=== block 1 ===
==> src/rtl/raster_timing_gen.sv <==
// raster_timing_gen: free-running raster counters with registered syncs, DE, line/frame strobes and frame count.
// Define RASTER_GEN_CE_EN to add the i_ce pixel clock enable; otherwise every i_clk edge advances.
module raster_timing_gen #(
   parameter int H_ACTIVE = 1024,
   parameter int H_FP     = 24,
   parameter int H_SYNC   = 136,
   parameter int H_BP     = 160,
   parameter int V_ACTIVE = 768,
   parameter int V_FP     = 3,
   parameter int V_SYNC   = 6,
   parameter int V_BP     = 29,
   parameter bit SYNC_POL = 1'b0
) (
   input  logic        i_clk,
   input  logic        i_rst_n,
`ifdef RASTER_GEN_CE_EN
   input  logic        i_ce,
`endif
   output logic [15:0] o_x,
   output logic [15:0] o_y,
   output logic        o_h_sync,
   output logic        o_v_sync,
   output logic        o_de,
   output logic        o_line_start,
   output logic        o_frame_start,
   output logic [15:0] o_frame_count
);
   localparam int H_TOTAL = H_ACTIVE + H_FP + H_SYNC + H_BP;
   localparam int V_TOTAL = V_ACTIVE + V_FP + V_SYNC + V_BP;
   localparam logic [15:0] X_LAST = 16'(H_TOTAL - 1);
   localparam logic [15:0] Y_LAST = 16'(V_TOTAL - 1);
   localparam logic [15:0] X_ACT  = 16'(H_ACTIVE);
   localparam logic [15:0] Y_ACT  = 16'(V_ACTIVE);
   localparam logic [15:0] HS_BEG = 16'(H_ACTIVE + H_FP);
   localparam logic [15:0] HS_END = 16'(H_ACTIVE + H_FP + H_SYNC);
   localparam logic [15:0] VS_BEG = 16'(V_ACTIVE + V_FP);
   localparam logic [15:0] VS_END = 16'(V_ACTIVE + V_FP + V_SYNC);

   if (H_TOTAL > 65535 || V_TOTAL > 65535) begin : g_bad_params
      $error("raster_timing_gen: H_TOTAL and V_TOTAL must not exceed 65535");
   end

   logic        adv;
   logic [15:0] nx, ny;
   logic [15:0] x_q, x_d, y_q, y_d, fc_q, fc_d;
   logic        hs_q, hs_d, vs_q, vs_d, de_q, de_d, ls_q, ls_d, fs_q, fs_d;

`ifdef RASTER_GEN_CE_EN
   assign adv = i_ce;
`else
   assign adv = 1'b1;
`endif

   // Outputs are computed from the coordinate being entered, so they line up with o_x/o_y.
   assign nx = (x_q == X_LAST) ? 16'd0 : x_q + 16'd1;
   assign ny = (x_q != X_LAST) ? y_q : (y_q == Y_LAST) ? 16'd0 : y_q + 16'd1;

   always_comb begin
      x_d  = adv ? nx : x_q;
      y_d  = adv ? ny : y_q;
      hs_d = adv ? ((nx >= HS_BEG && nx < HS_END) ? SYNC_POL : ~SYNC_POL) : hs_q;
      vs_d = adv ? ((ny >= VS_BEG && ny < VS_END) ? SYNC_POL : ~SYNC_POL) : vs_q;
      de_d = adv ? (nx < X_ACT && ny < Y_ACT) : de_q;
      ls_d = adv && nx == 16'd0;
      fs_d = ls_d && ny == 16'd0;
      fc_d = fs_d ? fc_q + 16'd1 : fc_q;
   end

   always_ff @(posedge i_clk or negedge i_rst_n) begin
      if (!i_rst_n) begin
         x_q  <= X_LAST;
         y_q  <= Y_LAST;
         hs_q <= ~SYNC_POL;
         vs_q <= ~SYNC_POL;
         de_q <= 1'b0;
         ls_q <= 1'b0;
         fs_q <= 1'b0;
         fc_q <= 16'd0;
      end else begin
         x_q  <= x_d;
         y_q  <= y_d;
         hs_q <= hs_d;
         vs_q <= vs_d;
         de_q <= de_d;
         ls_q <= ls_d;
         fs_q <= fs_d;
         fc_q <= fc_d;
      end
   end

   assign o_x           = x_q;
   assign o_y           = y_q;
   assign o_h_sync      = hs_q;
   assign o_v_sync      = vs_q;
   assign o_de          = de_q;
   assign o_line_start  = ls_q;
   assign o_frame_start = fs_q;
   assign o_frame_count = fc_q;
endmodule

==> config.mk <==
export PLATFORM = sky130hd
export DESIGN_NAME = raster_timing_gen
export DESIGN_NICKNAME = d
export VERILOG_FILES = /design/src/rtl/raster_timing_gen.sv
export SDC_FILE = /design/constraint.sdc
export NUM_CORES = 1
export LEC_CHECK = 0
export CORE_MARGIN = 10
export CORE_UTILIZATION = 35
export DETAILED_ROUTE_END_ITERATION = 7
export PLACE_DENSITY = 0.66
export SLEW_MARGIN = 10
export SYNTH_ARGS = -nofsm -noshare
export SYNTH_HDL_FRONTEND = slang
export SYNTH_SLANG_ARGS = --single-unit
==> constraint.sdc <==
create_clock -name i_clk -period 5.3 [get_ports i_clk]
set_input_delay 0.795 -clock i_clk [delete_from_list [all_inputs] [get_ports i_clk]]
set_output_delay 0.795 -clock i_clk [all_outputs]
set_load 0.05 [all_outputs]
=== block 2 ===
## src/rtl/alarm_pkg.sv

```systemverilog
`default_nettype none
// ============================================================================
// Module      : alarm_pkg
// Description : Shared types and constants for the anti-theft alarm sequencer.
//               Holds the 3-bit state encoding, the seconds-counter width and
//               the default delay values (in seconds).
// Revision    : 1.0 - initial release
// ============================================================================
package alarm_pkg;

  // Top-level sequencer states; 5..7 are illegal and recover to S_DISARMED
  typedef enum logic [2:0] {
    S_DISARMED  = 3'd0,
    S_ARMING    = 3'd1,
    S_ARMED     = 3'd2,
    S_TRIGGERED = 3'd3,
    S_ALARM_ON  = 3'd4
  } state_t;

  // Width of the saturating seconds counter and of every delay value
  localparam int c_SEC_W = 4;

  // Default delays, in seconds
  localparam int c_DEF_CLK_DIV        = 4;
  localparam int c_DEF_ARM_DELAY      = 6;
  localparam int c_DEF_DRIVER_DELAY   = 8;
  localparam int c_DEF_PASSENGER_DELAY = 15;
  localparam int c_DEF_ALARM_ON       = 10;

endpackage : alarm_pkg
`default_nettype wire

```

## src/rtl/alarm_timer.sv

```systemverilog
`default_nettype none
// ============================================================================
// Module      : alarm_timer
// Description : Seconds timer. A clock prescaler produces a one-second tick;
//               a 4-bit saturating seconds counter counts ticks since the last
//               load, and 'expired' flags when it equals the latched delay.
// Ports       : clock   - system clock, rising edge
//               reset   - synchronous, active-low
//               load    - clears prescaler and seconds, latches 'value'
//               value   - delay in seconds to compare against
//               tick    - high on the cycle whose edge wraps the prescaler
//               expired - seconds == latched delay (combinational)
// Revision    : 1.0 - initial release
// ============================================================================
module alarm_timer
  import alarm_pkg::*;
#(
  parameter int CLK_DIV = c_DEF_CLK_DIV
) (
  input  logic               clock,
  input  logic               reset,
  input  logic               load,
  input  logic [c_SEC_W-1:0] value,
  output logic               tick,
  output logic               expired
);

  localparam int c_PW = (CLK_DIV > 1) ? $clog2(CLK_DIV) : 1;
  localparam logic [c_PW-1:0]    c_PRESC_MAX = c_PW'(CLK_DIV - 1);
  localparam logic [c_SEC_W-1:0] c_SEC_MAX   = '1;

  logic [c_PW-1:0]    r_presc;
  logic [c_SEC_W-1:0] r_sec;
  logic [c_SEC_W-1:0] r_limit;

  assign tick    = (r_presc == c_PRESC_MAX);
  assign expired = (r_sec == r_limit);

  always_ff @(posedge clock) begin
    if (!reset) begin
      r_presc <= '0;
      r_sec   <= '0;
      r_limit <= '0;
    end else if (load) begin
      r_presc <= '0;
      r_sec   <= '0;
      r_limit <= value;
    end else if (tick) begin
      r_presc <= '0;
      // Saturate so a long-idle timer never wraps back into 'expired'
      if (r_sec != c_SEC_MAX) begin
        r_sec <= r_sec + 1'b1;
      end
    end else begin
      r_presc <= r_presc + 1'b1;
    end
  end

endmodule : alarm_timer
`default_nettype wire

```

## src/rtl/alarm_controller.sv

```systemverilog
`default_nettype none
// ============================================================================
// Module      : alarm_controller
// Description : Top-level anti-theft sequencer. Runs the arm countdown, watches
//               the doors once armed, applies the driver/passenger entry delay
//               and drives the siren and dashboard LED.
// Ports       : clock       - system clock, rising edge
//               reset       - synchronous, active-low
//               ignition    - 1 = key on (disarms from any active state)
//               d_door      - 1 = driver door open
//               p_door      - 1 = passenger door open
//               start_count - from arming FSM, countdown may run
//               arm_en      - enable to arming FSM (0 forces it idle)
//               siren       - 1 = siren active
//               status_led  - dashboard LED (registered)
//               state       - current state encoding
// Revision    : 1.0 - initial release
// ============================================================================
module alarm_controller
  import alarm_pkg::*;
#(
  parameter int CLK_DIV           = c_DEF_CLK_DIV,
  parameter int T_ARM_DELAY       = c_DEF_ARM_DELAY,
  parameter int T_DRIVER_DELAY    = c_DEF_DRIVER_DELAY,
  parameter int T_PASSENGER_DELAY = c_DEF_PASSENGER_DELAY,
  parameter int T_ALARM_ON        = c_DEF_ALARM_ON
) (
  input  logic       clock,
  input  logic       reset,
  input  logic       ignition,
  input  logic       d_door,
  input  logic       p_door,
  input  logic       start_count,
  output logic       arm_en,
  output logic       siren,
  output logic       status_led,
  output logic [2:0] state
);

  localparam logic [c_SEC_W-1:0] c_ARM = c_SEC_W'(T_ARM_DELAY);
  localparam logic [c_SEC_W-1:0] c_DRV = c_SEC_W'(T_DRIVER_DELAY);
  localparam logic [c_SEC_W-1:0] c_PAS = c_SEC_W'(T_PASSENGER_DELAY);
  localparam logic [c_SEC_W-1:0] c_ALM = c_SEC_W'(T_ALARM_ON);

  state_t             r_state;
  logic               r_led;
  logic               w_load;
  logic [c_SEC_W-1:0] w_value;
  logic               w_tick;
  logic               w_expired;
  logic               w_door;

  assign w_door = d_door | p_door;

  // Timer load must take effect on the same edge as the state change that
  // requests it, so the load strobe is decoded combinationally.
  always_comb begin
    w_load  = 1'b0;
    w_value = '0;
    case (r_state)
      S_DISARMED: begin
        if (start_count) begin
          w_load  = 1'b1;
          w_value = c_ARM;
        end
      end
      S_ARMED: begin
        if (!ignition && w_door) begin
          w_load  = 1'b1;
          // Driver delay wins when both doors open together
          w_value = d_door ? c_DRV : c_PAS;
        end
      end
      S_TRIGGERED: begin
        if (!ignition && w_expired) begin
          w_load  = 1'b1;
          w_value = c_ALM;
        end
      end
      S_ALARM_ON: begin
        if (!ignition && w_expired && w_door) begin
          w_load  = 1'b1;
          w_value = c_ALM;
        end
      end
      default: begin
        w_load  = 1'b0;
        w_value = '0;
      end
    endcase
  end

  alarm_timer #(
    .CLK_DIV (CLK_DIV)
  ) u_timer (
    .clock   (clock),
    .reset   (reset),
    .load    (w_load),
    .value   (w_value),
    .tick    (w_tick),
    .expired (w_expired)
  );

  // LED is computed alongside the next state so it is already correct on
  // the cycle the new state becomes visible.
  always_ff @(posedge clock) begin
    if (!reset) begin
      r_state <= S_DISARMED;
      r_led   <= 1'b0;
    end else begin
      case (r_state)
        S_DISARMED: begin
          if (start_count) begin
            r_state <= S_ARMING;
            r_led   <= 1'b1;
          end else begin
            r_led   <= 1'b0;
          end
        end
        S_ARMING: begin
          if (ignition || !start_count) begin
            r_state <= S_DISARMED;
            r_led   <= 1'b0;
          end else if (w_expired) begin
            r_state <= S_ARMED;
            r_led   <= 1'b1;
          end else begin
            r_led   <= 1'b1;
          end
        end
        S_ARMED: begin
          if (ignition) begin
            r_state <= S_DISARMED;
            r_led   <= 1'b0;
          end else if (w_door) begin
            r_state <= S_TRIGGERED;
            r_led   <= 1'b1;
          end else if (w_tick) begin
            r_led   <= ~r_led;
          end
        end
        S_TRIGGERED: begin
          if (ignition) begin
            r_state <= S_DISARMED;
            r_led   <= 1'b0;
          end else begin
            if (w_expired) begin
              r_state <= S_ALARM_ON;
            end
            r_led <= 1'b1;
          end
        end
        S_ALARM_ON: begin
          if (ignition) begin
            r_state <= S_DISARMED;
            r_led   <= 1'b0;
          end else begin
            // With a door still open the timer is reloaded and we stay
            if (w_expired && !w_door) begin
              r_state <= S_ARMED;
            end
            r_led <= 1'b1;
          end
        end
        default: begin
          r_state <= S_DISARMED;
          r_led   <= 1'b0;
        end
      endcase
    end
  end

  assign state      = r_state;
  assign status_led = r_led;
  assign siren      = (r_state == S_ALARM_ON);
  // Illegal encodings decode to the reset value of arm_en
  assign arm_en     = !((r_state == S_ARMED) || (r_state == S_TRIGGERED) ||
                        (r_state == S_ALARM_ON));

endmodule : alarm_controller
`default_nettype wire

```

## config.mk

```make
export PLATFORM = sky130hd
export DESIGN_NAME = alarm_controller
export DESIGN_NICKNAME = d
export VERILOG_FILES = /design/src/rtl/alarm_pkg.sv /design/src/rtl/alarm_timer.sv /design/src/rtl/alarm_controller.sv
export SDC_FILE = /design/constraint.sdc
export NUM_CORES = 1
export LEC_CHECK = 0
export CORE_MARGIN = 2
export CORE_UTILIZATION = 41
export DETAILED_ROUTE_END_ITERATION = 7
export GPL_ROUTABILITY_DRIVEN = 1
export HOLD_SLACK_MARGIN = 0.1
export PLACE_DENSITY = 0.7
export SETUP_SLACK_MARGIN = 0.4
export SYNTH_ARGS = -nofsm -noshare
export SYNTH_HDL_FRONTEND = slang
export SYNTH_SLANG_ARGS = --single-unit
```

## constraint.sdc

```tcl
create_clock -name clock -period 2.7 [get_ports clock]
set_input_delay 0.405 -clock clock [delete_from_list [all_inputs] [get_ports clock]]
set_output_delay 0.405 -clock clock [all_outputs]
set_load 0.005 [all_outputs]
```

=== block 3 ===
**src/rtl/parking_slot_controller_pkg.sv**
```systemverilog
// Shared types and helpers for the parking slot controller.
package parking_pkg;

  localparam int unsigned NUM_SLOTS = 8;
  localparam int unsigned SLOT_W    = 3;
  localparam int unsigned GATE_W    = 8;

  typedef enum logic [1:0] {
    IDLE     = 2'd0,
    GATE_IN  = 2'd1,
    GATE_OUT = 2'd2,
    WAIT_REL = 2'd3
  } state_t;

  function automatic logic [3:0] popcount8(input logic [7:0] v);
    logic [3:0] c;
    c = '0;
    for (int unsigned i = 0; i < 8; i++) begin
      c = c + 4'(v[i]);
    end
    return c;
  endfunction

endpackage

```
**src/rtl/parking_slot_controller_slot_finder.sv**
```systemverilog
// Lowest-index free slot finder over the occupancy map.
module slot_finder
  import parking_pkg::*;
(
  input  logic [7:0]        occ,
  output logic [SLOT_W-1:0] idx,
  output logic              none_free
);

  always_comb begin
    idx       = '0;
    none_free = 1'b1;
    for (int unsigned i = 0; i < 8; i++) begin
      if (!occ[i] && none_free) begin
        idx       = SLOT_W'(i);
        none_free = 1'b0;
      end
    end
  end

endmodule

```
**src/rtl/parking_slot_controller.sv**
```systemverilog
// Parking occupancy owner: sequences entry/exit transactions and drives the gate.
module parking_slot_controller #(
  parameter int unsigned NUM_SLOTS   = 8,
  parameter int unsigned GATE_CYCLES = 4,
  parameter logic [7:0]  INIT_OCC    = 8'h00
) (
  input  logic       clk,
  input  logic       rst,
  input  logic       entry_req,
  input  logic       exit_req,
  input  logic [2:0] exit_slot,
  output logic       entry_ack,
  output logic       exit_ack,
  output logic       entry_reject,
  output logic       exit_err,
  output logic [2:0] assigned_slot,
  output logic       gate_open,
  output logic [7:0] occupancy,
  output logic [3:0] free_count,
  output logic       full
);
  import parking_pkg::*;

  localparam logic [GATE_W-1:0] GATE_LOAD = GATE_W'(GATE_CYCLES - 1);

  state_t              state_q, state_d;
  logic [7:0]          occ_q, occ_d;
  logic [3:0]          free_q, free_d;
  logic                full_q, full_d;
  logic [SLOT_W-1:0]   assigned_q, assigned_d;
  logic [GATE_W-1:0]   cnt_q, cnt_d;
  logic                entry_ack_q, entry_ack_d;
  logic                exit_ack_q, exit_ack_d;
  logic                exit_err_q, exit_err_d;
  logic                reject_q, reject_d;
  logic                gate_q, gate_d;

  logic [SLOT_W-1:0]   free_idx;
  logic                none_free;

  slot_finder u_finder (
    .occ       (occ_q),
    .idx       (free_idx),
    .none_free (none_free)
  );

  always_comb begin
    state_d     = state_q;
    occ_d       = occ_q;
    assigned_d  = assigned_q;
    cnt_d       = cnt_q;
    entry_ack_d = 1'b0;
    exit_ack_d  = 1'b0;
    exit_err_d  = 1'b0;
    reject_d    = 1'b0;
    gate_d      = 1'b0;

    unique case (state_q)
      IDLE: begin
        if (exit_req) begin
          if (occ_q[exit_slot]) begin
            occ_d[exit_slot] = 1'b0;
            exit_ack_d       = 1'b1;
            gate_d           = 1'b1;
            cnt_d            = GATE_LOAD;
            state_d          = GATE_OUT;
          end else begin
            exit_err_d = 1'b1;
            state_d    = WAIT_REL;
          end
        end else if (entry_req) begin
          if (none_free) begin
            reject_d = 1'b1;
          end else begin
            occ_d[free_idx] = 1'b1;
            assigned_d      = free_idx;
            entry_ack_d     = 1'b1;
            gate_d          = 1'b1;
            cnt_d           = GATE_LOAD;
            state_d         = GATE_IN;
          end
        end
      end
      GATE_IN, GATE_OUT: begin
        if (cnt_q == '0) begin
          state_d = WAIT_REL;
        end else begin
          cnt_d  = cnt_q - 1'b1;
          gate_d = 1'b1;
        end
      end
      WAIT_REL: begin
        if (!entry_req && !exit_req) begin
          state_d = IDLE;
        end
      end
      default: state_d = IDLE;
    endcase

    // Status flags track the post-update map so they never lag occupancy.
    free_d = 4'(NUM_SLOTS) - popcount8(occ_d);
    full_d = &occ_d;
  end

  always_ff @(posedge clk) begin
    if (rst) begin
      state_q     <= IDLE;
      occ_q       <= INIT_OCC;
      free_q      <= 4'(NUM_SLOTS) - popcount8(INIT_OCC);
      full_q      <= &INIT_OCC;
      assigned_q  <= '0;
      cnt_q       <= '0;
      entry_ack_q <= 1'b0;
      exit_ack_q  <= 1'b0;
      exit_err_q  <= 1'b0;
      reject_q    <= 1'b0;
      gate_q      <= 1'b0;
    end else begin
      state_q     <= state_d;
      occ_q       <= occ_d;
      free_q      <= free_d;
      full_q      <= full_d;
      assigned_q  <= assigned_d;
      cnt_q       <= cnt_d;
      entry_ack_q <= entry_ack_d;
      exit_ack_q  <= exit_ack_d;
      exit_err_q  <= exit_err_d;
      reject_q    <= reject_d;
      gate_q      <= gate_d;
    end
  end

  assign entry_ack     = entry_ack_q;
  assign exit_ack      = exit_ack_q;
  assign entry_reject  = reject_q;
  assign exit_err      = exit_err_q;
  assign assigned_slot = assigned_q;
  assign gate_open     = gate_q;
  assign occupancy     = occ_q;
  assign free_count    = free_q;
  assign full          = full_q;

endmodule

```
**config.mk**
```make
export PLATFORM = sky130hd
export DESIGN_NAME = parking_slot_controller
export DESIGN_NICKNAME = d
export VERILOG_FILES = /design/src/rtl/parking_slot_controller_pkg.sv /design/src/rtl/parking_slot_controller_slot_finder.sv /design/src/rtl/parking_slot_controller.sv
export SDC_FILE = /design/constraint.sdc
export NUM_CORES = 1
export LEC_CHECK = 0
export ABC_AREA = 1
export CORE_ASPECT_RATIO = 1.75
export CORE_MARGIN = 2
export CORE_UTILIZATION = 45
export CTS_BUF_LIST = sky130_fd_sc_hd__clkbuf_8 sky130_fd_sc_hd__clkbuf_16
export DETAILED_ROUTE_END_ITERATION = 6
export MAX_ROUTING_LAYER = met4
export PLACE_DENSITY = 0.68
export SETUP_SLACK_MARGIN = 0.1
export SYNTH_ARGS = -nofsm -noshare
export SYNTH_HDL_FRONTEND = slang
export SYNTH_SLANG_ARGS = --single-unit
```
**constraint.sdc**
```tcl
create_clock -name clk -period 5.5 [get_ports clk]
set_clock_uncertainty 0.1 [all_clocks]
set_input_delay 1.65 -clock clk [delete_from_list [all_inputs] [get_ports clk]]
set_output_delay 1.65 -clock clk [all_outputs]
set_load 0.005 [all_outputs]
```
=== block 4 ===
`src/rtl/aso_pkg.sv`:
```
// Shared Avalon-ST packet-bus definitions: bus widths, the packed beat
// record, and the arbiter state encoding.
package aso_pkg;

  localparam int AST_DATA_W  = 64;
  localparam int AST_EMPTY_W = 3;
  localparam int AST_ERR_W   = 6;

  typedef enum logic [1:0] {
    IDLE   = 2'd0,
    LOCK_A = 2'd1,
    LOCK_B = 2'd2
  } arb_state_t;

  // One beat of the packet bus, everything except valid/ready/channel.
  typedef struct packed {
    logic                   sop;
    logic                   eop;
    logic [AST_EMPTY_W-1:0] empty;
    logic [AST_ERR_W-1:0]   error;
    logic [AST_DATA_W-1:0]  data;
  } ast_beat_t;

  // Round-robin pick between two SOP requesters; prio=1 favours B on a tie.
  function automatic logic pick_b(input logic i_req_a, input logic i_req_b,
                                  input logic i_prio);
    return i_req_b & (~i_req_a | i_prio);
  endfunction

endpackage

```
`src/rtl/aso_out_reg.sv`:
```
// One-stage registered Avalon-ST output slice. Reports "space" so the
// upstream can load a new beat in the same cycle the held one drains.
module aso_out_reg
  import aso_pkg::*;
(
  input  logic      clk_in,
  input  logic      reset_n,
  input  logic      i_load,
  input  ast_beat_t i_beat,
  input  logic      i_channel,
  input  logic      i_ready,
  output logic      o_valid,
  output ast_beat_t o_beat,
  output logic      o_channel,
  output logic      o_space
);

  logic      r_valid;
  ast_beat_t r_beat;
  logic      r_channel;

  // NOTE: sequential state uses non-blocking assignments so every register
  // samples pre-edge values regardless of block ordering.
  always_ff @(posedge clk_in or negedge reset_n) begin
    if (!reset_n) begin
      r_valid   <= 1'b0;
      r_beat    <= '0;
      r_channel <= 1'b0;
    end else if (i_load) begin
      r_valid   <= 1'b1;
      r_beat    <= i_beat;
      r_channel <= i_channel;
    end else if (i_ready) begin
      r_valid   <= 1'b0;
    end
  end

  // Fields only change on a load, and a load only happens with space, so
  // a stalled beat stays stable.
  assign o_space   = ~r_valid | i_ready;
  assign o_valid   = r_valid;
  assign o_beat    = r_beat;
  assign o_channel = r_channel;

endmodule

```
`src/rtl/aso_pkt_arbiter2.sv`:
```
// Two-input packet-atomic round-robin arbiter for the 64-bit Avalon-ST bus,
// with per-input packet counters and sticky protocol-error flags.
module aso_pkt_arbiter2
  import aso_pkg::*;
#(
  parameter int   CNT_W     = 16,
  parameter logic INIT_PRIO = 1'b0
) (
  input  logic                   clk_in,
  input  logic                   reset_n,

  input  logic [AST_DATA_W-1:0]  asi_a_data,
  input  logic                   asi_a_valid,
  output logic                   asi_a_ready,
  input  logic                   asi_a_sop,
  input  logic                   asi_a_eop,
  input  logic [AST_EMPTY_W-1:0] asi_a_empty,
  input  logic [AST_ERR_W-1:0]   asi_a_error,

  input  logic [AST_DATA_W-1:0]  asi_b_data,
  input  logic                   asi_b_valid,
  output logic                   asi_b_ready,
  input  logic                   asi_b_sop,
  input  logic                   asi_b_eop,
  input  logic [AST_EMPTY_W-1:0] asi_b_empty,
  input  logic [AST_ERR_W-1:0]   asi_b_error,

  output logic [AST_DATA_W-1:0]  aso_out_data,
  output logic                   aso_out_valid,
  input  logic                   aso_out_ready,
  output logic                   aso_out_sop,
  output logic                   aso_out_eop,
  output logic [AST_EMPTY_W-1:0] aso_out_empty,
  output logic [AST_ERR_W-1:0]   aso_out_error,
  output logic                   aso_out_channel,

  output logic [CNT_W-1:0]       pktcount_a,
  output logic [CNT_W-1:0]       pktcount_b,
  output logic [1:0]             err_orphan,
  output logic [1:0]             err_dupsop
);

  arb_state_t       r_state;
  logic             r_prio;
  logic [CNT_W-1:0] r_cnt_a;
  logic [CNT_W-1:0] r_cnt_b;
  logic [1:0]       r_err_orphan;
  logic [1:0]       r_err_dupsop;

  logic      w_space;
  logic      w_req_a, w_req_b;
  logic      w_gnt_a, w_gnt_b;
  logic      w_rdy_a, w_rdy_b;
  logic      w_fwd_a, w_fwd_b;
  logic      w_drop_a, w_drop_b;
  logic      w_load;
  ast_beat_t w_beat_a, w_beat_b, w_beat_sel, w_out_beat;

  assign w_beat_a = {asi_a_sop, asi_a_eop, asi_a_empty, asi_a_error, asi_a_data};
  assign w_beat_b = {asi_b_sop, asi_b_eop, asi_b_empty, asi_b_error, asi_b_data};

  assign w_req_a = asi_a_valid & asi_a_sop;
  assign w_req_b = asi_b_valid & asi_b_sop;

  // NOTE: every always_comb output gets a default first so no path
  // leaves it unassigned and infers a latch.
  always_comb begin
    w_gnt_a = 1'b0;
    w_gnt_b = 1'b0;
    case (r_state)
      IDLE: begin
        w_gnt_b = pick_b(w_req_a, w_req_b, r_prio);
        w_gnt_a = w_req_a & ~w_gnt_b;
      end
      LOCK_A:  w_gnt_a = 1'b1;
      LOCK_B:  w_gnt_b = 1'b1;
      default: ;
    endcase
  end

  // A non-granted mid-packet beat is swallowed; readys are forced low in reset.
  assign w_rdy_a = reset_n & (w_gnt_a ? w_space : (asi_a_valid & ~asi_a_sop));
  assign w_rdy_b = reset_n & (w_gnt_b ? w_space : (asi_b_valid & ~asi_b_sop));

  assign w_fwd_a  = asi_a_valid & w_rdy_a &  w_gnt_a;
  assign w_fwd_b  = asi_b_valid & w_rdy_b &  w_gnt_b;
  assign w_drop_a = asi_a_valid & w_rdy_a & ~w_gnt_a;
  assign w_drop_b = asi_b_valid & w_rdy_b & ~w_gnt_b;

  assign w_load     = w_fwd_a | w_fwd_b;
  assign w_beat_sel = w_gnt_b ? w_beat_b : w_beat_a;

  aso_out_reg u_out_reg (
    .clk_in    (clk_in),
    .reset_n   (reset_n),
    .i_load    (w_load),
    .i_beat    (w_beat_sel),
    .i_channel (w_gnt_b),
    .i_ready   (aso_out_ready),
    .o_valid   (aso_out_valid),
    .o_beat    (w_out_beat),
    .o_channel (aso_out_channel),
    .o_space   (w_space)
  );

  always_ff @(posedge clk_in or negedge reset_n) begin
    if (!reset_n) begin
      r_state <= IDLE;
      r_prio  <= INIT_PRIO;
    end else begin
      case (r_state)
        IDLE: begin
          // A single-beat packet releases immediately and only flips priority.
          if (w_fwd_a) begin
            if (asi_a_eop) r_prio  <= 1'b1;
            else           r_state <= LOCK_A;
          end else if (w_fwd_b) begin
            if (asi_b_eop) r_prio  <= 1'b0;
            else           r_state <= LOCK_B;
          end
        end
        LOCK_A: begin
          if (w_fwd_a && asi_a_eop) begin
            r_state <= IDLE;
            r_prio  <= 1'b1;
          end
        end
        LOCK_B: begin
          if (w_fwd_b && asi_b_eop) begin
            r_state <= IDLE;
            r_prio  <= 1'b0;
          end
        end
        default: r_state <= IDLE;
      endcase
    end
  end

  always_ff @(posedge clk_in or negedge reset_n) begin
    if (!reset_n) begin
      r_cnt_a      <= '0;
      r_cnt_b      <= '0;
      r_err_orphan <= '0;
      r_err_dupsop <= '0;
    end else begin
      if (w_fwd_a && asi_a_eop) r_cnt_a <= r_cnt_a + CNT_W'(1);
      if (w_fwd_b && asi_b_eop) r_cnt_b <= r_cnt_b + CNT_W'(1);
      r_err_orphan <= r_err_orphan | {w_drop_b, w_drop_a};
      // An SOP already inside the lock is a restart attempt, not a new grant.
      r_err_dupsop <= r_err_dupsop |
                      {w_fwd_b & asi_b_sop & (r_state == LOCK_B),
                       w_fwd_a & asi_a_sop & (r_state == LOCK_A)};
    end
  end

  assign asi_a_ready   = w_rdy_a;
  assign asi_b_ready   = w_rdy_b;
  assign aso_out_data  = w_out_beat.data;
  assign aso_out_sop   = w_out_beat.sop;
  assign aso_out_eop   = w_out_beat.eop;
  assign aso_out_empty = w_out_beat.empty;
  assign aso_out_error = w_out_beat.error;
  assign pktcount_a    = r_cnt_a;
  assign pktcount_b    = r_cnt_b;
  assign err_orphan    = r_err_orphan;
  assign err_dupsop    = r_err_dupsop;

endmodule

```
`config.mk`:
```
export PLATFORM = sky130hd
export DESIGN_NAME = aso_pkt_arbiter2
export DESIGN_NICKNAME = d
export VERILOG_FILES = /design/src/rtl/aso_pkg.sv /design/src/rtl/aso_out_reg.sv /design/src/rtl/aso_pkt_arbiter2.sv
export SDC_FILE = /design/constraint.sdc
export NUM_CORES = 1
export LEC_CHECK = 0
export CELL_PAD_IN_SITES_DETAIL_PLACEMENT = 1
export CELL_PAD_IN_SITES_GLOBAL_PLACEMENT = 1
export CORE_MARGIN = 2
export CORE_UTILIZATION = 30
export CTS_CLUSTER_SIZE = 20
export DETAILED_ROUTE_END_ITERATION = 7
export PLACE_DENSITY_LB_ADDON = 0.1
export SETUP_SLACK_MARGIN = 0.2
export SYNTH_ARGS = -nofsm -noshare
export SYNTH_HDL_FRONTEND = slang
export SYNTH_SLANG_ARGS = --single-unit
```
`constraint.sdc`:
```
create_clock -name clk_in -period 3 [get_ports clk_in]
set_input_delay 0.6 -clock clk_in [delete_from_list [all_inputs] [get_ports clk_in]]
set_output_delay 0.6 -clock clk_in [all_outputs]
set_load 0.1 [all_outputs]
```
Fig. 1: block 2, gate-type map
Bar = 10 microns.
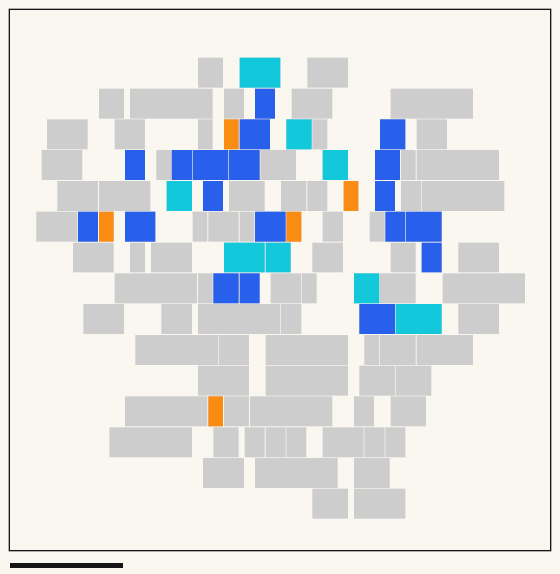
Orange marks inv cells, cells 5. Cyan marks and/or cells, cells 8. Blue marks aoi and oai cells, cells 19.
leading cell type in the layout, fill and taps excluded: sky130_fd_sc_hd__dfxtp_1
final instance count without filler cells: 132
combinational share of cell area: 0.495

==> results.env, block 2 <==
DRT_DRC_VIOLATIONS_LEFT=0
MAXPOWERGROUP='registers'
CORE-AREA_SQ_MM=0.00176
FINISH.UTILIZATION=0.544
STD_CELL_ROWS=15
CRIT_PATH_CELL_TRACE='nor3b_2 -> clkdlybuf4s50_1'
CTS_HOLD_BUF=0
PEAKVDDDROP_uV=300
FILL_CELLS=189
CHIP_AREA_SQ_MM=0.00228
FINISH.NET_COUNT=116
POWER_DENSITY_mW_PER_MM2=460
REPORT.POWER.TOTAL_mW=0.441
YS_TOP_CELLS_BY_AREA='sky130_fd_sc_hd__dfxtp_1 36%, sky130_fd_sc_hd__xor2_1 7.8%, sky130_fd_sc_hd__nor3_1 3.8%'
R2R_SETUP_SLK_NS=0.86
CRITPATHBUFINV=1
SHARE_COMB_OF_TOTAL_POWER=0.147
TERMINUS_OF_THE_CRITICAL_FLOP_TO_FLOP_PATH='state[2]'
ANTENNA_VIOLATING_NETS_POST_ROUTE=0
FINCLKSKEW_NS=0.000772
REPORTED_SEQUENTIAL_GROUP_POWER_mW=0.224
MIN_FROM='u_timer.r_presc[0]'
GRT_PASS1_VIAS=650
GRT_SETUP_UNREPAIRED='false'
NUMBER_OF_GATES_ON_THE_WORST_PATH_WITH_BUFFERS_COUNTED=2
RUN_STATUS='finished clean'
-- block 2: metal layers --
| metal | part of all wire | wire [microns] | up-vias | global-route usage |
|---|---|---|---|---|
| met5 | 0 | 0 | - | 0 |
| met4 | 0.012 | 21 | 0 | 0.0811 |
| met3 | 0.073 | 130 | 4 | 0.0679 |
| li1 | - | - | 371 | - |
| met2 | 0.45 | 810 | 35 | 0.277 |
| met1 | 0.46 | 820 | 353 | 0.222 |
-- block 2: final cells by class --
cell class / instances / area [sq um] / share of cell area
Multi-Input combinational cell: 72 / 475 / 0.495
Sequential cell: 14 / 280 / 0.292
Inverter: 5 / 18.8 / 0.0196
Clock buffer: 4 / 36.3 / 0.0378
Tap cell: 25 / 31.3 / 0.0326
Timing Repair Buffer: 12 / 118 / 0.123
-- block 2: cell families (layout without fill, tap and decap cells) --
group | Yosys count | count (layout) | synth area share
flops | 14 | 14 | 0.358
compound gates | 22 | 22 | 0.184
simple gates | 39 | 39 | 0.288
mux | 2 | 2 | 0.0256
fa+ha+maj | 2 | 2 | 0.0319
buf+inv | 7 | 21 | 0.0351
xor+xnor | 7 | 7 | 0.0783
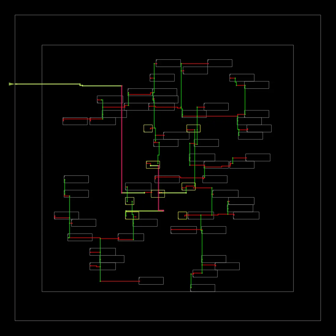
Fig. 2. Clock wiring as the flow saved it (block 1).
clk pwr: 0.240 mW
clock buffer instance count of the final layout: 5
total clock buffers created by CTS: 5

==> results.env, block 1 <==
SYN-MEAN-INSTANCE-AREA_SQ_UM=9.67
PEAKVDDDROP_uV=76.9
GR-USAGE-ALL-LAYERS=0.123
LAYOUT.CELLS.MOST_COMMON='sky130_fd_sc_hd__clkdlybuf4s50_1'
SYNTH.LIB_CELLS_USED.DISTINCT=55
POWER_DISSIPATED_BY_SWITCHING_NET_LOADS_mW=0.151
YS_WARN_COUNT=0
FINISH.UTILIZATION=0.437
TIMING.SETUP.TNS_NS=0
CTS_RESIZED=0
CTS_ROOT_BUF='sky130_fd_sc_hd__clkbuf_8'
FA_HA_AREA_FRAC=0.0160
SHARE_CLK_OF_TOTAL_POWER=0.367
YS_FF=53
FINCLKSKEW_NS=0.0156
DR_TOTAL_VIAS=2648
ASYNC_RESET_FF_FRAC=1.00
RUN_STATUS='finished clean'
CRIT_PATH_TOP_DELAY_CELL='sky130_fd_sc_hd__nand3_1'
CTS_HOLD_BUF=0
SHARE_SEQ_OF_TOTAL_POWER=0.620
SYNTH_TOP_CELL_BY_AREA='sky130_fd_sc_hd__dfrtp_1'
YOSYS_AREA_SQ_MM=0.00313
block 1: worst paths after layout:
path	start	to	slack (ns)	cells past startpoint
min in group asynchronous	i_rst_n	o_x[6]	0.59	2
worst max register to register	o_x[0]	o_frame_count[13]	1.10	9
worst min-delay path	o_frame_count[15]	o_frame_count[15]	0.49	1
worst max-delay path	o_x[0]	o_frame_count[13]	1.10	9
worst min register to register	o_frame_count[15]	o_frame_count[15]	0.49	1
max in group asynchronous	i_rst_n	o_x[11]	4.24	2
block 1: layer usage:
layer	vias up	track usage	part of all wire
met2	83	0.181	0.45
met5	-	0	0
li1	1261	-	-
met3	7	0.0367	0.075
met1	1297	0.170	0.47
met4	0	0.0317	0.0096
block 1: registers in the layout, summed over array words and instances, names as in the netlist:
signal and count:
o_frame_start 1, o_x 16, o_v_sync 1, o_frame_count 16, o_h_sync 1, o_line_start 1, o_de 1, o_y 16
block 1: final cells by class:
class / count / area share
Multi-Input combinational cell: 245 / 0.435
Sequential cell: 53 / 0.353
Timing Repair Buffer: 56 / 0.144
Tap cell: 108 / 0.0355
Clock buffer: 5 / 0.0181
Clock inverter: 3 / 0.00690
Inverter: 7 / 0.00690
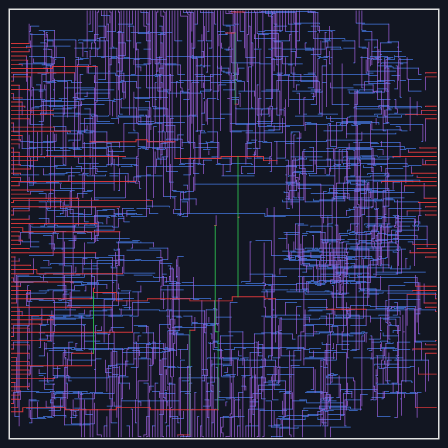
Fig. 3. Signal wires by layer (block 4).
Blue marks metal 1, wire length 6680 microns. Green marks metal 4, wire length 183 microns. Red marks metal 3, wire length 1330 microns. Purple marks metal 2, wire length 9480 microns.
DR vias: 4878
detailed-route wire length per cell: 17.2 microns
Total Routing Usage GR: 0.186
wire length reported by the detailed router: 17700 microns

==> results.env, block 4 <==
RUN_STATUS='finished clean'
TERMINUS_OF_THE_CRITICAL_FLOP_TO_FLOP_PATH='r_prio'
R2R_SETUP_SLK_NS=0.53
NUMBER_OF_GATES_ON_THE_WORST_PATH_WITH_BUFFERS_COUNTED=6
CTS_HOLD_BUF=0
TIMING.REG2REG.WORST_PATH_DEPTH=8
SYNTH.LIB_CELLS_USED.DISTINCT=47
CTS_ROOT_BUF='sky130_fd_sc_hd__clkbuf_16'
FINALSETUPVIOLATIONS=0
GRT_MAX_DEGREE=77
CORE-AREA_SQ_MM=0.0179
PLACE_AREA_SQ_MM=0.00821
CLOCKNETWORKPOWER_mW=1.97
GRT_SETUP_UNREPAIRED='false'
SYNTHDOMINANTCELLAREASHARE=0.531
YS_DOMINANT_REG_CELL='sky130_fd_sc_hd__dfrtp_1'
CRITPATHBUFINV=2
WORSTSETUPENDPOINT='asi_b_ready'
CLOCK_LATENCY_NS=0.41
FILL_CELLS=1980
MAX_FFS_PER_REGISTER=75
CRITPATHKIND='primary input to primary output'
DIODES=0
COMB_POWER_mW=6.87
CTS-BUFFERS-INSERTED=17
NUMBER_OF_CELLS_IN_YOSYS_STAT=519
block 4: cell type report:
| type | instances | area, sq um | share of cell area |
|---|---|---|---|
| clock buffer | 21 | 470 | 0.0535 |
| clock inverter | 10 | 106 | 0.0121 |
| inverter | 5 | 18.8 | 0.00214 |
| multi-input combinational | 367 | 2450 | 0.279 |
| sequential | 116 | 2900 | 0.330 |
| tap | 229 | 287 | 0.0326 |
| timing repair buffer | 281 | 2550 | 0.291 |
block 4: per-layer routing:
layer / part of all wire / GRT usage / up-vias
li1: - / - / 2348
met1: 0.38 / 0.201 / 2376
met2: 0.54 / 0.341 / 143
met3: 0.075 / 0.0725 / 11
met4: 0.010 / 0.0494 / 0
met5: 0 / 0 / -
block 4: synth_stat cells, drive strengths merged, types with 2 or more instances:
cell and n:
nand4 8, nor3 4, and3 4, a21oi 4, nand2 95, buf 17
xor2 10, mux2i 76, nor2b 2, ha 6, or3 2, clkbuf 14
a22o 2, o41ai 2, and2 5, a41o 3, nor3b 2, nor4 2
or4 2, o21ai 78, dfrtp 116, nand3 11, a31oi 2, inv 5
nor2 12, xnor2 20
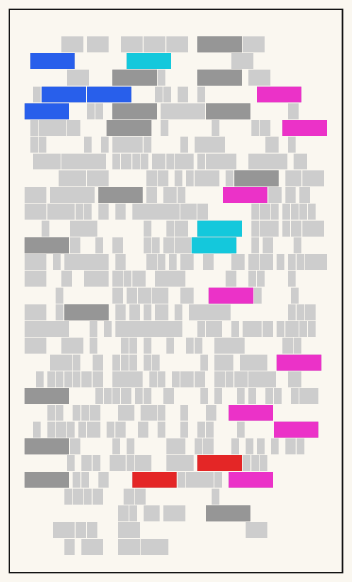
Fig. 4. Sequential cells colored by netlist name (block 3).
Other sequential cells in the stronger gray, the rest of the logic in the fainter gray.
Cyan marks assigned_slot, placed flops 3. Magenta marks cnt_q, placed flops 8. Red marks state_q, placed flops 2. Blue marks free_count, placed flops 4, where top left.

==> results.env, block 3 <==
NWELLTAPS=49
INTPOWER_mW=0.678
TIMING.SETUP.TNS_NS=0
SETUP_WS_NS=0.325
MIN_FROM='state_q[1]'
CLOCK_TREE.HTREE_LEVEL_COUNT=2
SYNTH_SEQUENTIAL_AREA_RATIO=0.317
DP_CELLS=362
DESIGN.SEQ.COUNT=31
RUN_STATUS='finished clean'
SYN2LAYOUT_AREA_GROWTH_PCT=24.8
NUMBER_OF_GATES_ON_THE_WORST_PATH_WITH_BUFFERS_COUNTED=15
PRECTSSETUPSLACK_NS=-0.0977
GRT_MAX_DEGREE=23
FP.DIEW_MICRONS=53.9
DR_TOTAL_VIAS=1923
MAX-CLOCK-PATH-BUFFERS=2
DIE_H_MICRONS=91.2
COMB_POWER_mW=0.621
MET1_USAGE=0.214
SLEW_VIOL_FINAL=0
==> block 3: cell usage after synthesis (2+ instances only) <==
library cell / n
sky130_fd_sc_hd__a21oi_1: 17
sky130_fd_sc_hd__clkbuf_1: 3
sky130_fd_sc_hd__o211ai_1: 2
sky130_fd_sc_hd__fa_1: 4
sky130_fd_sc_hd__nor2_4: 2
sky130_fd_sc_hd__nand3_1: 18
sky130_fd_sc_hd__inv_1: 44
sky130_fd_sc_hd__ha_1: 9
sky130_fd_sc_hd__inv_2: 4
sky130_fd_sc_hd__a31oi_1: 2
sky130_fd_sc_hd__nor2_1: 31
sky130_fd_sc_hd__nand4_1: 12
sky130_fd_sc_hd__o21ai_2: 2
sky130_fd_sc_hd__nand2_1: 65
sky130_fd_sc_hd__nor3_1: 7
sky130_fd_sc_hd__dfxtp_1: 31
sky130_fd_sc_hd__o21ai_0: 14
sky130_fd_sc_hd__nand2_2: 2
sky130_fd_sc_hd__nor2_2: 2
==> block 3: logic make-up after synthesis <==
logic type                 Yosys count  synth area share
xor gates and xnor gates             2           0.00895
DFF                                 31             0.317
adders and majority gates           13            0.0985
buffers and inverters               52             0.102
muxes                                1           0.00512
and+or+nand+nor                    144             0.348
AOI/OAI and AO/OA                   40             0.121

==> screenshots <==
Pin map.
Pins as bars across the die edge, other pins in gray.
picture 1
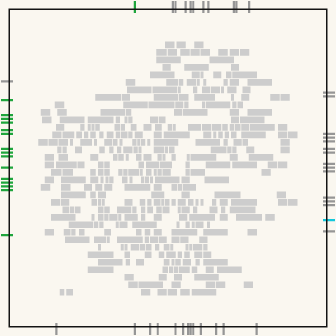
picture 2
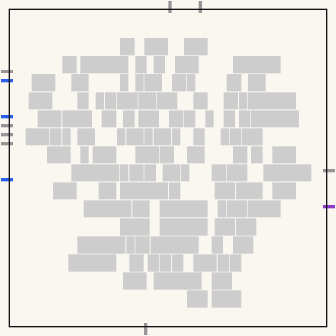
picture 3
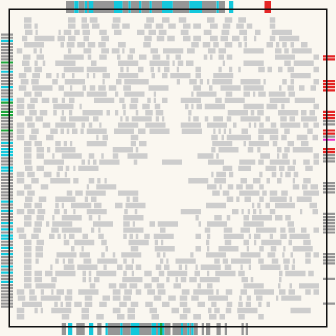
picture 4
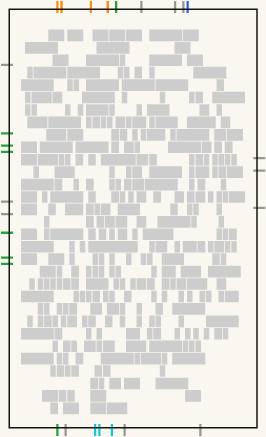
| picture | from |
|---|---|
| picture 1 | block 1 |
| picture 4 | block 3 |
| picture 2 | block 2 |
| picture 3 | block 4 |


=== block 5 ===
Fig. 5: block 5, pin map
Pins as bars across the die edge, other pins in gray.
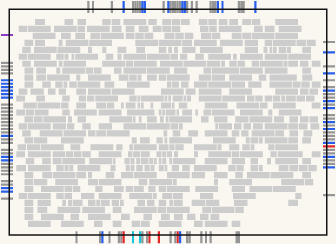

<file path="src/rtl/cdb_arbiter_pkg.sv">
// Shared constants for the common data bus arbiter.
//   ROB_WIDTH_BIT : ROB tag width (32-entry ROB)
//   CDB_NUM_REQ   : default number of CDB producers
//   CDB_REQ_RS    : requester index of the RS execute stage
//   CDB_REQ_LSB   : requester index of the load/store buffer
//   idx_w()       : index width for an n-entry vector (at least 1 bit)
package cdb_arbiter_pkg;

  localparam int ROB_WIDTH_BIT = 5;
  localparam int CDB_NUM_REQ   = 2;
  localparam int CDB_REQ_RS    = 0;
  localparam int CDB_REQ_LSB   = 1;

  function automatic int idx_w(input int n);
    return (n > 1) ? $clog2(n) : 1;
  endfunction

endpackage

</file>
<file path="src/rtl/cdb_arbiter_rr_pick.sv">
// Combinational round-robin one-hot picker. The search starts at ptr_i and
// walks upward modulo N; the first set request wins.
//   req_i   : request vector
//   ptr_i   : search start index (must be < N)
//   grant_o : one-hot grant, zero when no request is set
//   idx_o   : index of the granted request (0 when none)
//   any_o   : at least one request was granted
module cdb_arbiter_rr_pick #(
  parameter int N     = 2,
  parameter int IDX_W = 1
) (
  input  logic [N-1:0]     req_i,
  input  logic [IDX_W-1:0] ptr_i,
  output logic [N-1:0]     grant_o,
  output logic [IDX_W-1:0] idx_o,
  output logic             any_o
);

  always_comb begin
    logic [IDX_W:0] pos;
    grant_o = '0;
    idx_o   = '0;
    any_o   = 1'b0;
    pos     = '0;
    for (int k = 0; k < N; k++) begin
      // one extra bit so the wrap compare cannot overflow
      pos = {1'b0, ptr_i} + (IDX_W+1)'(k);
      if (pos >= (IDX_W+1)'(N)) pos = pos - (IDX_W+1)'(N);
      if (!any_o && req_i[pos[IDX_W-1:0]]) begin
        any_o                    = 1'b1;
        grant_o[pos[IDX_W-1:0]]  = 1'b1;
        idx_o                    = pos[IDX_W-1:0];
      end
    end
  end

endmodule

</file>
<file path="src/rtl/cdb_arbiter.sv">
// Common data bus arbiter. Each producer owns a one-deep holding slot; a
// round-robin pick broadcasts one {rob_id, value} per cycle on registered
// CDB outputs. req_ready is combinational so a slot being drained this
// cycle can be refilled on the same edge (1 result/cycle per producer).
//   clk_in, rst_n_in : clock, async active-low reset
//   rdy_in           : global pause when low (everything frozen)
//   clear_in         : synchronous flush of all slots
//   req_valid/rob_id/value : packed per-requester results
//   req_ready        : slot can accept this cycle
//   cdb_valid/rob_id/value : registered broadcast
module cdb_arbiter
  import cdb_arbiter_pkg::*;
#(
  parameter int NUM_REQ  = CDB_NUM_REQ,
  parameter int DATA_W   = 32,
  parameter int ROB_ID_W = ROB_WIDTH_BIT
) (
  input  logic                         clk_in,
  input  logic                         rst_n_in,
  input  logic                         rdy_in,
  input  logic                         clear_in,
  input  logic [NUM_REQ-1:0]           req_valid,
  input  logic [NUM_REQ*ROB_ID_W-1:0]  req_rob_id,
  input  logic [NUM_REQ*DATA_W-1:0]    req_value,
  output logic [NUM_REQ-1:0]           req_ready,
  output logic                         cdb_valid,
  output logic [ROB_ID_W-1:0]          cdb_rob_id,
  output logic [DATA_W-1:0]            cdb_value
);

  localparam int PTR_W = idx_w(NUM_REQ);

  logic [NUM_REQ-1:0]                slot_v_q,   slot_v_d;
  logic [NUM_REQ-1:0][ROB_ID_W-1:0]  slot_tag_q, slot_tag_d;
  logic [NUM_REQ-1:0][DATA_W-1:0]    slot_val_q, slot_val_d;
  logic [PTR_W-1:0]                  ptr_q,      ptr_d;
  logic                              cdb_v_q,    cdb_v_d;
  logic [ROB_ID_W-1:0]               cdb_tag_q,  cdb_tag_d;
  logic [DATA_W-1:0]                 cdb_val_q,  cdb_val_d;

  logic [NUM_REQ-1:0] grant;
  logic [PTR_W-1:0]   grant_idx;
  logic               grant_any;

  cdb_arbiter_rr_pick #(
    .N     (NUM_REQ),
    .IDX_W (PTR_W)
  ) u_pick (
    .req_i   (slot_v_q),
    .ptr_i   (ptr_q),
    .grant_o (grant),
    .idx_o   (grant_idx),
    .any_o   (grant_any)
  );

  assign req_ready = {NUM_REQ{rdy_in && !clear_in}} & (~slot_v_q | grant);

  always_comb begin
    slot_v_d   = slot_v_q;
    slot_tag_d = slot_tag_q;
    slot_val_d = slot_val_q;
    ptr_d      = ptr_q;
    cdb_v_d    = cdb_v_q;
    cdb_tag_d  = cdb_tag_q;
    cdb_val_d  = cdb_val_q;
    if (rdy_in) begin
      if (clear_in) begin
        // flush wins over any grant; tag/value regs and pointer hold
        slot_v_d = '0;
        cdb_v_d  = 1'b0;
      end else begin
        cdb_v_d = grant_any;
        if (grant_any) begin
          cdb_tag_d = slot_tag_q[grant_idx];
          cdb_val_d = slot_val_q[grant_idx];
          ptr_d     = (grant_idx == PTR_W'(NUM_REQ-1)) ? '0 : grant_idx + PTR_W'(1);
        end
        for (int i = 0; i < NUM_REQ; i++) begin
          if (grant[i]) slot_v_d[i] = 1'b0;
          if (req_valid[i] && req_ready[i]) begin
            slot_v_d[i]   = 1'b1;
            slot_tag_d[i] = req_rob_id[i*ROB_ID_W +: ROB_ID_W];
            slot_val_d[i] = req_value[i*DATA_W +: DATA_W];
          end
        end
      end
    end
  end

  always_ff @(posedge clk_in or negedge rst_n_in) begin
    if (!rst_n_in) begin
      slot_v_q   <= '0;
      slot_tag_q <= '0;
      slot_val_q <= '0;
      ptr_q      <= '0;
      cdb_v_q    <= 1'b0;
      cdb_tag_q  <= '0;
      cdb_val_q  <= '0;
    end else begin
      slot_v_q   <= slot_v_d;
      slot_tag_q <= slot_tag_d;
      slot_val_q <= slot_val_d;
      ptr_q      <= ptr_d;
      cdb_v_q    <= cdb_v_d;
      cdb_tag_q  <= cdb_tag_d;
      cdb_val_q  <= cdb_val_d;
    end
  end

  assign cdb_valid  = cdb_v_q;
  assign cdb_rob_id = cdb_tag_q;
  assign cdb_value  = cdb_val_q;

endmodule

</file>
<file path="config.mk">
export PLATFORM = sky130hd
export DESIGN_NAME = cdb_arbiter
export DESIGN_NICKNAME = d
export VERILOG_FILES = /design/src/rtl/cdb_arbiter_pkg.sv /design/src/rtl/cdb_arbiter_rr_pick.sv /design/src/rtl/cdb_arbiter.sv
export SDC_FILE = /design/constraint.sdc
export NUM_CORES = 1
export LEC_CHECK = 0
export CAP_MARGIN = 15
export CORE_ASPECT_RATIO = 0.7
export CORE_MARGIN = 2
export CORE_UTILIZATION = 50
export CTS_CLUSTER_SIZE = 12
export DETAILED_ROUTE_END_ITERATION = 12
export GPL_TIMING_DRIVEN = 0
export PLACE_DENSITY = 0.77
export SETUP_SLACK_MARGIN = 0.2
export SYNTH_ARGS = -nofsm -noshare
export SYNTH_HDL_FRONTEND = slang
export SYNTH_SLANG_ARGS = --single-unit
</file>
<file path="constraint.sdc">
create_clock -name clk_in -period 3.1 [get_ports clk_in]
set_input_delay 0.62 -clock clk_in [delete_from_list [all_inputs] [get_ports clk_in]]
set_output_delay 0.62 -clock clk_in [all_outputs]
set_load 0.05 [all_outputs]
</file>
=== block 6 ===
File: config.mk
export PLATFORM = sky130hd
export DESIGN_NAME = rotary_decoder
export DESIGN_NICKNAME = d
export VERILOG_FILES = /design/src/rtl/rotary_pkg.sv /design/src/rtl/rotary_decoder_debounce_bit.sv /design/src/rtl/rotary_decoder.sv
export SDC_FILE = /design/constraint.sdc
export NUM_CORES = 1
export LEC_CHECK = 0
export ABC_AREA = 1
export CAP_MARGIN = 10
export CORE_AREA = 2 2 60 62
export DETAILED_ROUTE_END_ITERATION = 12
export DIE_AREA = 0 0 62 64
export PLACE_DENSITY_LB_ADDON = 0.2
export RECOVER_POWER = 50
export REMOVE_ABC_BUFFERS = 1
export SETUP_SLACK_MARGIN = 0.4
export SLEW_MARGIN = 10
export SYNTH_ARGS = -nofsm -noshare
export SYNTH_HDL_FRONTEND = slang
export SYNTH_HIERARCHICAL = 1
export SYNTH_SLANG_ARGS = --single-unit
File: constraint.sdc
create_clock -name clk -period 2.2 [get_ports clk]
set_clock_uncertainty 0.1 [all_clocks]
set_input_delay 0.44 -clock clk [delete_from_list [all_inputs] [get_ports clk]]
set_output_delay 0.44 -clock clk [all_outputs]
set_load 0.02 [all_outputs]
File: src/rtl/rotary_pkg.sv
// rotary_pkg: shared definitions for the rotary encoder decoder.
//   rot_state_e : detent-tracking FSM state encoding (3 bits)
//   REST_CODE   : {a, b} code seen while the encoder sits in a detent
package rotary_pkg;

  typedef enum logic [2:0] {
    ST_REST = 3'd0,
    ST_CW1  = 3'd1,
    ST_CW2  = 3'd2,
    ST_CW3  = 3'd3,
    ST_CCW1 = 3'd4,
    ST_CCW2 = 3'd5,
    ST_CCW3 = 3'd6
  } rot_state_e;

  localparam logic [1:0] REST_CODE = 2'b11;

endpackage

File: src/rtl/rotary_decoder_debounce_bit.sv
// debounce_bit: two-flop synchronizer followed by a saturating-count debouncer.
//   clk  : system clock
//   rst  : synchronous active-high reset (sync flops and stable value reset to 1)
//   din  : asynchronous pin input
//   dout : debounced, synchronized value
// The stable value only follows the synchronized input after it has differed
// for DEBOUNCE_CYCLES consecutive cycles; any return to the stable value
// clears the count.
module debounce_bit #(
  parameter int DEBOUNCE_CYCLES = 5000
) (
  input  logic clk,
  input  logic rst,
  input  logic din,
  output logic dout
);

  localparam int CNT_W = (DEBOUNCE_CYCLES < 2) ? 1 : $clog2(DEBOUNCE_CYCLES + 1);
  localparam logic [CNT_W-1:0] CNT_LAST = CNT_W'(DEBOUNCE_CYCLES - 1);

  logic [1:0]       sync_q, sync_d;
  logic             stable_q, stable_d;
  logic [CNT_W-1:0] cnt_q, cnt_d;

  always_comb begin
    sync_d   = {sync_q[0], din};
    stable_d = stable_q;
    cnt_d    = '0;
    if (sync_q[1] != stable_q) begin
      // Count reaching DEBOUNCE_CYCLES-1 while still differing means this is
      // the DEBOUNCE_CYCLES-th differing cycle, so accept the new value.
      // The count clears here, so it never wraps.
      if (cnt_q == CNT_LAST) begin
        stable_d = sync_q[1];
      end else begin
        cnt_d = cnt_q + CNT_W'(1);
      end
    end
  end

  always_ff @(posedge clk) begin
    if (rst) begin
      sync_q   <= 2'b11;
      stable_q <= 1'b1;
      cnt_q    <= '0;
    end else begin
      sync_q   <= sync_d;
      stable_q <= stable_d;
      cnt_q    <= cnt_d;
    end
  end

  assign dout = stable_q;

endmodule

File: src/rtl/rotary_decoder.sv
// rotary_decoder: turns raw quadrature pins into single-cycle step pulses.
//   clk     : system clock
//   rst     : synchronous active-high reset
//   rot_a   : encoder channel A (async pin, high at rest)
//   rot_b   : encoder channel B (async pin, high at rest)
//   cw      : one-cycle pulse per completed clockwise detent
//   ccw     : one-cycle pulse per completed counter-clockwise detent
//   seq_err : one-cycle pulse on an illegal two-bit code jump
// Each pin is synchronized and debounced, then a detent-tracking FSM walks
// the Gray sequence and pulses only when it returns to the rest code from
// the last quarter-step of a rotation. Reversals inside a detent walk back
// without pulsing. The FSM state is held in state_q.
module rotary_decoder
  import rotary_pkg::*;
#(
  parameter int DEBOUNCE_CYCLES = 5000
) (
  input  logic clk,
  input  logic rst,
  input  logic rot_a,
  input  logic rot_b,
  output logic cw,
  output logic ccw,
  output logic seq_err
);

  logic       stable_a, stable_b;
  logic [1:0] code;

  debounce_bit #(.DEBOUNCE_CYCLES(DEBOUNCE_CYCLES)) u_deb_a (
    .clk  (clk),
    .rst  (rst),
    .din  (rot_a),
    .dout (stable_a)
  );

  debounce_bit #(.DEBOUNCE_CYCLES(DEBOUNCE_CYCLES)) u_deb_b (
    .clk  (clk),
    .rst  (rst),
    .din  (rot_b),
    .dout (stable_b)
  );

  assign code = {stable_a, stable_b};

  rot_state_e state_q, state_d;
  logic       cw_q, cw_d;
  logic       ccw_q, ccw_d;
  logic       err_q, err_d;

  always_comb begin
    state_d = state_q;
    cw_d    = 1'b0;
    ccw_d   = 1'b0;
    err_d   = 1'b0;
    case (state_q)
      ST_REST: begin
        case (code)
          2'b01:   state_d = ST_CW1;
          2'b10:   state_d = ST_CCW1;
          2'b00:   err_d   = 1'b1;
          default: state_d = ST_REST;
        endcase
      end
      ST_CW1: begin
        case (code)
          2'b00:     state_d = ST_CW2;
          REST_CODE: state_d = ST_REST;
          2'b10:     begin err_d = 1'b1; state_d = ST_REST; end
          default:   state_d = ST_CW1;
        endcase
      end
      ST_CW2: begin
        case (code)
          2'b10:     state_d = ST_CW3;
          2'b01:     state_d = ST_CW1;
          REST_CODE: begin err_d = 1'b1; state_d = ST_REST; end
          default:   state_d = ST_CW2;
        endcase
      end
      ST_CW3: begin
        case (code)
          REST_CODE: begin cw_d = 1'b1; state_d = ST_REST; end
          2'b00:     state_d = ST_CW2;
          2'b01:     begin err_d = 1'b1; state_d = ST_REST; end
          default:   state_d = ST_CW3;
        endcase
      end
      ST_CCW1: begin
        case (code)
          2'b00:     state_d = ST_CCW2;
          REST_CODE: state_d = ST_REST;
          2'b01:     begin err_d = 1'b1; state_d = ST_REST; end
          default:   state_d = ST_CCW1;
        endcase
      end
      ST_CCW2: begin
        case (code)
          2'b01:     state_d = ST_CCW3;
          2'b10:     state_d = ST_CCW1;
          REST_CODE: begin err_d = 1'b1; state_d = ST_REST; end
          default:   state_d = ST_CCW2;
        endcase
      end
      ST_CCW3: begin
        case (code)
          REST_CODE: begin ccw_d = 1'b1; state_d = ST_REST; end
          2'b00:     state_d = ST_CCW2;
          2'b10:     begin err_d = 1'b1; state_d = ST_REST; end
          default:   state_d = ST_CCW3;
        endcase
      end
      default: state_d = ST_REST;
    endcase
  end

  always_ff @(posedge clk) begin
    if (rst) begin
      state_q <= ST_REST;
      cw_q    <= 1'b0;
      ccw_q   <= 1'b0;
      err_q   <= 1'b0;
    end else begin
      state_q <= state_d;
      cw_q    <= cw_d;
      ccw_q   <= ccw_d;
      err_q   <= err_d;
    end
  end

  assign cw      = cw_q;
  assign ccw     = ccw_q;
  assign seq_err = err_q;

endmodule

=== block 7 ===
<file path="src/rtl/pipe_cmp_pkg.sv">
// Shared status encoding and chunk-compare helper for the chunked pipelined comparator.
package pipe_cmp_pkg;

   typedef logic [1:0] status_t;

   localparam status_t ST_EQ = 2'b00;
   localparam status_t ST_GT = 2'b01;
   localparam status_t ST_LT = 2'b10;

   // Chunks are extended to this width by the caller before comparison.
   localparam int CMP_MAX_W = 64;

   function automatic status_t cmp_chunk(
      input logic [CMP_MAX_W-1:0] a,
      input logic [CMP_MAX_W-1:0] b,
      input logic                 is_signed
   );
      status_t st;
      st = ST_EQ;
      if (is_signed) begin
         if ($signed(a) < $signed(b))      st = ST_LT;
         else if ($signed(a) > $signed(b)) st = ST_GT;
      end else begin
         if (a < b)      st = ST_LT;
         else if (a > b) st = ST_GT;
      end
      return st;
   endfunction

endpackage

</file>
<file path="src/rtl/pipe_cmp_stage.sv">
// One comparator stage: compares the top CHUNK_W bits of the remaining operands and
// registers the verdict together with the still-uncompared lower bits.
module pipe_cmp_stage
   import pipe_cmp_pkg::*;
#(
   parameter int  REM_W   = 16,
   parameter int  CHUNK_W = 8,
   parameter bit  FIRST   = 1'b1,
   localparam int OUT_W   = (REM_W > CHUNK_W) ? (REM_W - CHUNK_W) : 1
) (
   input  logic             i_clk,
   input  logic             i_rst,
   input  logic             i_en,
   input  logic             i_valid,
   input  status_t          i_status,
   input  logic             i_signed,
   input  logic [REM_W-1:0] i_a,
   input  logic [REM_W-1:0] i_b,
   output logic             o_valid,
   output status_t          o_status,
   output logic             o_signed,
   output logic [OUT_W-1:0] o_a,
   output logic [OUT_W-1:0] o_b
);

   logic [CHUNK_W-1:0]   w_a_chunk;
   logic [CHUNK_W-1:0]   w_b_chunk;
   logic                 w_cmp_signed;
   logic [CMP_MAX_W-1:0] w_a_ext;
   logic [CMP_MAX_W-1:0] w_b_ext;
   status_t              w_status_next;

   logic                 r_valid;
   status_t              r_status;
   logic                 r_signed;

   assign w_a_chunk    = i_a[REM_W-1 -: CHUNK_W];
   assign w_b_chunk    = i_b[REM_W-1 -: CHUNK_W];
   assign w_cmp_signed = FIRST & i_signed;

   // Only the MSB chunk carries the sign bit, so only it is ever sign-extended.
   assign w_a_ext = {{(CMP_MAX_W-CHUNK_W){w_cmp_signed & w_a_chunk[CHUNK_W-1]}}, w_a_chunk};
   assign w_b_ext = {{(CMP_MAX_W-CHUNK_W){w_cmp_signed & w_b_chunk[CHUNK_W-1]}}, w_b_chunk};

   assign w_status_next = (i_status == ST_EQ) ? cmp_chunk(w_a_ext, w_b_ext, w_cmp_signed)
                                              : i_status;

   always_ff @(posedge i_clk or posedge i_rst) begin
      if (i_rst) begin
         r_valid  <= 1'b0;
         r_status <= ST_EQ;
         r_signed <= 1'b0;
      end else if (i_en) begin
         r_valid  <= i_valid;
         r_status <= w_status_next;
         r_signed <= i_signed;
      end
   end

   assign o_valid  = r_valid;
   assign o_status = r_status;
   assign o_signed = r_signed;

   if (REM_W > CHUNK_W) begin : g_rest
      logic [OUT_W-1:0] r_a;
      logic [OUT_W-1:0] r_b;

      always_ff @(posedge i_clk or posedge i_rst) begin
         if (i_rst) begin
            r_a <= '0;
            r_b <= '0;
         end else if (i_en) begin
            r_a <= i_a[OUT_W-1:0];
            r_b <= i_b[OUT_W-1:0];
         end
      end

      assign o_a = r_a;
      assign o_b = r_b;
   end else begin : g_last
      assign o_a = '0;
      assign o_b = '0;
   end

endmodule

</file>
<file path="src/rtl/pipe_cmp_chunked.sv">
// Pipelined chunked magnitude comparator (MSB chunk first) with valid/ready flow control.
// Define PIPE_CMP_TAG_EN to carry a sideband tag (tag_i/tag_o) alongside each transaction.
module pipe_cmp_chunked
   import pipe_cmp_pkg::*;
#(
   parameter int DATA_W  = 16,
   parameter int CHUNK_W = 8,
   parameter int TAG_W   = 4
) (
   input  logic              clk_i,
   input  logic              rst_i,
   input  logic              valid_i,
   output logic              ready_o,
   input  logic [DATA_W-1:0] A_i,
   input  logic [DATA_W-1:0] B_i,
   input  logic              signed_i,
   output logic              valid_o,
   input  logic              ready_i,
   output logic              lt_o,
   output logic              eq_o,
   output logic              gt_o
`ifdef PIPE_CMP_TAG_EN
   ,
   input  logic [TAG_W-1:0]  tag_i,
   output logic [TAG_W-1:0]  tag_o
`endif
);

   localparam int STAGES = DATA_W / CHUNK_W;
   localparam int LAST   = STAGES - 1;

   if ((CHUNK_W < 1) || (CHUNK_W >= CMP_MAX_W) || (DATA_W < CHUNK_W) ||
       ((DATA_W % CHUNK_W) != 0) || (TAG_W < 1)) begin : g_param_check
      $error("pipe_cmp_chunked: DATA_W must be a non-zero multiple of CHUNK_W");
   end

   logic [STAGES-1:0] w_vld;
   logic [STAGES:0]   w_en;
   status_t           w_st_last;
   logic              w_unused;

   // A stage may load when it is empty or when the stage after it is also moving.
   always_comb begin
      w_en         = '0;
      w_en[STAGES] = ready_i;
      for (int k = STAGES - 1; k >= 0; k--) begin
         w_en[k] = ~w_vld[k] | w_en[k+1];
      end
   end

   assign ready_o = w_en[0];

   genvar gi;
   for (gi = 0; gi < STAGES; gi++) begin : g_stage
      localparam int REM_W = DATA_W - gi * CHUNK_W;
      localparam int OUT_W = (REM_W > CHUNK_W) ? (REM_W - CHUNK_W) : 1;

      logic             w_v_in;
      status_t          w_st_in;
      logic             w_sgn_in;
      logic [REM_W-1:0] w_a_in;
      logic [REM_W-1:0] w_b_in;
      status_t          w_st;
      logic             w_sgn;
      logic [OUT_W-1:0] w_a;
      logic [OUT_W-1:0] w_b;

      if (gi == 0) begin : g_head
         assign w_v_in   = valid_i;
         assign w_st_in  = ST_EQ;
         assign w_sgn_in = signed_i;
         assign w_a_in   = A_i;
         assign w_b_in   = B_i;
      end else begin : g_body
         assign w_v_in   = w_vld[gi-1];
         assign w_st_in  = g_stage[gi-1].w_st;
         assign w_sgn_in = g_stage[gi-1].w_sgn;
         assign w_a_in   = g_stage[gi-1].w_a;
         assign w_b_in   = g_stage[gi-1].w_b;
      end

      pipe_cmp_stage #(
         .REM_W   (REM_W),
         .CHUNK_W (CHUNK_W),
         .FIRST   (gi == 0)
      ) u_stage (
         .i_clk    (clk_i),
         .i_rst    (rst_i),
         .i_en     (w_en[gi]),
         .i_valid  (w_v_in),
         .i_status (w_st_in),
         .i_signed (w_sgn_in),
         .i_a      (w_a_in),
         .i_b      (w_b_in),
         .o_valid  (w_vld[gi]),
         .o_status (w_st),
         .o_signed (w_sgn),
         .o_a      (w_a),
         .o_b      (w_b)
      );

`ifdef PIPE_CMP_TAG_EN
      logic [TAG_W-1:0] w_tag_in;
      logic [TAG_W-1:0] r_tag;

      if (gi == 0) begin : g_tag_head
         assign w_tag_in = tag_i;
      end else begin : g_tag_body
         assign w_tag_in = g_stage[gi-1].r_tag;
      end

      always_ff @(posedge clk_i or posedge rst_i) begin
         if (rst_i)         r_tag <= '0;
         else if (w_en[gi]) r_tag <= w_tag_in;
      end
`endif
   end

   assign valid_o   = w_vld[LAST];
   assign w_st_last = g_stage[LAST].w_st;

   assign lt_o = valid_o & (w_st_last == ST_LT);
   assign gt_o = valid_o & (w_st_last == ST_GT);
   assign eq_o = valid_o & (w_st_last == ST_EQ);

`ifdef PIPE_CMP_TAG_EN
   assign tag_o = g_stage[LAST].r_tag;
`endif

   // The last stage has no lower bits left and its signed flag has no consumer.
   assign w_unused = ^{g_stage[LAST].w_a, g_stage[LAST].w_b, g_stage[LAST].w_sgn};

endmodule

</file>
<file path="config.mk">
export PLATFORM = sky130hd
export DESIGN_NAME = pipe_cmp_chunked
export DESIGN_NICKNAME = d
export VERILOG_FILES = /design/src/rtl/pipe_cmp_pkg.sv /design/src/rtl/pipe_cmp_stage.sv /design/src/rtl/pipe_cmp_chunked.sv
export SDC_FILE = /design/constraint.sdc
export NUM_CORES = 1
export LEC_CHECK = 0
export CAP_MARGIN = 25
export CORE_MARGIN = 2
export CORE_UTILIZATION = 50
export CTS_CLUSTER_DIAMETER = 50
export DETAILED_ROUTE_END_ITERATION = 16
export PLACE_DENSITY = 0.85
export SETUP_SLACK_MARGIN = 0.5
export SLEW_MARGIN = 20
export SYNTH_ARGS = -nofsm -noshare
export SYNTH_HDL_FRONTEND = slang
export SYNTH_HIERARCHICAL = 1
export SYNTH_SLANG_ARGS = --single-unit
</file>
<file path="constraint.sdc">
create_clock -name clk_i -period 3 [get_ports clk_i]
set_input_delay 0.6 -clock clk_i [delete_from_list [all_inputs] [get_ports clk_i]]
set_output_delay 0.6 -clock clk_i [all_outputs]
set_load 0.05 [all_outputs]
</file>
=== block 8 ===
<file path="config.mk">
export PLATFORM = sky130hd
export DESIGN_NAME = prog_toggle_divider_flat
export DESIGN_NICKNAME = d
export VERILOG_FILES = /design/src/rtl/prog_toggle_divider_if.sv /design/src/rtl/prog_toggle_divider.sv /design/src/flat_wrapper.sv
export SDC_FILE = /design/constraint.sdc
export NUM_CORES = 1
export LEC_CHECK = 0
export ABC_CLOCK_PERIOD_IN_PS = 4700
export CAP_MARGIN = 20
export CELL_PAD_IN_SITES_DETAIL_PLACEMENT = 1
export CELL_PAD_IN_SITES_GLOBAL_PLACEMENT = 1
export CORE_MARGIN = 1.5
export CORE_UTILIZATION = 37
export CTS_CLUSTER_DIAMETER = 100
export DETAILED_ROUTE_END_ITERATION = 12
export HOLD_SLACK_MARGIN = 0.08
export PLACE_DENSITY_LB_ADDON = 0.15
export SETUP_SLACK_MARGIN = 0.2
export SYNTH_ARGS = -nofsm -noshare
export SYNTH_HDL_FRONTEND = slang
export SYNTH_SLANG_ARGS = --single-unit
</file>
<file path="constraint.sdc">
create_clock -name clk -period 4.7 [get_ports clk]
set_input_delay 0.94 -clock clk [delete_from_list [all_inputs] [get_ports clk]]
set_output_delay 0.94 -clock clk [all_outputs]
set_load 0.01 [all_outputs]
</file>
<file path="src/rtl/prog_toggle_divider_if.sv">
// rtl/prog_toggle_divider_if.sv - control/status bundle for the programmable toggle divider (TICK_COUNT_EN adds tick counter signals)
interface prog_toggle_divider_if #(
  parameter int WIDTH = 5
);
  logic             en;
  logic             mode;
  logic             tc_load;
  logic [WIDTH-1:0] tc_in;
  logic             tc_pending;
  logic [WIDTH-1:0] active_tc;
  logic [WIDTH-1:0] counts_var;
  logic [WIDTH-1:0] next_counts_var;
  logic             tick;
  logic             out;
`ifdef TICK_COUNT_EN
  logic             tick_clr;
  logic [15:0]      tick_cnt;
`endif

  modport master (
    output en, mode, tc_load, tc_in,
`ifdef TICK_COUNT_EN
    output tick_clr,
    input  tick_cnt,
`endif
    input  tc_pending, active_tc, counts_var, next_counts_var, tick, out
  );

  modport slave (
    input  en, mode, tc_load, tc_in,
`ifdef TICK_COUNT_EN
    input  tick_clr,
    output tick_cnt,
`endif
    output tc_pending, active_tc, counts_var, next_counts_var, tick, out
  );
endinterface

</file>
<file path="src/rtl/prog_toggle_divider.sv">
// rtl/prog_toggle_divider.sv - programmable wrap counter driving a toggle or pulse output; TICK_COUNT_EN adds a saturating tick counter
module prog_toggle_divider #(
  parameter int WIDTH      = 5,
  parameter int DEFAULT_TC = 31
) (
  input logic                  clk,
  input logic                  rst_n,
  prog_toggle_divider_if.slave bus
);
  localparam logic [WIDTH-1:0] RESET_TC = WIDTH'(DEFAULT_TC);

  logic [WIDTH-1:0] count;
  logic [WIDTH-1:0] count_nxt;
  logic [WIDTH-1:0] active_tc;
  logic [WIDTH-1:0] shadow_tc;
  logic             pending;
  logic             out_q;
  logic             at_tc;
  logic             tick;

  always_comb begin
    at_tc     = (count == active_tc);
    tick      = bus.en && at_tc;
    count_nxt = count;
    if (bus.en) begin
      count_nxt = at_tc ? '0 : count + WIDTH'(1);
    end
  end

  assign bus.tick            = tick;
  assign bus.next_counts_var = count_nxt;
  assign bus.counts_var      = count;
  assign bus.active_tc       = active_tc;
  assign bus.tc_pending      = pending;
  assign bus.out             = out_q;

  always_ff @(posedge clk or negedge rst_n) begin
    if (!rst_n) begin
      count     <= '0;
      out_q     <= 1'b0;
      active_tc <= RESET_TC;
      shadow_tc <= RESET_TC;
      pending   <= 1'b0;
    end else begin
      count <= count_nxt;
      if (bus.en) begin
        out_q <= bus.mode ? tick : (out_q ^ tick);
      end
      // Commit uses the old shadow; a load on the same edge re-arms pending.
      if (tick && pending) begin
        active_tc <= shadow_tc;
        pending   <= 1'b0;
      end
      if (bus.tc_load) begin
        shadow_tc <= bus.tc_in;
        pending   <= 1'b1;
      end
    end
  end

`ifdef TICK_COUNT_EN
  logic [15:0] tick_cnt;

  always_ff @(posedge clk or negedge rst_n) begin
    if (!rst_n) begin
      tick_cnt <= '0;
    end else if (bus.tick_clr) begin
      tick_cnt <= '0;
    end else if (tick && (tick_cnt != 16'hFFFF)) begin
      tick_cnt <= tick_cnt + 16'd1;
    end
  end

  assign bus.tick_cnt = tick_cnt;
`endif
endmodule

</file>
<file path="src/flat_wrapper.sv">
// flat-port wrapper written by rule: the top's interface ports become plain ports
module prog_toggle_divider_flat 
#(
  parameter int WIDTH      = 5,
  parameter int DEFAULT_TC = 31
)
  (clk, rst_n, bus_en, bus_mode, bus_tc_load, bus_tc_in, bus_tc_pending, bus_active_tc, bus_counts_var, bus_next_counts_var, bus_tick, bus_out);
  prog_toggle_divider_if #(.WIDTH(WIDTH)) bus_i ();
  input logic clk;
  input logic rst_n;
  input wire logic [$bits(bus_i.en)-1:0] bus_en;
  input wire logic [$bits(bus_i.mode)-1:0] bus_mode;
  input wire logic [$bits(bus_i.tc_load)-1:0] bus_tc_load;
  input wire logic [$bits(bus_i.tc_in)-1:0] bus_tc_in;
  output wire logic [$bits(bus_i.tc_pending)-1:0] bus_tc_pending;
  output wire logic [$bits(bus_i.active_tc)-1:0] bus_active_tc;
  output wire logic [$bits(bus_i.counts_var)-1:0] bus_counts_var;
  output wire logic [$bits(bus_i.next_counts_var)-1:0] bus_next_counts_var;
  output wire logic [$bits(bus_i.tick)-1:0] bus_tick;
  output wire logic [$bits(bus_i.out)-1:0] bus_out;
  assign bus_i.en = bus_en;
  assign bus_i.mode = bus_mode;
  assign bus_i.tc_load = bus_tc_load;
  assign bus_i.tc_in = bus_tc_in;
  assign bus_tc_pending = bus_i.tc_pending;
  assign bus_active_tc = bus_i.active_tc;
  assign bus_counts_var = bus_i.counts_var;
  assign bus_next_counts_var = bus_i.next_counts_var;
  assign bus_tick = bus_i.tick;
  assign bus_out = bus_i.out;
  prog_toggle_divider #(.WIDTH(WIDTH), .DEFAULT_TC(DEFAULT_TC)) u_core (.clk(clk), .rst_n(rst_n), .bus(bus_i));
endmodule
</file>
Fig. 6: block 6, gate-type map
Bar = 20 microns.
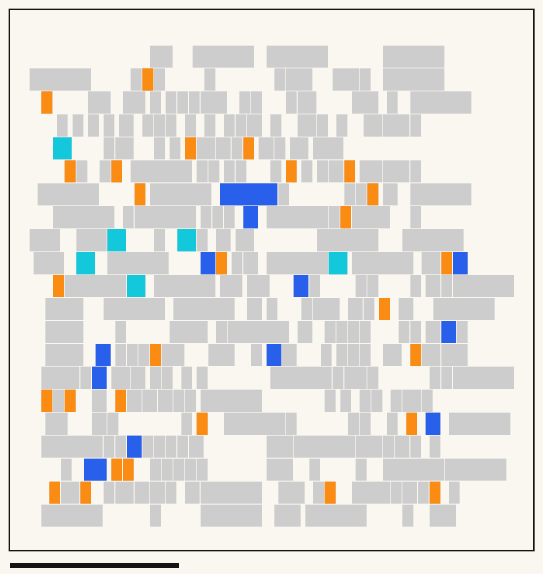
Cyan marks and/or cells, cells 6, where left middle. Orange marks inv cells, cells 28, where all over the die. Blue marks aoi and oai cells, cells 12.
combinational share of cell area: 0.503
final instance count without filler cells: 335
leading cell type in the layout, fill and taps excluded: sky130_fd_sc_hd__nand2_1

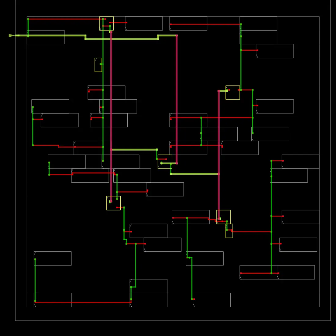
Fig. 7. Clock wiring as the flow saved it (block 6).
clock buffer instance count of the final layout: 7
clock net sink count: 38

==> results.env, block 6 <==
STAGE_LOG_WARNINGS=29
YOSYS-MUX-AREA-FRACTION=0
MAXPOWERGROUP='registers'
SYN2LAYOUT_AREA_GROWTH_PCT=7.89
COMB_POWER_mW=0.0216
CHIP_AREA_SQ_MM=0.00397
RUN_STATUS='finished clean'
DIE_H_MICRONS=64
CTS_ROOT_BUF='sky130_fd_sc_hd__clkbuf_4'
CLOCK_LATENCY_NS=0.34
SYNTH.COMB.LARGEST_FAMILY='simple AND/OR/NAND/NOR gates'
POSTSYNTHCELLCOUNT=276
ROUTE.TOP_LAYER_USED='met4'
LAYOUT.CELLS.MOST_COMMON_LIST='69 x sky130_fd_sc_hd__nand2_1, 57 x sky130_fd_sc_hd__nor2_1, 38 x sky130_fd_sc_hd__dfxtp_1, 27 x sky130_fd_sc_hd__inv_1, 25 x sky130_fd_sc_hd__nand3_1'
AREA_SHARE_NONCLK_BUFFERS=0.0290
DRT-VIAS-PER-INSTANCE=4.86
WORSTSETUPSTARTPOINTTYPE='primary input'
SHARE_CLK_OF_TOTAL_POWER=0.316
PORT_BUFFERS=6
ANTENNA_FOUND_INITIAL=0
COMB_CELLS=209
DRT_FIRST_ITER_VIOLATIONS=108
MET3_WIRELENGTH_MICRONS=95
GLOBAL_ROUTE.USAGE.MET2=0.285
CTS.CLK_SLEW.WORST_PATHS_NS=0.10
CTS_HOLD_BUF=0
[block 6: stage by stage]
step           setup WS (ns)  utilization  hold slack, ns
6_report               0.636        0.630           0.317
5_1_grt                0.497        0.630           0.342
4_1_cts                0.526        0.632           0.321
3_5_place_dp           0.434        0.619           0.293
3_3_place_gp           0.457        0.619           0.292
2_1_floorplan          0.833            -           0.289
[block 6: synthesized netlist by cell type (all sizes together)]
cell / n / area (sq um)
nand2: 72 / 278
nor2: 63 / 252
dfxtp: 38 / 761
inv: 28 / 105
nand3: 26 / 135
ha: 7 / 87.6
xnor2: 7 / 61.3
a21oi: 6 / 30.0
or2: 6 / 37.5
nand4: 5 / 31.3
xor2: 5 / 43.8
o21ai: 4 / 20.0
nand3b: 3 / 22.5
nor3: 2 / 10.0
o21bai: 2 / 26.3
buf: 1 / 11.3
o21a: 1 / 7.51
[block 6: worst paths after layout]
check	slack, ns	cells past startpoint	startpoint	endpoint
worst min-delay path	0.32	1	u_deb_a/sync_q[0]	u_deb_a/sync_q[1]
worst min register to register	0.32	1	u_deb_a/sync_q[0]	u_deb_a/sync_q[1]
worst max-delay path	0.64	5	rst	state_q[0]
worst max register to register	0.64	6	u_deb_a/cnt_q[0]	u_deb_a/cnt_q[6]
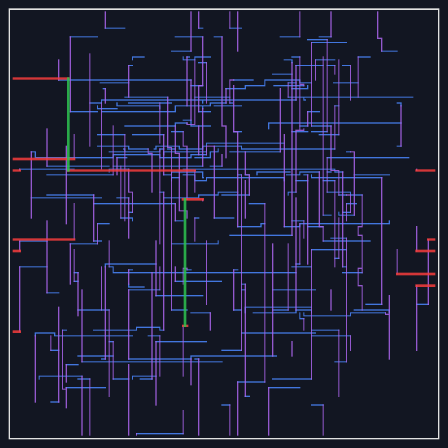
Fig. 8. Signal wires by layer (block 8).
Red marks metal 3, wire length 51.3 microns. Blue marks metal 1, wire length 774 microns. Green marks metal 4, wire length 25.8 microns. Purple marks metal 2, wire length 967 microns.
Total Routing Usage GR: 0.169
wire length reported by the detailed router: 1820 microns
detailed-route wire length per cell: 14.8 microns

==> results.env, block 8 <==
PLACE_AREA_SQ_MM=0.00114
DRT_FIRST_ITER_VIOLATIONS=1
RUN_STATUS='finished clean'
CTS-BUFFERS-INSERTED=3
POWER_DENSITY_mW_PER_MM2=436
CRITPATHKIND='primary input to primary output'
YOSYS_AREA_SQ_UM=838
PERIOD_USED_SHARE=0.796
ENDPOINT_KIND='primary output'
NUMCLOCKSINKS=17
GRT_MAX_DEGREE=18
MIN_FROM='u_core.bus.tc_pending'
DRIVE_ABOVE_1_SHARE=0.263
CTS_RESIZED=0
WORSTPATHARRIVAL_NS=2.80
NUMBER_OF_GATES_ON_THE_WORST_PATH_WITH_BUFFERS_COUNTED=5
LAYOUT.CELLS.MOST_COMMON_LIST='27 x sky130_fd_sc_hd__clkdlybuf4s50_1, 10 x sky130_fd_sc_hd__dfstp_2, 7 x sky130_fd_sc_hd__dfrtp_1'
CLOCK.FMAX_MHz=267
ANTENNA_FOUND_INITIAL=0
ANTENNA_VIOLATING_NETS_POST_ROUTE=0
CRITPATHBUFINV=2
TIMING.SETUP.TNS_NS=0
TIMING.REG2REG.WORST_PATH_DEPTH=4
CRITPATHMAXSTAGEDELAY_NS=0.79
block 8: flip-flops by register name, indices dropped and copies added, names as in the netlist:
register               cells
u_core.bus.active_tc       5
u_core.bus.counts_var      5
u_core.bus.out             1
u_core.bus.tc_pending      1
u_core.shadow_tc           5
block 8: power by group:
part,leakage (nW),internal [mW],switching (mW)
combinational,0.297,0.118,0.0864
clock,0.0150,0.0330,0.0468
sequential,0.181,0.184,0.0382
block 8: layout make-up:
| class | count | area [sq um] | share of cell area |
|---|---|---|---|
| clock buffer | 4 | 26.3 | 0.0226 |
| timing repair buffer | 27 | 270 | 0.233 |
| multi-input combinational | 43 | 378 | 0.325 |
| inverter | 4 | 15.0 | 0.0129 |
| sequential | 17 | 438 | 0.377 |
| tap | 28 | 35.0 | 0.0301 |
block 8: cell families (layout without fill, tap and decap cells):
kind of cell / Yosys count / after routing / synth area share
simple gates: 17 / 17 / 0.152
fa+ha+maj: 1 / 1 / 0.0149
buf+inv: 6 / 35 / 0.0269
compound gates: 10 / 10 / 0.0746
flops: 17 / 17 / 0.522
xor+xnor: 5 / 5 / 0.0522
mux: 10 / 10 / 0.157
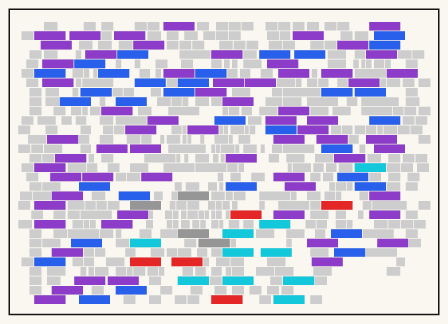
Fig. 9. Sequential cells colored by netlist name (block 5).
Other sequential cells in the stronger gray, the rest of the logic in the fainter gray.
Cyan marks slot_tag_q, placed flops 10, where bottom middle. Red marks cdb_rob_id, placed flops 5, where bottom middle. Purple marks slot_val_q, placed flops 64, where all over the die. Blue marks cdb_value, placed flops 32, where all over the die.
Another 4 sequential cells are not colored.
fraction of the core area covered by cells at the end of the flow: 0.718
fraction of area in registers: 0.412

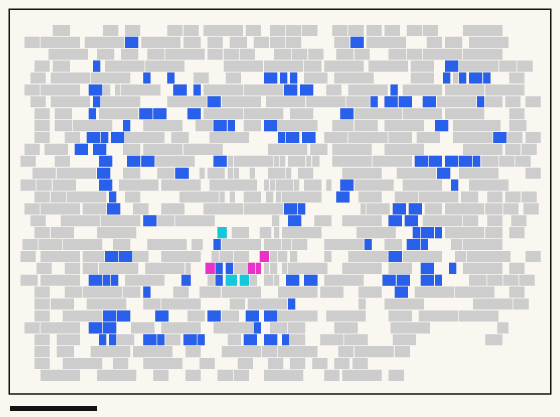
Fig. 10. Gate-type map (block 5).
Bar = 20 microns.
Magenta marks nand cells, cells 4. Blue marks aoi and oai cells, cells 117, where all over the die. Cyan marks and/or cells, cells 3.

Notes on Fig. 5 above:
Purple marks clk_in, pins 1, direction input, edge left. Blue marks cdb_value, pins 32, direction output, edge 11 left, 10 right, 9 top, 2 bottom. Cyan marks req_valid, pins 2, direction input, edge bottom. Red marks cdb_rob_id, pins 5, direction output, edge 4 bottom, 1 right.
All pins by edge: 36 left, 31 top, 29 right, 24 bottom.

==> results.env, block 5 <==
DR_TOTAL_VIAS=3660
DRT_FIRST_ITER_VIOLATIONS=251
POWER_DENSITY_mW_PER_MM2=833
PERIOD_USED_SHARE=0.902
POWER.SHARE.SWITCHING=0.325
CP-STARTPOINT='clear_in'
CRITPATHKIND='primary input to primary output'
PRECTSSETUPSLACK_NS=-0.176
YS_FF=115
ENDPOINT_KIND='primary output'
SYNTH.LIB_CELLS_USED.DISTINCT=28
CRIT_PATH_CELL_TRACE='clkdlybuf4s50_1 -> nand2b_1 -> buf_2 -> clkbuf_2 -> a21oi_1 -> clkdlybuf4s15_2'
COMB_POWER_mW=1.73
FILL_CELLS=677
WORSTHOLDPATHTYPE='primary input to asynchronous set/reset pin'
TRITONCTS='yes'
PIN_COUNT=120
RUN_STATUS='finished clean'
NUMCLOCKSINKS=115
YS_DOMINANT_REG_CELL='sky130_fd_sc_hd__dfrtp_1'
CLOCK_TREE.HTREE_LEVEL_COUNT=4
MAX-CAP-VIOLATIONS=0
CRIT_PATH_TOP_DELAY_CELL='sky130_fd_sc_hd__clkdlybuf4s50_1'
block 5: routing by layer:
metal / share of wire / vias up / wire length [microns] / track usage
met1: 0.45 / 1867 / 5710 / 0.346
met3: 0.065 / 10 / 822 / 0.0749
met5: 0 / - / 0 / 0
met2: 0.48 / 128 / 6090 / 0.394
met4: 0.0072 / 0 / 91 / 0.0671
li1: - / 1655 / - / -
block 5: layout make-up:
| class | instances | share of cell area |
|---|---|---|
| clock buffer | 23 | 0.0685 |
| timing repair buffer | 120 | 0.174 |
| inverter | 2 | 0.00108 |
| tap | 128 | 0.0229 |
| sequential | 115 | 0.412 |
| multi-input combinational | 204 | 0.272 |
| buffer | 37 | 0.0307 |
| clock inverter | 9 | 0.0183 |
block 5: repair_timing:
| item | CTS | global route |
|---|---|---|
| endpoints found under the hold margin | 0 | 0 |
| endpoints found under the setup margin | 2 | 1 |
| resized | 4 | 2 |
block 5: kinds of logic (layout without fill, tap and decap cells):
logic type,count (synthesis),count (layout),synth area share
buffers and inverters,39,191,0.0441
and+or+nand+nor,10,10,0.0120
DFF,115,115,0.576
AOI/OAI and AO/OA,120,120,0.179
muxes,74,74,0.189
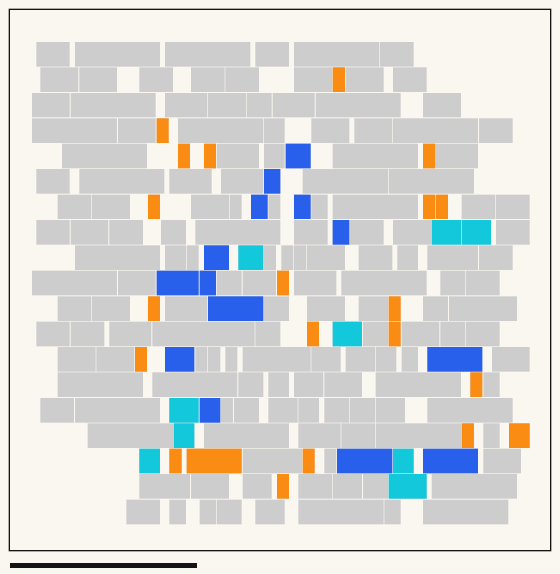
Fig. 11. Gate-type map (block 7).
Bar = 20 microns.
Orange marks inv cells, cells 21. Cyan marks and/or cells, cells 9. Blue marks aoi and oai cells, cells 14.
final instance count without filler cells: 223
leading cell type in the layout, fill and taps excluded: sky130_fd_sc_hd__clkdlybuf4s50_1

==> results.env, block 7 <==
ANTENNA_VIOLATING_NETS_POST_ROUTE=0
POWER_DISSIPATED_BY_SWITCHING_NET_LOADS_mW=0.289
CRIT-REG2REG-LAUNCH='g_stage[1].u_stage/o_valid'
DOMINANT-CELL-CLASS='multi-input combinational cells'
CTS_ROOT_BUF='sky130_fd_sc_hd__clkbuf_4'
FINALWIRELENGTH_MICRONS=3550
DRTPASS1ITERATIONS=4
DIODES=0
P_LEAK_nW=1.01
CLOCK_TREE.HTREE_LEVEL_COUNT=1
GRT_UTIL_MET3=0.0379
RUN_STATUS='finished clean'
SYN2LAYOUT_AREA_GROWTH_PCT=51.4
AREA_SHARE_NONCLK_BUFFERS=0.216
POSTSYNTHCELLCOUNT=135
OVERFLOW=0
POWER.SHARE.SWITCHING=0.308
-- block 7: through the flow --
step / util / power (mW) / area [sq um] / setup TNS, ns
floorplan: - / 0.555 / 1520 / 0
global placement: 0.726 / 0.656 / 2000 / -0.669
detailed placement: 0.726 / 0.672 / 2000 / -0.843
CTS: 0.787 / 0.930 / 2170 / 0
global route: 0.794 / 0.990 / 2190 / 0
finish: 0.794 / 0.940 / 2190 / 0
-- block 7: what timing repair did --
action / CTS / global route
setup endpoints to repair: 2 / 2
resized: 71 / 2
pin swaps: 20 / 2
setup buffers: 5 / 1
hold buffers: 0 / 0
-- block 7: worst max-delay path by stage --
| stage | startpoint | cells past startpoint | endpoint |
|---|---|---|---|
| 2_1_floorplan | B_i[9] | 12 | g_stage[0].u_stage/o_status[0] |
| 3_3_place_gp | B_i[9] | 13 | g_stage[0].u_stage/o_status[0] |
| 3_5_place_dp | B_i[9] | 13 | g_stage[0].u_stage/o_status[0] |
| 4_1_cts | B_i[9] | 13 | g_stage[0].u_stage/o_status[0] |
| 5_1_grt | B_i[11] | 13 | g_stage[0].u_stage/o_status[0] |
| 6_report | B_i[15] | 12 | g_stage[0].u_stage/o_status[0] |

=== block 9 ===
Fig. 12: block 9, clock wiring as the flow saved it
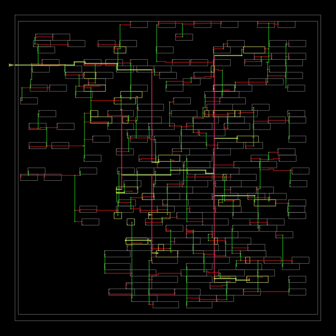

[config.mk]
export PLATFORM = sky130hd
export DESIGN_NAME = dsp_mac_sequencer_flat
export DESIGN_NICKNAME = d
export VERILOG_FILES = /design/src/rtl/dsp_mac_sequencer_if.sv /design/src/rtl/dsp_mac_sequencer.sv /design/src/flat_wrapper.sv
export SDC_FILE = /design/constraint.sdc
export NUM_CORES = 1
export LEC_CHECK = 0
export CAP_MARGIN = 20
export CORE_UTILIZATION = 43
export DETAILED_ROUTE_END_ITERATION = 6
export PLACE_DENSITY = 0.79
export SLEW_MARGIN = 20
export SYNTH_ARGS = -nofsm -noshare
export SYNTH_HDL_FRONTEND = slang
export SYNTH_SLANG_ARGS = --single-unit
[constraint.sdc]
create_clock -name clk -period 2.84 [get_ports clk]
set_clock_uncertainty 0.1 [all_clocks]
set_input_delay 0.284 -clock clk [delete_from_list [all_inputs] [get_ports clk]]
set_output_delay 0.284 -clock clk [all_outputs]
set_load 0.01 [all_outputs]
[src/rtl/dsp_mac_sequencer_if.sv]
// Operand-pair stream in and dot-product result out for dsp_mac_sequencer.
interface dsp_mac_sequencer_if #(
  parameter int CNT_W = 16
);
  logic               s_valid;
  logic               s_ready;
  logic signed [17:0] s_a;
  logic signed [17:0] s_b;
  logic               s_last;
  logic               m_valid;
  logic               m_ready;
  logic signed [47:0] m_result;
  logic [CNT_W-1:0]   m_count;

  modport slave (
    input  s_valid, s_a, s_b, s_last, m_ready,
    output s_ready, m_valid, m_result, m_count
  );

  modport master (
    output s_valid, s_a, s_b, s_last, m_ready,
    input  s_ready, m_valid, m_result, m_count
  );
endinterface

[src/rtl/dsp_mac_sequencer.sv]
// Drives a DSP48A1 slice so its post-adder accumulates each vector's dot product,
// and captures P when the vector's last product has reached the accumulator.
module dsp_mac_sequencer #(
  parameter int DSP_LAT = 3,
  parameter int CNT_W   = 16
) (
  input  logic                      clk,
  input  logic                      rst,
  dsp_mac_sequencer_if.slave        bus,
  output logic signed [17:0]        dsp_a,
  output logic signed [17:0]        dsp_b,
  output logic        [7:0]         dsp_opmode,
  output logic                      dsp_ce,
  output logic                      dsp_rst,
  input  logic signed [47:0]        dsp_p
);
  localparam int STAGES = DSP_LAT + 1;
  localparam logic [7:0] OPM_LOAD = 8'h01;
  localparam logic [7:0] OPM_ACC  = 8'h09;

  // First pair of a vector restarts the accumulator; everything else (bubbles too) adds M.
  function automatic logic [7:0] opmode_code(input logic acc, input logic first);
    return (acc && first) ? OPM_LOAD : OPM_ACC;
  endfunction

  logic               rdy_q;
  logic               first_q;
  logic [CNT_W-1:0]   cnt_q;
  logic [CNT_W-1:0]   cnt_nxt;
  logic [7:0]         code_p0;
  logic               tag_last_p [STAGES];
  logic [CNT_W-1:0]   tag_cnt_p  [STAGES];
  logic               m_valid_q;
  logic signed [47:0] m_result_q;
  logic [CNT_W-1:0]   m_count_q;
  logic               stall;
  logic               s_rdy;
  logic               accept;
  logic               capture;

  assign stall   = tag_last_p[STAGES-1] && m_valid_q && !bus.m_ready;
  assign s_rdy   = rdy_q && !rst && !stall;
  assign accept  = bus.s_valid && s_rdy;
  assign capture = tag_last_p[STAGES-1] && (!m_valid_q || bus.m_ready);
  assign cnt_nxt = cnt_q + CNT_W'(1);

  assign bus.s_ready  = s_rdy;
  assign bus.m_valid  = m_valid_q;
  assign bus.m_result = m_result_q;
  assign bus.m_count  = m_count_q;
  // Freezing the whole slice keeps the pending sum in P until the result slot frees up.
  assign dsp_ce       = rst || !stall;
  assign dsp_rst      = rst;

  always_ff @(posedge clk) begin
    if (rst) begin
      rdy_q      <= 1'b0;
      first_q    <= 1'b1;
      cnt_q      <= '0;
      dsp_a      <= '0;
      dsp_b      <= '0;
      code_p0    <= '0;
      dsp_opmode <= '0;
      for (int i = 0; i < STAGES; i++) begin
        tag_last_p[i] <= 1'b0;
        tag_cnt_p[i]  <= '0;
      end
      m_valid_q  <= 1'b0;
      m_result_q <= '0;
      m_count_q  <= '0;
    end else begin
      rdy_q <= 1'b1;
      if (!stall) begin
        // Stage p0: issue to slice A0/B0, tag enters pipeline
        dsp_a         <= accept ? bus.s_a : '0;
        dsp_b         <= accept ? bus.s_b : '0;
        code_p0       <= opmode_code(accept, first_q);
        tag_last_p[0] <= accept && bus.s_last;
        tag_cnt_p[0]  <= accept ? cnt_nxt : '0;
        // Stage p1: opmode lines up with the slice M register
        dsp_opmode    <= code_p0;
        for (int i = 1; i < STAGES; i++) begin
          tag_last_p[i] <= tag_last_p[i-1];
          tag_cnt_p[i]  <= tag_cnt_p[i-1];
        end
      end
      if (accept) begin
        first_q <= bus.s_last;
        cnt_q   <= bus.s_last ? '0 : cnt_nxt;
      end
      // Output stage: P holds the full vector sum when the last tag arrives
      if (capture) begin
        m_result_q <= dsp_p;
        m_count_q  <= tag_cnt_p[STAGES-1];
        m_valid_q  <= 1'b1;
      end else if (bus.m_ready) begin
        m_valid_q  <= 1'b0;
      end
    end
  end
endmodule
[src/flat_wrapper.sv]
// flat-port wrapper written by rule: the top's interface ports become plain ports
module dsp_mac_sequencer_flat 
#(
  parameter int DSP_LAT = 3,
  parameter int CNT_W   = 16
)
  (clk, rst, dsp_a, dsp_b, dsp_opmode, dsp_ce, dsp_rst, dsp_p, bus_s_valid, bus_s_a, bus_s_b, bus_s_last, bus_m_ready, bus_s_ready, bus_m_valid, bus_m_result, bus_m_count);
  dsp_mac_sequencer_if #(.CNT_W(CNT_W)) bus_i ();
  input  logic clk;
  input  logic rst;
  output logic signed [17:0] dsp_a;
  output logic signed [17:0] dsp_b;
  output logic        [7:0] dsp_opmode;
  output logic dsp_ce;
  output logic dsp_rst;
  input  logic signed [47:0] dsp_p;
  input wire logic [$bits(bus_i.s_valid)-1:0] bus_s_valid;
  input wire logic [$bits(bus_i.s_a)-1:0] bus_s_a;
  input wire logic [$bits(bus_i.s_b)-1:0] bus_s_b;
  input wire logic [$bits(bus_i.s_last)-1:0] bus_s_last;
  input wire logic [$bits(bus_i.m_ready)-1:0] bus_m_ready;
  output wire logic [$bits(bus_i.s_ready)-1:0] bus_s_ready;
  output wire logic [$bits(bus_i.m_valid)-1:0] bus_m_valid;
  output wire logic [$bits(bus_i.m_result)-1:0] bus_m_result;
  output wire logic [$bits(bus_i.m_count)-1:0] bus_m_count;
  assign bus_i.s_valid = bus_s_valid;
  assign bus_i.s_a = bus_s_a;
  assign bus_i.s_b = bus_s_b;
  assign bus_i.s_last = bus_s_last;
  assign bus_i.m_ready = bus_m_ready;
  assign bus_s_ready = bus_i.s_ready;
  assign bus_m_valid = bus_i.m_valid;
  assign bus_m_result = bus_i.m_result;
  assign bus_m_count = bus_i.m_count;
  dsp_mac_sequencer #(.DSP_LAT(DSP_LAT), .CNT_W(CNT_W)) u_core (.clk(clk), .rst(rst), .bus(bus_i), .dsp_a(dsp_a), .dsp_b(dsp_b), .dsp_opmode(dsp_opmode), .dsp_ce(dsp_ce), .dsp_rst(dsp_rst), .dsp_p(dsp_p));
endmodule
=== block 10 ===
### config.mk
export PLATFORM = sky130hd
export DESIGN_NAME = mem_ctrl
export DESIGN_NICKNAME = d
export VERILOG_FILES = /design/src/rtl/mem_ctrl_pkg.sv /design/src/rtl/mem_ctrl.sv
export SDC_FILE = /design/constraint.sdc
export NUM_CORES = 1
export LEC_CHECK = 0
export CAP_MARGIN = 40
export CORE_AREA = 2 2 126 128
export DETAILED_ROUTE_END_ITERATION = 10
export DIE_AREA = 0 0 128 130
export MAX_ROUTING_LAYER = met4
export PLACE_DENSITY_LB_ADDON = 0.3
export SETUP_SLACK_MARGIN = 0.3
export SLEW_MARGIN = 20
export SYNTH_ARGS = -nofsm -noshare
export SYNTH_HDL_FRONTEND = slang
export SYNTH_SLANG_ARGS = --single-unit
### constraint.sdc
create_clock -name clk -period 3.7 [get_ports clk]
set_clock_uncertainty 0.1 [all_clocks]
set_input_delay 0.74 -clock clk [delete_from_list [all_inputs] [get_ports clk]]
set_output_delay 0.74 -clock clk [all_outputs]
set_load 0.005 [all_outputs]
### src/rtl/mem_ctrl_pkg.sv
// Shared definitions for the MEM-stage RAM request responder:
// access size codes, FSM state encoding and byte lane helpers.
package mem_ctrl_pkg;

    localparam logic [1:0] MemSizeByte = 2'b00;
    localparam logic [1:0] MemSizeHalf = 2'b01;
    localparam logic [1:0] MemSizeWord = 2'b11;

    typedef enum logic [2:0] {
        S_IDLE,
        S_WRITE,
        S_READ,
        S_RLAST,
        S_DONE
    } state_e;

    // Index of the last byte of an access; 2'b10 is also a word.
    function automatic logic [1:0] last_idx(input logic [1:0] size);
        logic [1:0] r;
        case (size)
            MemSizeByte: r = 2'd0;
            MemSizeHalf: r = 2'd1;
            default:     r = 2'd3;
        endcase
        return r;
    endfunction

    function automatic logic [7:0] get_byte(input logic [31:0] w,
                                            input logic [1:0]  k);
        return w[8*k +: 8];
    endfunction

    function automatic logic [31:0] put_byte(input logic [31:0] w,
                                             input logic [1:0]  k,
                                             input logic [7:0]  b);
        logic [31:0] r;
        r = w;
        r[8*k +: 8] = b;
        return r;
    endfunction

endpackage

### src/rtl/mem_ctrl.sv
// mem_ctrl: serialises 1/2/4-byte MEM-stage loads/stores onto a byte-wide
// synchronous RAM, little-endian, and returns read data with a done pulse.
// Ports:
//   clk, rst                 clock, synchronous active-high reset
//   ram_r_req_i/ram_w_req_i  level requests, held until ram_done_o
//   ram_addr_i, ram_w_data_i byte address, store data
//   ram_state_i              size code (00 byte, 01 half, 1x word)
//   ram_done_o, ram_r_data_o one-cycle done, zero-extended load data
//   mem_din_i                RAM read byte, valid one cycle after address
//   mem_dout_o, mem_a_o      RAM write byte, RAM byte address
//   mem_wr_o                 RAM write strobe
module mem_ctrl
    import mem_ctrl_pkg::*;
#(
    parameter int ADDR_WIDTH = 32
) (
    input  logic                  clk,
    input  logic                  rst,
    input  logic                  ram_r_req_i,
    input  logic                  ram_w_req_i,
    input  logic [ADDR_WIDTH-1:0] ram_addr_i,
    input  logic [31:0]           ram_w_data_i,
    input  logic [1:0]            ram_state_i,
    output logic                  ram_done_o,
    output logic [31:0]           ram_r_data_o,
    input  logic [7:0]            mem_din_i,
    output logic [7:0]            mem_dout_o,
    output logic [ADDR_WIDTH-1:0] mem_a_o,
    output logic                  mem_wr_o
);

    state_e                state_q, state_d;
    logic [1:0]            k_q, k_d;
    logic [1:0]            last_q, last_d;
    logic [ADDR_WIDTH-1:0] addr_q, addr_d;
    logic [31:0]           wdata_q, wdata_d;
    logic [31:0]           asm_q, asm_d;
    logic                  done_q, done_d;
    logic [31:0]           rdata_q, rdata_d;
    logic [7:0]            dout_q, dout_d;
    logic [ADDR_WIDTH-1:0] a_q, a_d;
    logic                  wr_q, wr_d;
    logic [1:0]            k_nx;
    logic [31:0]           asm_fin;

    always_comb begin
        state_d = state_q;
        k_d     = k_q;
        last_d  = last_q;
        addr_d  = addr_q;
        wdata_d = wdata_q;
        asm_d   = asm_q;
        done_d  = 1'b0;
        rdata_d = rdata_q;
        dout_d  = 8'h00;
        a_d     = '0;
        wr_d    = 1'b0;
        k_nx    = k_q + 2'd1;
        asm_fin = put_byte(asm_q, k_q, mem_din_i);

        case (state_q)
            S_IDLE: begin
                // Write wins when both requests are high.
                if (ram_w_req_i) begin
                    state_d = S_WRITE;
                    k_d     = 2'd0;
                    last_d  = last_idx(ram_state_i);
                    addr_d  = ram_addr_i;
                    wdata_d = ram_w_data_i;
                    a_d     = ram_addr_i;
                    dout_d  = ram_w_data_i[7:0];
                    wr_d    = 1'b1;
                end else if (ram_r_req_i) begin
                    state_d = S_READ;
                    k_d     = 2'd0;
                    last_d  = last_idx(ram_state_i);
                    addr_d  = ram_addr_i;
                    asm_d   = 32'h0;
                    a_d     = ram_addr_i;
                end
            end
            S_WRITE: begin
                if (k_q == last_q) begin
                    state_d = S_DONE;
                    done_d  = 1'b1;
                end else begin
                    k_d    = k_nx;
                    a_d    = addr_q + ADDR_WIDTH'(k_nx);
                    dout_d = get_byte(wdata_q, k_nx);
                    wr_d   = 1'b1;
                end
            end
            S_READ: begin
                // Byte issued in the previous cycle arrives now.
                if (k_q != 2'd0)
                    asm_d = put_byte(asm_q, k_q - 2'd1, mem_din_i);
                if (k_q == last_q) begin
                    state_d = S_RLAST;
                end else begin
                    k_d = k_nx;
                    a_d = addr_q + ADDR_WIDTH'(k_nx);
                end
            end
            S_RLAST: begin
                asm_d   = asm_fin;
                rdata_d = asm_fin;
                done_d  = 1'b1;
                state_d = S_DONE;
            end
            S_DONE: begin
                state_d = S_IDLE;
            end
            default: begin
                state_d = S_IDLE;
            end
        endcase
    end

    always_ff @(posedge clk) begin
        if (rst) begin
            state_q <= S_IDLE;
            k_q     <= 2'd0;
            last_q  <= 2'd0;
            addr_q  <= '0;
            wdata_q <= 32'h0;
            asm_q   <= 32'h0;
            done_q  <= 1'b0;
            rdata_q <= 32'h0;
            dout_q  <= 8'h00;
            a_q     <= '0;
            wr_q    <= 1'b0;
        end else begin
            state_q <= state_d;
            k_q     <= k_d;
            last_q  <= last_d;
            addr_q  <= addr_d;
            wdata_q <= wdata_d;
            asm_q   <= asm_d;
            done_q  <= done_d;
            rdata_q <= rdata_d;
            dout_q  <= dout_d;
            a_q     <= a_d;
            wr_q    <= wr_d;
        end
    end

    assign ram_done_o   = done_q;
    assign ram_r_data_o = rdata_q;
    assign mem_dout_o   = dout_q;
    assign mem_a_o      = a_q;
    assign mem_wr_o     = wr_q;

endmodule

=== block 11 ===
**src/rtl/onchip_mem_arbiter_if.sv**
```systemverilog
// Avalon-MM master port bundle used between one master and the on-chip memory arbiter.
//   master modport : the requesting side (CPU data master, frame/sprite engine)
//   slave modport  : the arbiter side
// Signals:
//   address[14:0]    word address
//   byteenable[3:0]  byte lanes
//   read, write      request strobes (write wins when both are high)
//   writedata[31:0]  write data
//   waitrequest      high = request not accepted this cycle
//   readdata[31:0]   read data
//   readdatavalid    one-cycle pulse marking readdata for this master
interface onchip_mem_arbiter_if;
  logic [14:0] address;
  logic [3:0]  byteenable;
  logic        read;
  logic        write;
  logic [31:0] writedata;
  logic        waitrequest;
  logic [31:0] readdata;
  logic        readdatavalid;

  modport master (
    output address, byteenable, read, write, writedata,
    input  waitrequest, readdata, readdatavalid
  );

  modport slave (
    input  address, byteenable, read, write, writedata,
    output waitrequest, readdata, readdatavalid
  );
endinterface

```
**src/rtl/onchip_mem_arbiter.sv**
```systemverilog
// Two-master arbiter for one single-port 32-bit on-chip RAM (1-cycle read latency).
// m0 is the CPU data master, m1 the frame/sprite engine. At most one transfer is granted
// per cycle; under contention the current owner keeps the RAM for up to MAX_BURST
// consecutive grants, then ownership flips. Addresses >= DEPTH are accepted but never
// reach the RAM: writes are dropped and reads return zero.
// Ports:
//   clk, reset          clock, asynchronous active-high reset
//   m0, m1              Avalon-MM slave-side bundles (onchip_mem_arbiter_if.slave)
//   mem_*               RAM drive; mem_readdata valid the cycle after the address
// Optional: define ONCHIP_MEM_ARB_PERF_EN to add conflict_count (cycles with both masters
// requesting, saturating) and starve_max (longest observed wait streak, saturating at 15).
module onchip_mem_arbiter #(
  parameter int unsigned DEPTH     = 32000,
  parameter int unsigned MAX_BURST = 4
) (
  input  logic                       clk,
  input  logic                       reset,
  onchip_mem_arbiter_if.slave        m0,
  onchip_mem_arbiter_if.slave        m1,
  output logic [14:0]                mem_address,
  output logic [3:0]                 mem_byteenable,
  output logic                       mem_chipselect,
  output logic                       mem_write,
  output logic [31:0]                mem_writedata,
  output logic                       mem_clken,
  input  logic [31:0]                mem_readdata
`ifdef ONCHIP_MEM_ARB_PERF_EN
  ,
  output logic [15:0]                conflict_count,
  output logic [3:0]                 starve_max
`endif
);

  localparam logic [15:0] DepthW    = 16'(DEPTH);
  localparam logic [3:0]  MaxBurstW = 4'(MAX_BURST);

  logic        req0, req1, gnt_vld, gnt_id, sel_m1;
  logic        sel_wr, sel_rd, in_range, wait0, wait1;
  logic [14:0] sel_addr;
  logic [31:0] rdata;

  logic        last_q, last_d;
  logic [3:0]  run_cnt_q, run_cnt_d;
  logic        rd_pend_q, rd_pend_d;
  logic        rd_owner_q, rd_owner_d;
  logic        rd_oor_q, rd_oor_d;

  // Grant decision and RAM mux
  always_comb begin
    req0    = m0.read | m0.write;
    req1    = m1.read | m1.write;
    gnt_vld = ~reset & (req0 | req1);
    gnt_id  = 1'b0;
    if (req0 && req1) begin
      // Owner keeps the RAM until its run reaches MAX_BURST, then the waiter gets it
      gnt_id = (run_cnt_q < MaxBurstW) ? last_q : ~last_q;
    end else if (req1) begin
      gnt_id = 1'b1;
    end
    // With no grant the mux rests on m0
    sel_m1   = gnt_vld & gnt_id;
    sel_addr = sel_m1 ? m1.address : m0.address;
    sel_wr   = sel_m1 ? m1.write : m0.write;
    sel_rd   = (sel_m1 ? m1.read : m0.read) & ~sel_wr;
    in_range = {1'b0, sel_addr} < DepthW;
    wait0    = ~(gnt_vld & ~gnt_id);
    wait1    = ~(gnt_vld & gnt_id);
    rdata    = rd_oor_q ? 32'h0 : mem_readdata;
  end

  assign mem_address    = sel_addr;
  assign mem_byteenable = sel_m1 ? m1.byteenable : m0.byteenable;
  assign mem_writedata  = sel_m1 ? m1.writedata : m0.writedata;
  assign mem_write      = gnt_vld & sel_wr & in_range;
  assign mem_chipselect = gnt_vld & in_range;
  assign mem_clken      = ~reset;

  assign m0.waitrequest   = wait0;
  assign m1.waitrequest   = wait1;
  assign m0.readdata      = rdata;
  assign m1.readdata      = rdata;
  assign m0.readdatavalid = ~reset & rd_pend_q & ~rd_owner_q;
  assign m1.readdatavalid = ~reset & rd_pend_q & rd_owner_q;

  always_comb begin
    run_cnt_d  = 4'd0;
    last_d     = last_q;
    rd_pend_d  = 1'b0;
    rd_owner_d = rd_owner_q;
    rd_oor_d   = rd_oor_q;
    if (gnt_vld) begin
      if (gnt_id == last_q) begin
        run_cnt_d = (run_cnt_q < MaxBurstW) ? run_cnt_q + 4'd1 : MaxBurstW;
      end else begin
        run_cnt_d = 4'd1;
      end
      last_d = gnt_id;
      if (sel_rd) begin
        rd_pend_d  = 1'b1;
        rd_owner_d = gnt_id;
        rd_oor_d   = ~in_range;
      end
    end
  end

  always_ff @(posedge clk or posedge reset) begin
    if (reset) begin
      last_q     <= 1'b0;
      run_cnt_q  <= 4'd0;
      rd_pend_q  <= 1'b0;
      rd_owner_q <= 1'b0;
      rd_oor_q   <= 1'b0;
    end else begin
      last_q     <= last_d;
      run_cnt_q  <= run_cnt_d;
      rd_pend_q  <= rd_pend_d;
      rd_owner_q <= rd_owner_d;
      rd_oor_q   <= rd_oor_d;
    end
  end

`ifdef ONCHIP_MEM_ARB_PERF_EN
  logic [15:0] conflict_q, conflict_d;
  logic [3:0]  starve_q, starve_d;
  logic [3:0]  wait0_q, wait0_d, wait1_q, wait1_d;

  always_comb begin
    conflict_d = conflict_q;
    if (req0 && req1 && conflict_q != 16'hFFFF) begin
      conflict_d = conflict_q + 16'd1;
    end
    // Per-master current wait streak; a grant or dropped request ends it
    wait0_d = (req0 && wait0) ? ((wait0_q == 4'hF) ? 4'hF : wait0_q + 4'd1) : 4'd0;
    wait1_d = (req1 && wait1) ? ((wait1_q == 4'hF) ? 4'hF : wait1_q + 4'd1) : 4'd0;
    starve_d = starve_q;
    if (wait0_d > starve_d) starve_d = wait0_d;
    if (wait1_d > starve_d) starve_d = wait1_d;
  end

  always_ff @(posedge clk or posedge reset) begin
    if (reset) begin
      conflict_q <= 16'd0;
      starve_q   <= 4'd0;
      wait0_q    <= 4'd0;
      wait1_q    <= 4'd0;
    end else begin
      conflict_q <= conflict_d;
      starve_q   <= starve_d;
      wait0_q    <= wait0_d;
      wait1_q    <= wait1_d;
    end
  end

  assign conflict_count = conflict_q;
  assign starve_max     = starve_q;
`endif

endmodule

```
**src/flat_wrapper.sv**
```systemverilog
// flat-port wrapper written by rule: the top's interface ports become plain ports
module onchip_mem_arbiter_flat 
#(
  parameter int unsigned DEPTH     = 32000,
  parameter int unsigned MAX_BURST = 4
)
  (clk, reset, mem_address, mem_byteenable, mem_chipselect, mem_write, mem_writedata, mem_clken, mem_readdata, m0_address, m0_byteenable, m0_read, m0_write, m0_writedata, m0_waitrequest, m0_readdata, m0_readdatavalid, m1_address, m1_byteenable, m1_read, m1_write, m1_writedata, m1_waitrequest, m1_readdata, m1_readdatavalid);
  onchip_mem_arbiter_if m0_i ();
  onchip_mem_arbiter_if m1_i ();
  input  logic clk;
  input  logic reset;
  output logic [14:0] mem_address;
  output logic [3:0] mem_byteenable;
  output logic mem_chipselect;
  output logic mem_write;
  output logic [31:0] mem_writedata;
  output logic mem_clken;
  input  logic [31:0] mem_readdata;
  input wire logic [$bits(m0_i.address)-1:0] m0_address;
  input wire logic [$bits(m0_i.byteenable)-1:0] m0_byteenable;
  input wire logic [$bits(m0_i.read)-1:0] m0_read;
  input wire logic [$bits(m0_i.write)-1:0] m0_write;
  input wire logic [$bits(m0_i.writedata)-1:0] m0_writedata;
  output wire logic [$bits(m0_i.waitrequest)-1:0] m0_waitrequest;
  output wire logic [$bits(m0_i.readdata)-1:0] m0_readdata;
  output wire logic [$bits(m0_i.readdatavalid)-1:0] m0_readdatavalid;
  input wire logic [$bits(m1_i.address)-1:0] m1_address;
  input wire logic [$bits(m1_i.byteenable)-1:0] m1_byteenable;
  input wire logic [$bits(m1_i.read)-1:0] m1_read;
  input wire logic [$bits(m1_i.write)-1:0] m1_write;
  input wire logic [$bits(m1_i.writedata)-1:0] m1_writedata;
  output wire logic [$bits(m1_i.waitrequest)-1:0] m1_waitrequest;
  output wire logic [$bits(m1_i.readdata)-1:0] m1_readdata;
  output wire logic [$bits(m1_i.readdatavalid)-1:0] m1_readdatavalid;
  assign m0_i.address = m0_address;
  assign m0_i.byteenable = m0_byteenable;
  assign m0_i.read = m0_read;
  assign m0_i.write = m0_write;
  assign m0_i.writedata = m0_writedata;
  assign m0_waitrequest = m0_i.waitrequest;
  assign m0_readdata = m0_i.readdata;
  assign m0_readdatavalid = m0_i.readdatavalid;
  assign m1_i.address = m1_address;
  assign m1_i.byteenable = m1_byteenable;
  assign m1_i.read = m1_read;
  assign m1_i.write = m1_write;
  assign m1_i.writedata = m1_writedata;
  assign m1_waitrequest = m1_i.waitrequest;
  assign m1_readdata = m1_i.readdata;
  assign m1_readdatavalid = m1_i.readdatavalid;
  onchip_mem_arbiter #(.DEPTH(DEPTH), .MAX_BURST(MAX_BURST)) u_core (.clk(clk), .reset(reset), .m0(m0_i), .m1(m1_i), .mem_address(mem_address), .mem_byteenable(mem_byteenable), .mem_chipselect(mem_chipselect), .mem_write(mem_write), .mem_writedata(mem_writedata), .mem_clken(mem_clken), .mem_readdata(mem_readdata));
endmodule
```
**config.mk**
```make
export PLATFORM = sky130hd
export DESIGN_NAME = onchip_mem_arbiter_flat
export DESIGN_NICKNAME = d
export VERILOG_FILES = /design/src/rtl/onchip_mem_arbiter_if.sv /design/src/rtl/onchip_mem_arbiter.sv /design/src/flat_wrapper.sv
export SDC_FILE = /design/constraint.sdc
export NUM_CORES = 1
export LEC_CHECK = 0
export CORE_AREA = 2 2 101 103
export CTS_CLUSTER_SIZE = 8
export DETAILED_ROUTE_END_ITERATION = 10
export DIE_AREA = 0 0 103 105
export PLACE_DENSITY_LB_ADDON = 0.2
export RECOVER_POWER = 25
export SYNTH_ARGS = -nofsm -noshare
export SYNTH_HDL_FRONTEND = slang
export SYNTH_SLANG_ARGS = --single-unit
```
**constraint.sdc**
```tcl
create_clock -name clk -period 3.26 [get_ports clk]
set_clock_uncertainty 0.2 [all_clocks]
set_input_delay 0.815 -clock clk [delete_from_list [all_inputs] [get_ports clk]]
set_output_delay 0.815 -clock clk [all_outputs]
set_load 0.02 [all_outputs]
```
Fig. 13: block 11, clock wiring as the flow saved it
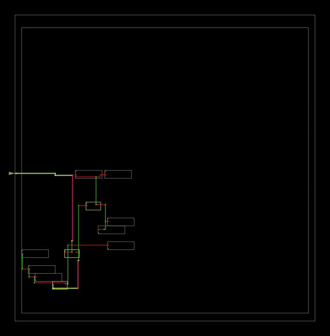
total clock buffers created by CTS: 3
clk latency of the worst-skew pair: 0.23 ns
clock buffer instance count of the final layout: 3
number of flip-flops and latches: 8

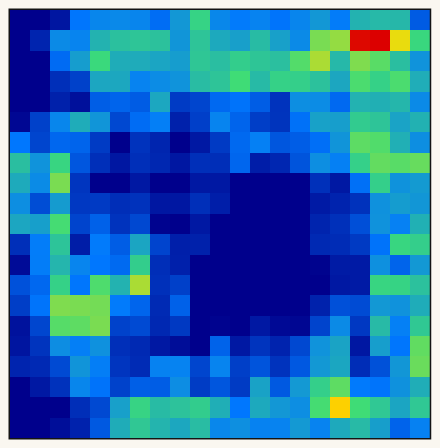
Fig. 14. Signal metal coverage by tile (block 11).
21 x 21 tiles, from dark blue (low) to red (high), scaled to the fullest tile. Values are wire area over tile area, all layers added.
7.5% of the tiles are over half the peak. The emptiest ninth of the die: middle. The densest ninth of the die: top right. The fullest tile reaches 0.58. 15% of the tiles are nearly empty. The mean over all tiles is 0.14.
wire length reported by the detailed router: 9150 microns
Total Routing Usage GR: 0.155

==> results.env, block 11 <==
SYN2LAYOUT_AREA_GROWTH_PCT=138
DETAILEDPLACEMENTHPWL_MICRONS=7450
ANTENNA_VIOLATING_NETS_POST_ROUTE=0
MET3_WIRELENGTH_MICRONS=830
SYNTH.LIB_CELLS_USED.DISTINCT=40
SYNTH_TOP_CELL_BY_COUNT='sky130_fd_sc_hd__mux2_4'
LAYOUT.CLOCK.CELL_AREA_SHARE=0.00929
ROUTED-WL-MET2_MICRONS=4860
CORE-AREA_SQ_MM=0.00964
LAYOUT.CELLS.MOST_COMMON_LIST='187 x sky130_fd_sc_hd__clkdlybuf4s50_1, 51 x sky130_fd_sc_hd__mux2_4, 34 x sky130_fd_sc_hd__buf_2, 32 x sky130_fd_sc_hd__nor2b_1'
NUMCLOCKSINKS=8
OVERFLOW=0
CTS_ROOT_BUF='sky130_fd_sc_hd__clkbuf_8'
POST-CTS-SETUP-BUFFER-COUNT=4
CP.REQUIRED_NS=2.24
RUN_STATUS='finished clean'
DIODES=0
[block 11: kinds of logic (layout without fill, tap and decap cells)]
family | after synthesis | after routing | synth area share
other | 1 | 1 | 0.00201
AND-OR/OR-AND | 18 | 18 | 0.0798
buffers and inverters | 47 | 296 | 0.213
multiplexers | 52 | 52 | 0.408
flip-flops | 8 | 8 | 0.107
AND/OR/NAND/NOR | 57 | 57 | 0.183
adder cells (fa/ha/maj) | 1 | 1 | 0.00670
[block 11: stage by stage]
stage                     worst slack [ns]  std cells
final                               0.0410        566
after global placement              -0.782        556
after CTS                          -0.0303        567
after detailed placement            -0.777        556
after global routing              -0.00553        566
after floorplan                     0.0321        184
[block 11: registers in the layout, indices dropped and copies added, names as in the netlist]
signal,count
u_core.last_q,1
u_core.rd_oor_q,1
u_core.rd_owner_q,1
u_core.rd_pend_q,1
u_core.run_cnt_q,4
[block 11: power breakdown]
part	internal [mW]	total [mW]	switching (mW)
sequential	0.114	0.121	0.00632
clock	0.0803	0.123	0.0423
combinational	0.674	1.30	0.624
total	0.868	1.54	0.673
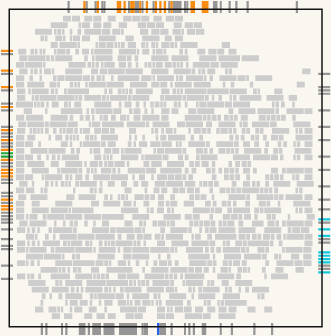
Fig. 15. Pin map (block 10).
Pins as bars across the die edge, other pins in gray.
Cyan marks mem_din_i, pins 8, direction input, edge right. Blue marks ram_w_req_i, pins 1, direction input, edge bottom. Orange marks mem_a_o, pins 32, direction output, edge 18 top, 14 left. Green marks ram_state_i, pins 2, direction input, edge left.
All pins by edge: 43 left, 42 top, 42 bottom, 25 right.

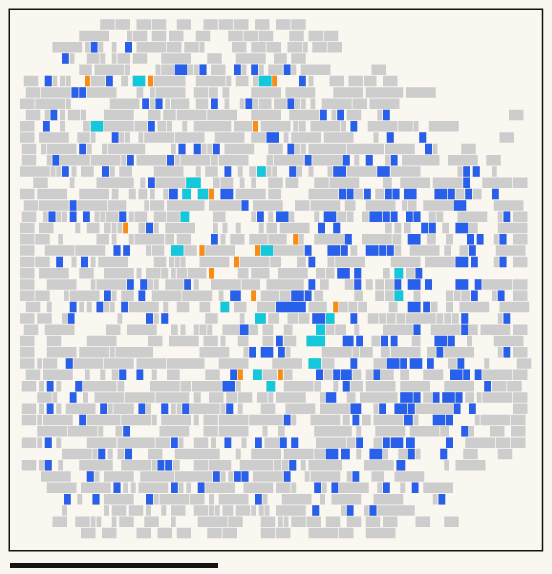
Fig. 16. Gate-type map (block 10).
Bar = 50 microns.
Cyan marks and/or cells, cells 20. Blue marks aoi and oai cells, cells 248, where all over the die. Orange marks inv cells, cells 15.

==> results.env, block 10 <==
SYNTH_SEQUENTIAL_AREA_RATIO=0.455
ROUTED-WL-MET2_MICRONS=9540
CTS_ROOT_BUF='sky130_fd_sc_hd__clkbuf_16'
AREA.SHARE.SEQUENTIAL=0.356
RUN_STATUS='finished clean'
FINAL-HOLD-VIOLATION-COUNT=0
ASYNC_RESET_FF_FRAC=0
WORSTMARGINPINSLEW_NS=0.807
SHARE_SEQ_OF_TOTAL_POWER=0.447
CLOCK_BUFFER_COUNT=21
GRT_UTIL_MET3=0.0451
MAX-CLOCK-PATH-BUFFERS=2
DIE_H_MICRONS=130
LAYOUT.CELLS.MOST_COMMON='sky130_fd_sc_hd__a21oi_1'
FIN_WORST_HOLD_SLACK_NS=0.356
PLACE_CONGESTION=0.818
FINALSETUPVIOLATIONS=0
SYNTH_AREA_SQ_MM=0.00779
FA_HA_AREA_FRAC=0.0154
DRT-VIAS-PER-INSTANCE=5.53
DETAILED_ROUTE_WIRE_LENGTH_PER_CELL_MICRONS=15.9
DRIVE_ABOVE_1_SHARE=0.0775
COUNT_OF_FLIP_FLOPS_WITH_A_BUILT_IN_ENABLE_AFTER_SYNTHESIS=0
PLACE_AREA_SQ_MM=0.00938
DRT_FIRST_ITER_VIOLATIONS=639
DOMINANT-CELL-CLASS='multi-input combinational cells'
FINAL_STANDARD_CELL_AREA_WITHOUT_FILLERS_SQ_MM=0.00994
DETAILEDPLACEMENTHPWL_MICRONS=13300
## block 10: worst max-delay path, stage by stage, from the launching register on
cell and delay (ns):
sky130_fd_sc_hd__dfxtp_1 0.42, sky130_fd_sc_hd__inv_1 0.13, sky130_fd_sc_hd__ha_1 0.31, sky130_fd_sc_hd__inv_1 0.07, sky130_fd_sc_hd__fa_1 0.45, sky130_fd_sc_hd__nand4b_1 0.23
sky130_fd_sc_hd__or3_1 0.60, sky130_fd_sc_hd__nor4_2 0.32, sky130_fd_sc_hd__xnor2_1 0.18, sky130_fd_sc_hd__o21ai_2 0.06
## block 10: worst max path at each step
| stage | to | slack [ns] | startpoint |
|---|---|---|---|
| floorplan | mem_a_o[26] | 0.46 | k_q[0] |
| detailed placement | mem_a_o[26] | 0.71 | k_q[1] |
| global route | mem_a_o[26] | 0.48 | k_q[1] |
| global placement | mem_a_o[27] | 0.80 | k_q[1] |
| CTS | mem_a_o[26] | 0.69 | k_q[1] |
| finish | mem_a_o[26] | 0.72 | k_q[1] |
## block 10: stage by stage
step,std cells,worst slack (ns),utilization
detailed placement,1231,0.710,0.608
floorplan,939,0.458,-
CTS,1263,0.690,0.644
global route,1263,0.481,0.644
global placement,1230,0.804,0.607
finish,1263,0.720,0.644
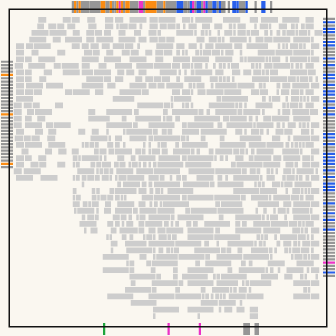
Fig. 17. Pin map (block 9).
Pins as bars across the die edge, other pins in gray.
Blue marks dsp_p, pins 48, direction input, edge 32 right, 16 top. Orange marks bus_s_a, pins 18, direction input, edge 15 top, 3 left. Magenta marks dsp_opmode, pins 8, direction output, edge 5 top, 2 bottom, 1 right. Green marks dsp_ce, pins 1, direction output, edge bottom.
All pins by edge: 81 top, 79 right, 33 left, 8 bottom.
# port buffers: 194
width of the chip: 131 microns
die height: 131 microns

## Picture notes: Fig. 12
clock net sink count: 191
total clock buffers created by CTS: 17
number of flip-flops and latches: 191

==> results.env, block 9 <==
SYNTH.LIB_CELLS_USED.DISTINCT=43
RUN_STATUS='finished clean'
TOP_REGISTER='u_core.tag_cnt_p'
CRIT_PATH_CELL_TRACE='nand3b_1 -> and3_1 -> clkdlybuf4s50_1'
ASYNC_RESET_FF_FRAC=0
FINALWIRELENGTH_MICRONS=15500
SYN2LAYOUT_AREA_GROWTH_PCT=36.6
FILL_CELLS=1342
GRT_SETUP_UNREPAIRED='false'
CLOCK_TREE.HTREE_LEVEL_COUNT=4
POST-CTS-SETUP-BUFFER-COUNT=0
STAGE_LOG_WARNINGS=26
DRT_DRC_VIOLATIONS_LEFT=0
ANTENNA_VIOLATING_NETS_POST_ROUTE=0
CRITPATHMAXSTAGEDELAY_NS=0.56
CTS_RESIZED=0
SYNTH.COMB.LARGEST_FAMILY='simple AND/OR/NAND/NOR gates'
FINAL-HOLD-VIOLATION-COUNT=0
DRT_FIRST_ITER_VIOLATIONS=259
ROUTED-WL-MET2_MICRONS=7670
MAX-CLOCK-PATH-BUFFERS=2
POWER.SHARE.SWITCHING=0.208
SYNTH_TOP_CELL_BY_COUNT='sky130_fd_sc_hd__nand2_1'
GRT.BUSIEST_LAYER='met2'
COMB_POWER_mW=0.266
SYN-MEAN-INSTANCE-AREA_SQ_UM=10.4
DRTPASS1ITERATIONS=4
INTPOWER_mW=4.19
POWER_DENSITY_mW_PER_MM2=545
block 9: area by class of cell:
class | instances | area (sq um) | share of cell area
inverter | 5 | 18.8 | 0.00193
clock inverter | 8 | 55.1 | 0.00567
timing repair buffer | 205 | 2060 | 0.212
clock buffer | 23 | 478 | 0.0493
multi-input combinational | 432 | 2320 | 0.239
tap | 216 | 270 | 0.0278
sequential | 191 | 4500 | 0.464
block 9: stage by stage:
step	hold slack (ns)	area, sq um	total power, mW	util
3_3_place_gp	0.317	9170	3.17	0.573
2_1_floorplan	0.306	7120	3.00	-
4_1_cts	0.175	9700	5.34	0.607
6_report	0.189	9700	5.29	0.607
3_5_place_dp	0.335	9170	3.18	0.573
5_1_grt	0.191	9700	5.49	0.607
block 9: worst min path at each step:
stage,slack (ns),end,from
2_1_floorplan,0.31,u_core.code_p0[3],u_core.first_q
3_3_place_gp,0.32,u_core.code_p0[3],u_core.first_q
3_5_place_dp,0.33,u_core.code_p0[3],u_core.first_q
4_1_cts,0.18,u_core.cnt_q[0],rst
5_1_grt,0.19,u_core.cnt_q[0],rst
6_report,0.19,u_core.cnt_q[1],rst


## Gallery

Sequential cells colored by netlist name.
Other sequential cells in the stronger gray, the rest of the logic in the fainter gray.
shot_01.png
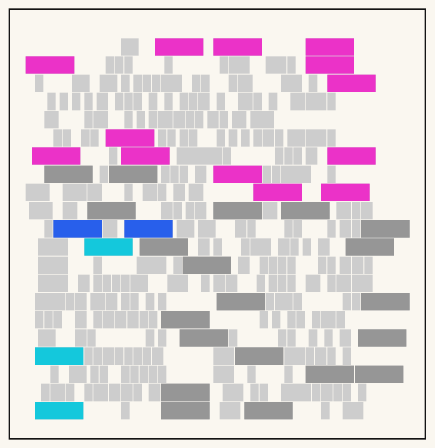
shot_02.png
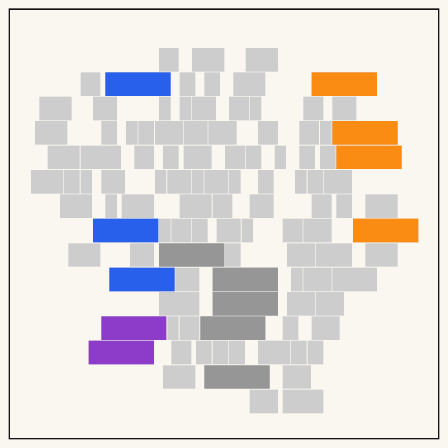
shot_03.png
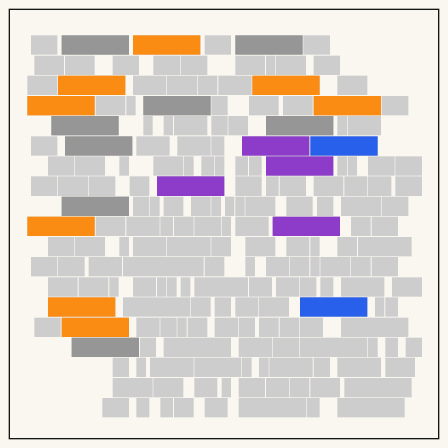
shot_04.png
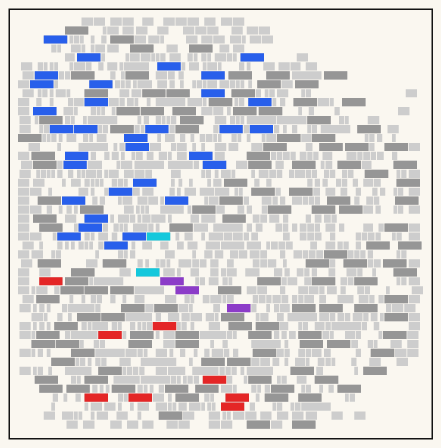
shot_05.png
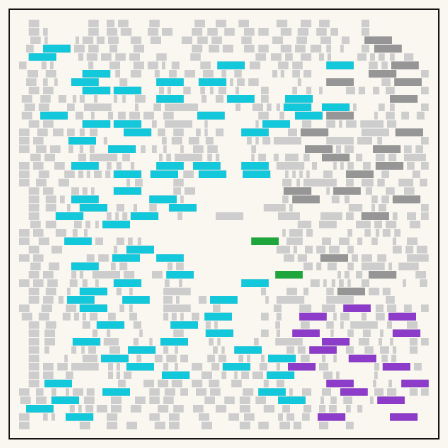
shot_06.png
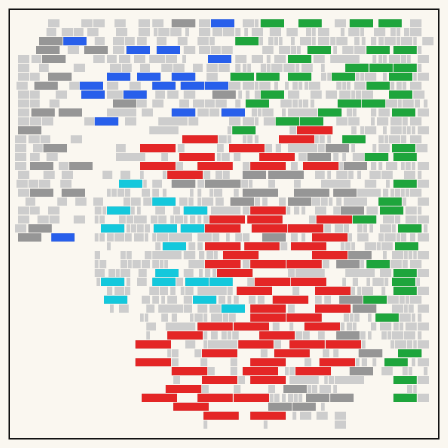
- fewest cells: shot_02.png
- most cells: shot_04.png
shot_06.png comes from block 9.
shot_03.png comes from block 7.
shot_02.png comes from block 2.
shot_04.png comes from block 10.
shot_01.png comes from block 6.
shot_05.png comes from block 4.

Key to shot_04.png:
Cyan marks last_q, placed flops 2. Red marks mem_dout_o, placed flops 8. Purple marks state_q, placed flops 3. Blue marks addr_q, placed flops 32.
Another 132 sequential cells are not colored.


==> gallery <==
Clock wiring as the flow saved it.
(a)
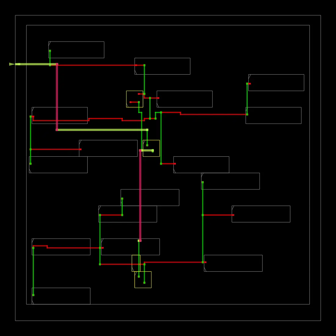
(b)
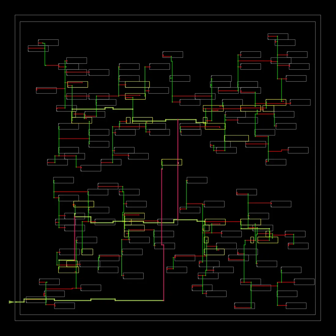
(c)
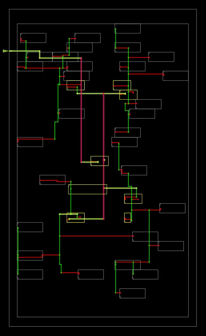
(d)
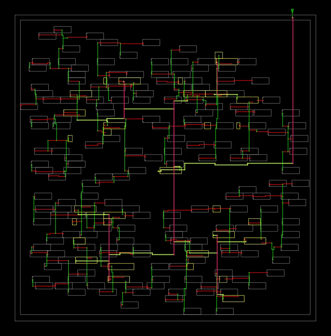
(e)
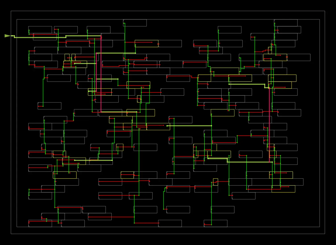
(f)
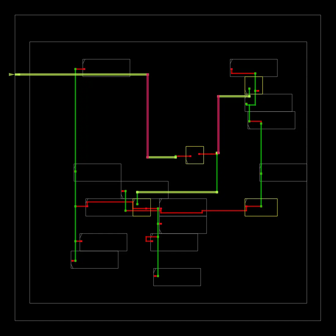
(d) comes from block 10.
(a) comes from block 8.
(f) comes from block 2.
(b) comes from block 4.
(e) comes from block 5.
(c) comes from block 3.

Power and IR drop assume default switching activity.
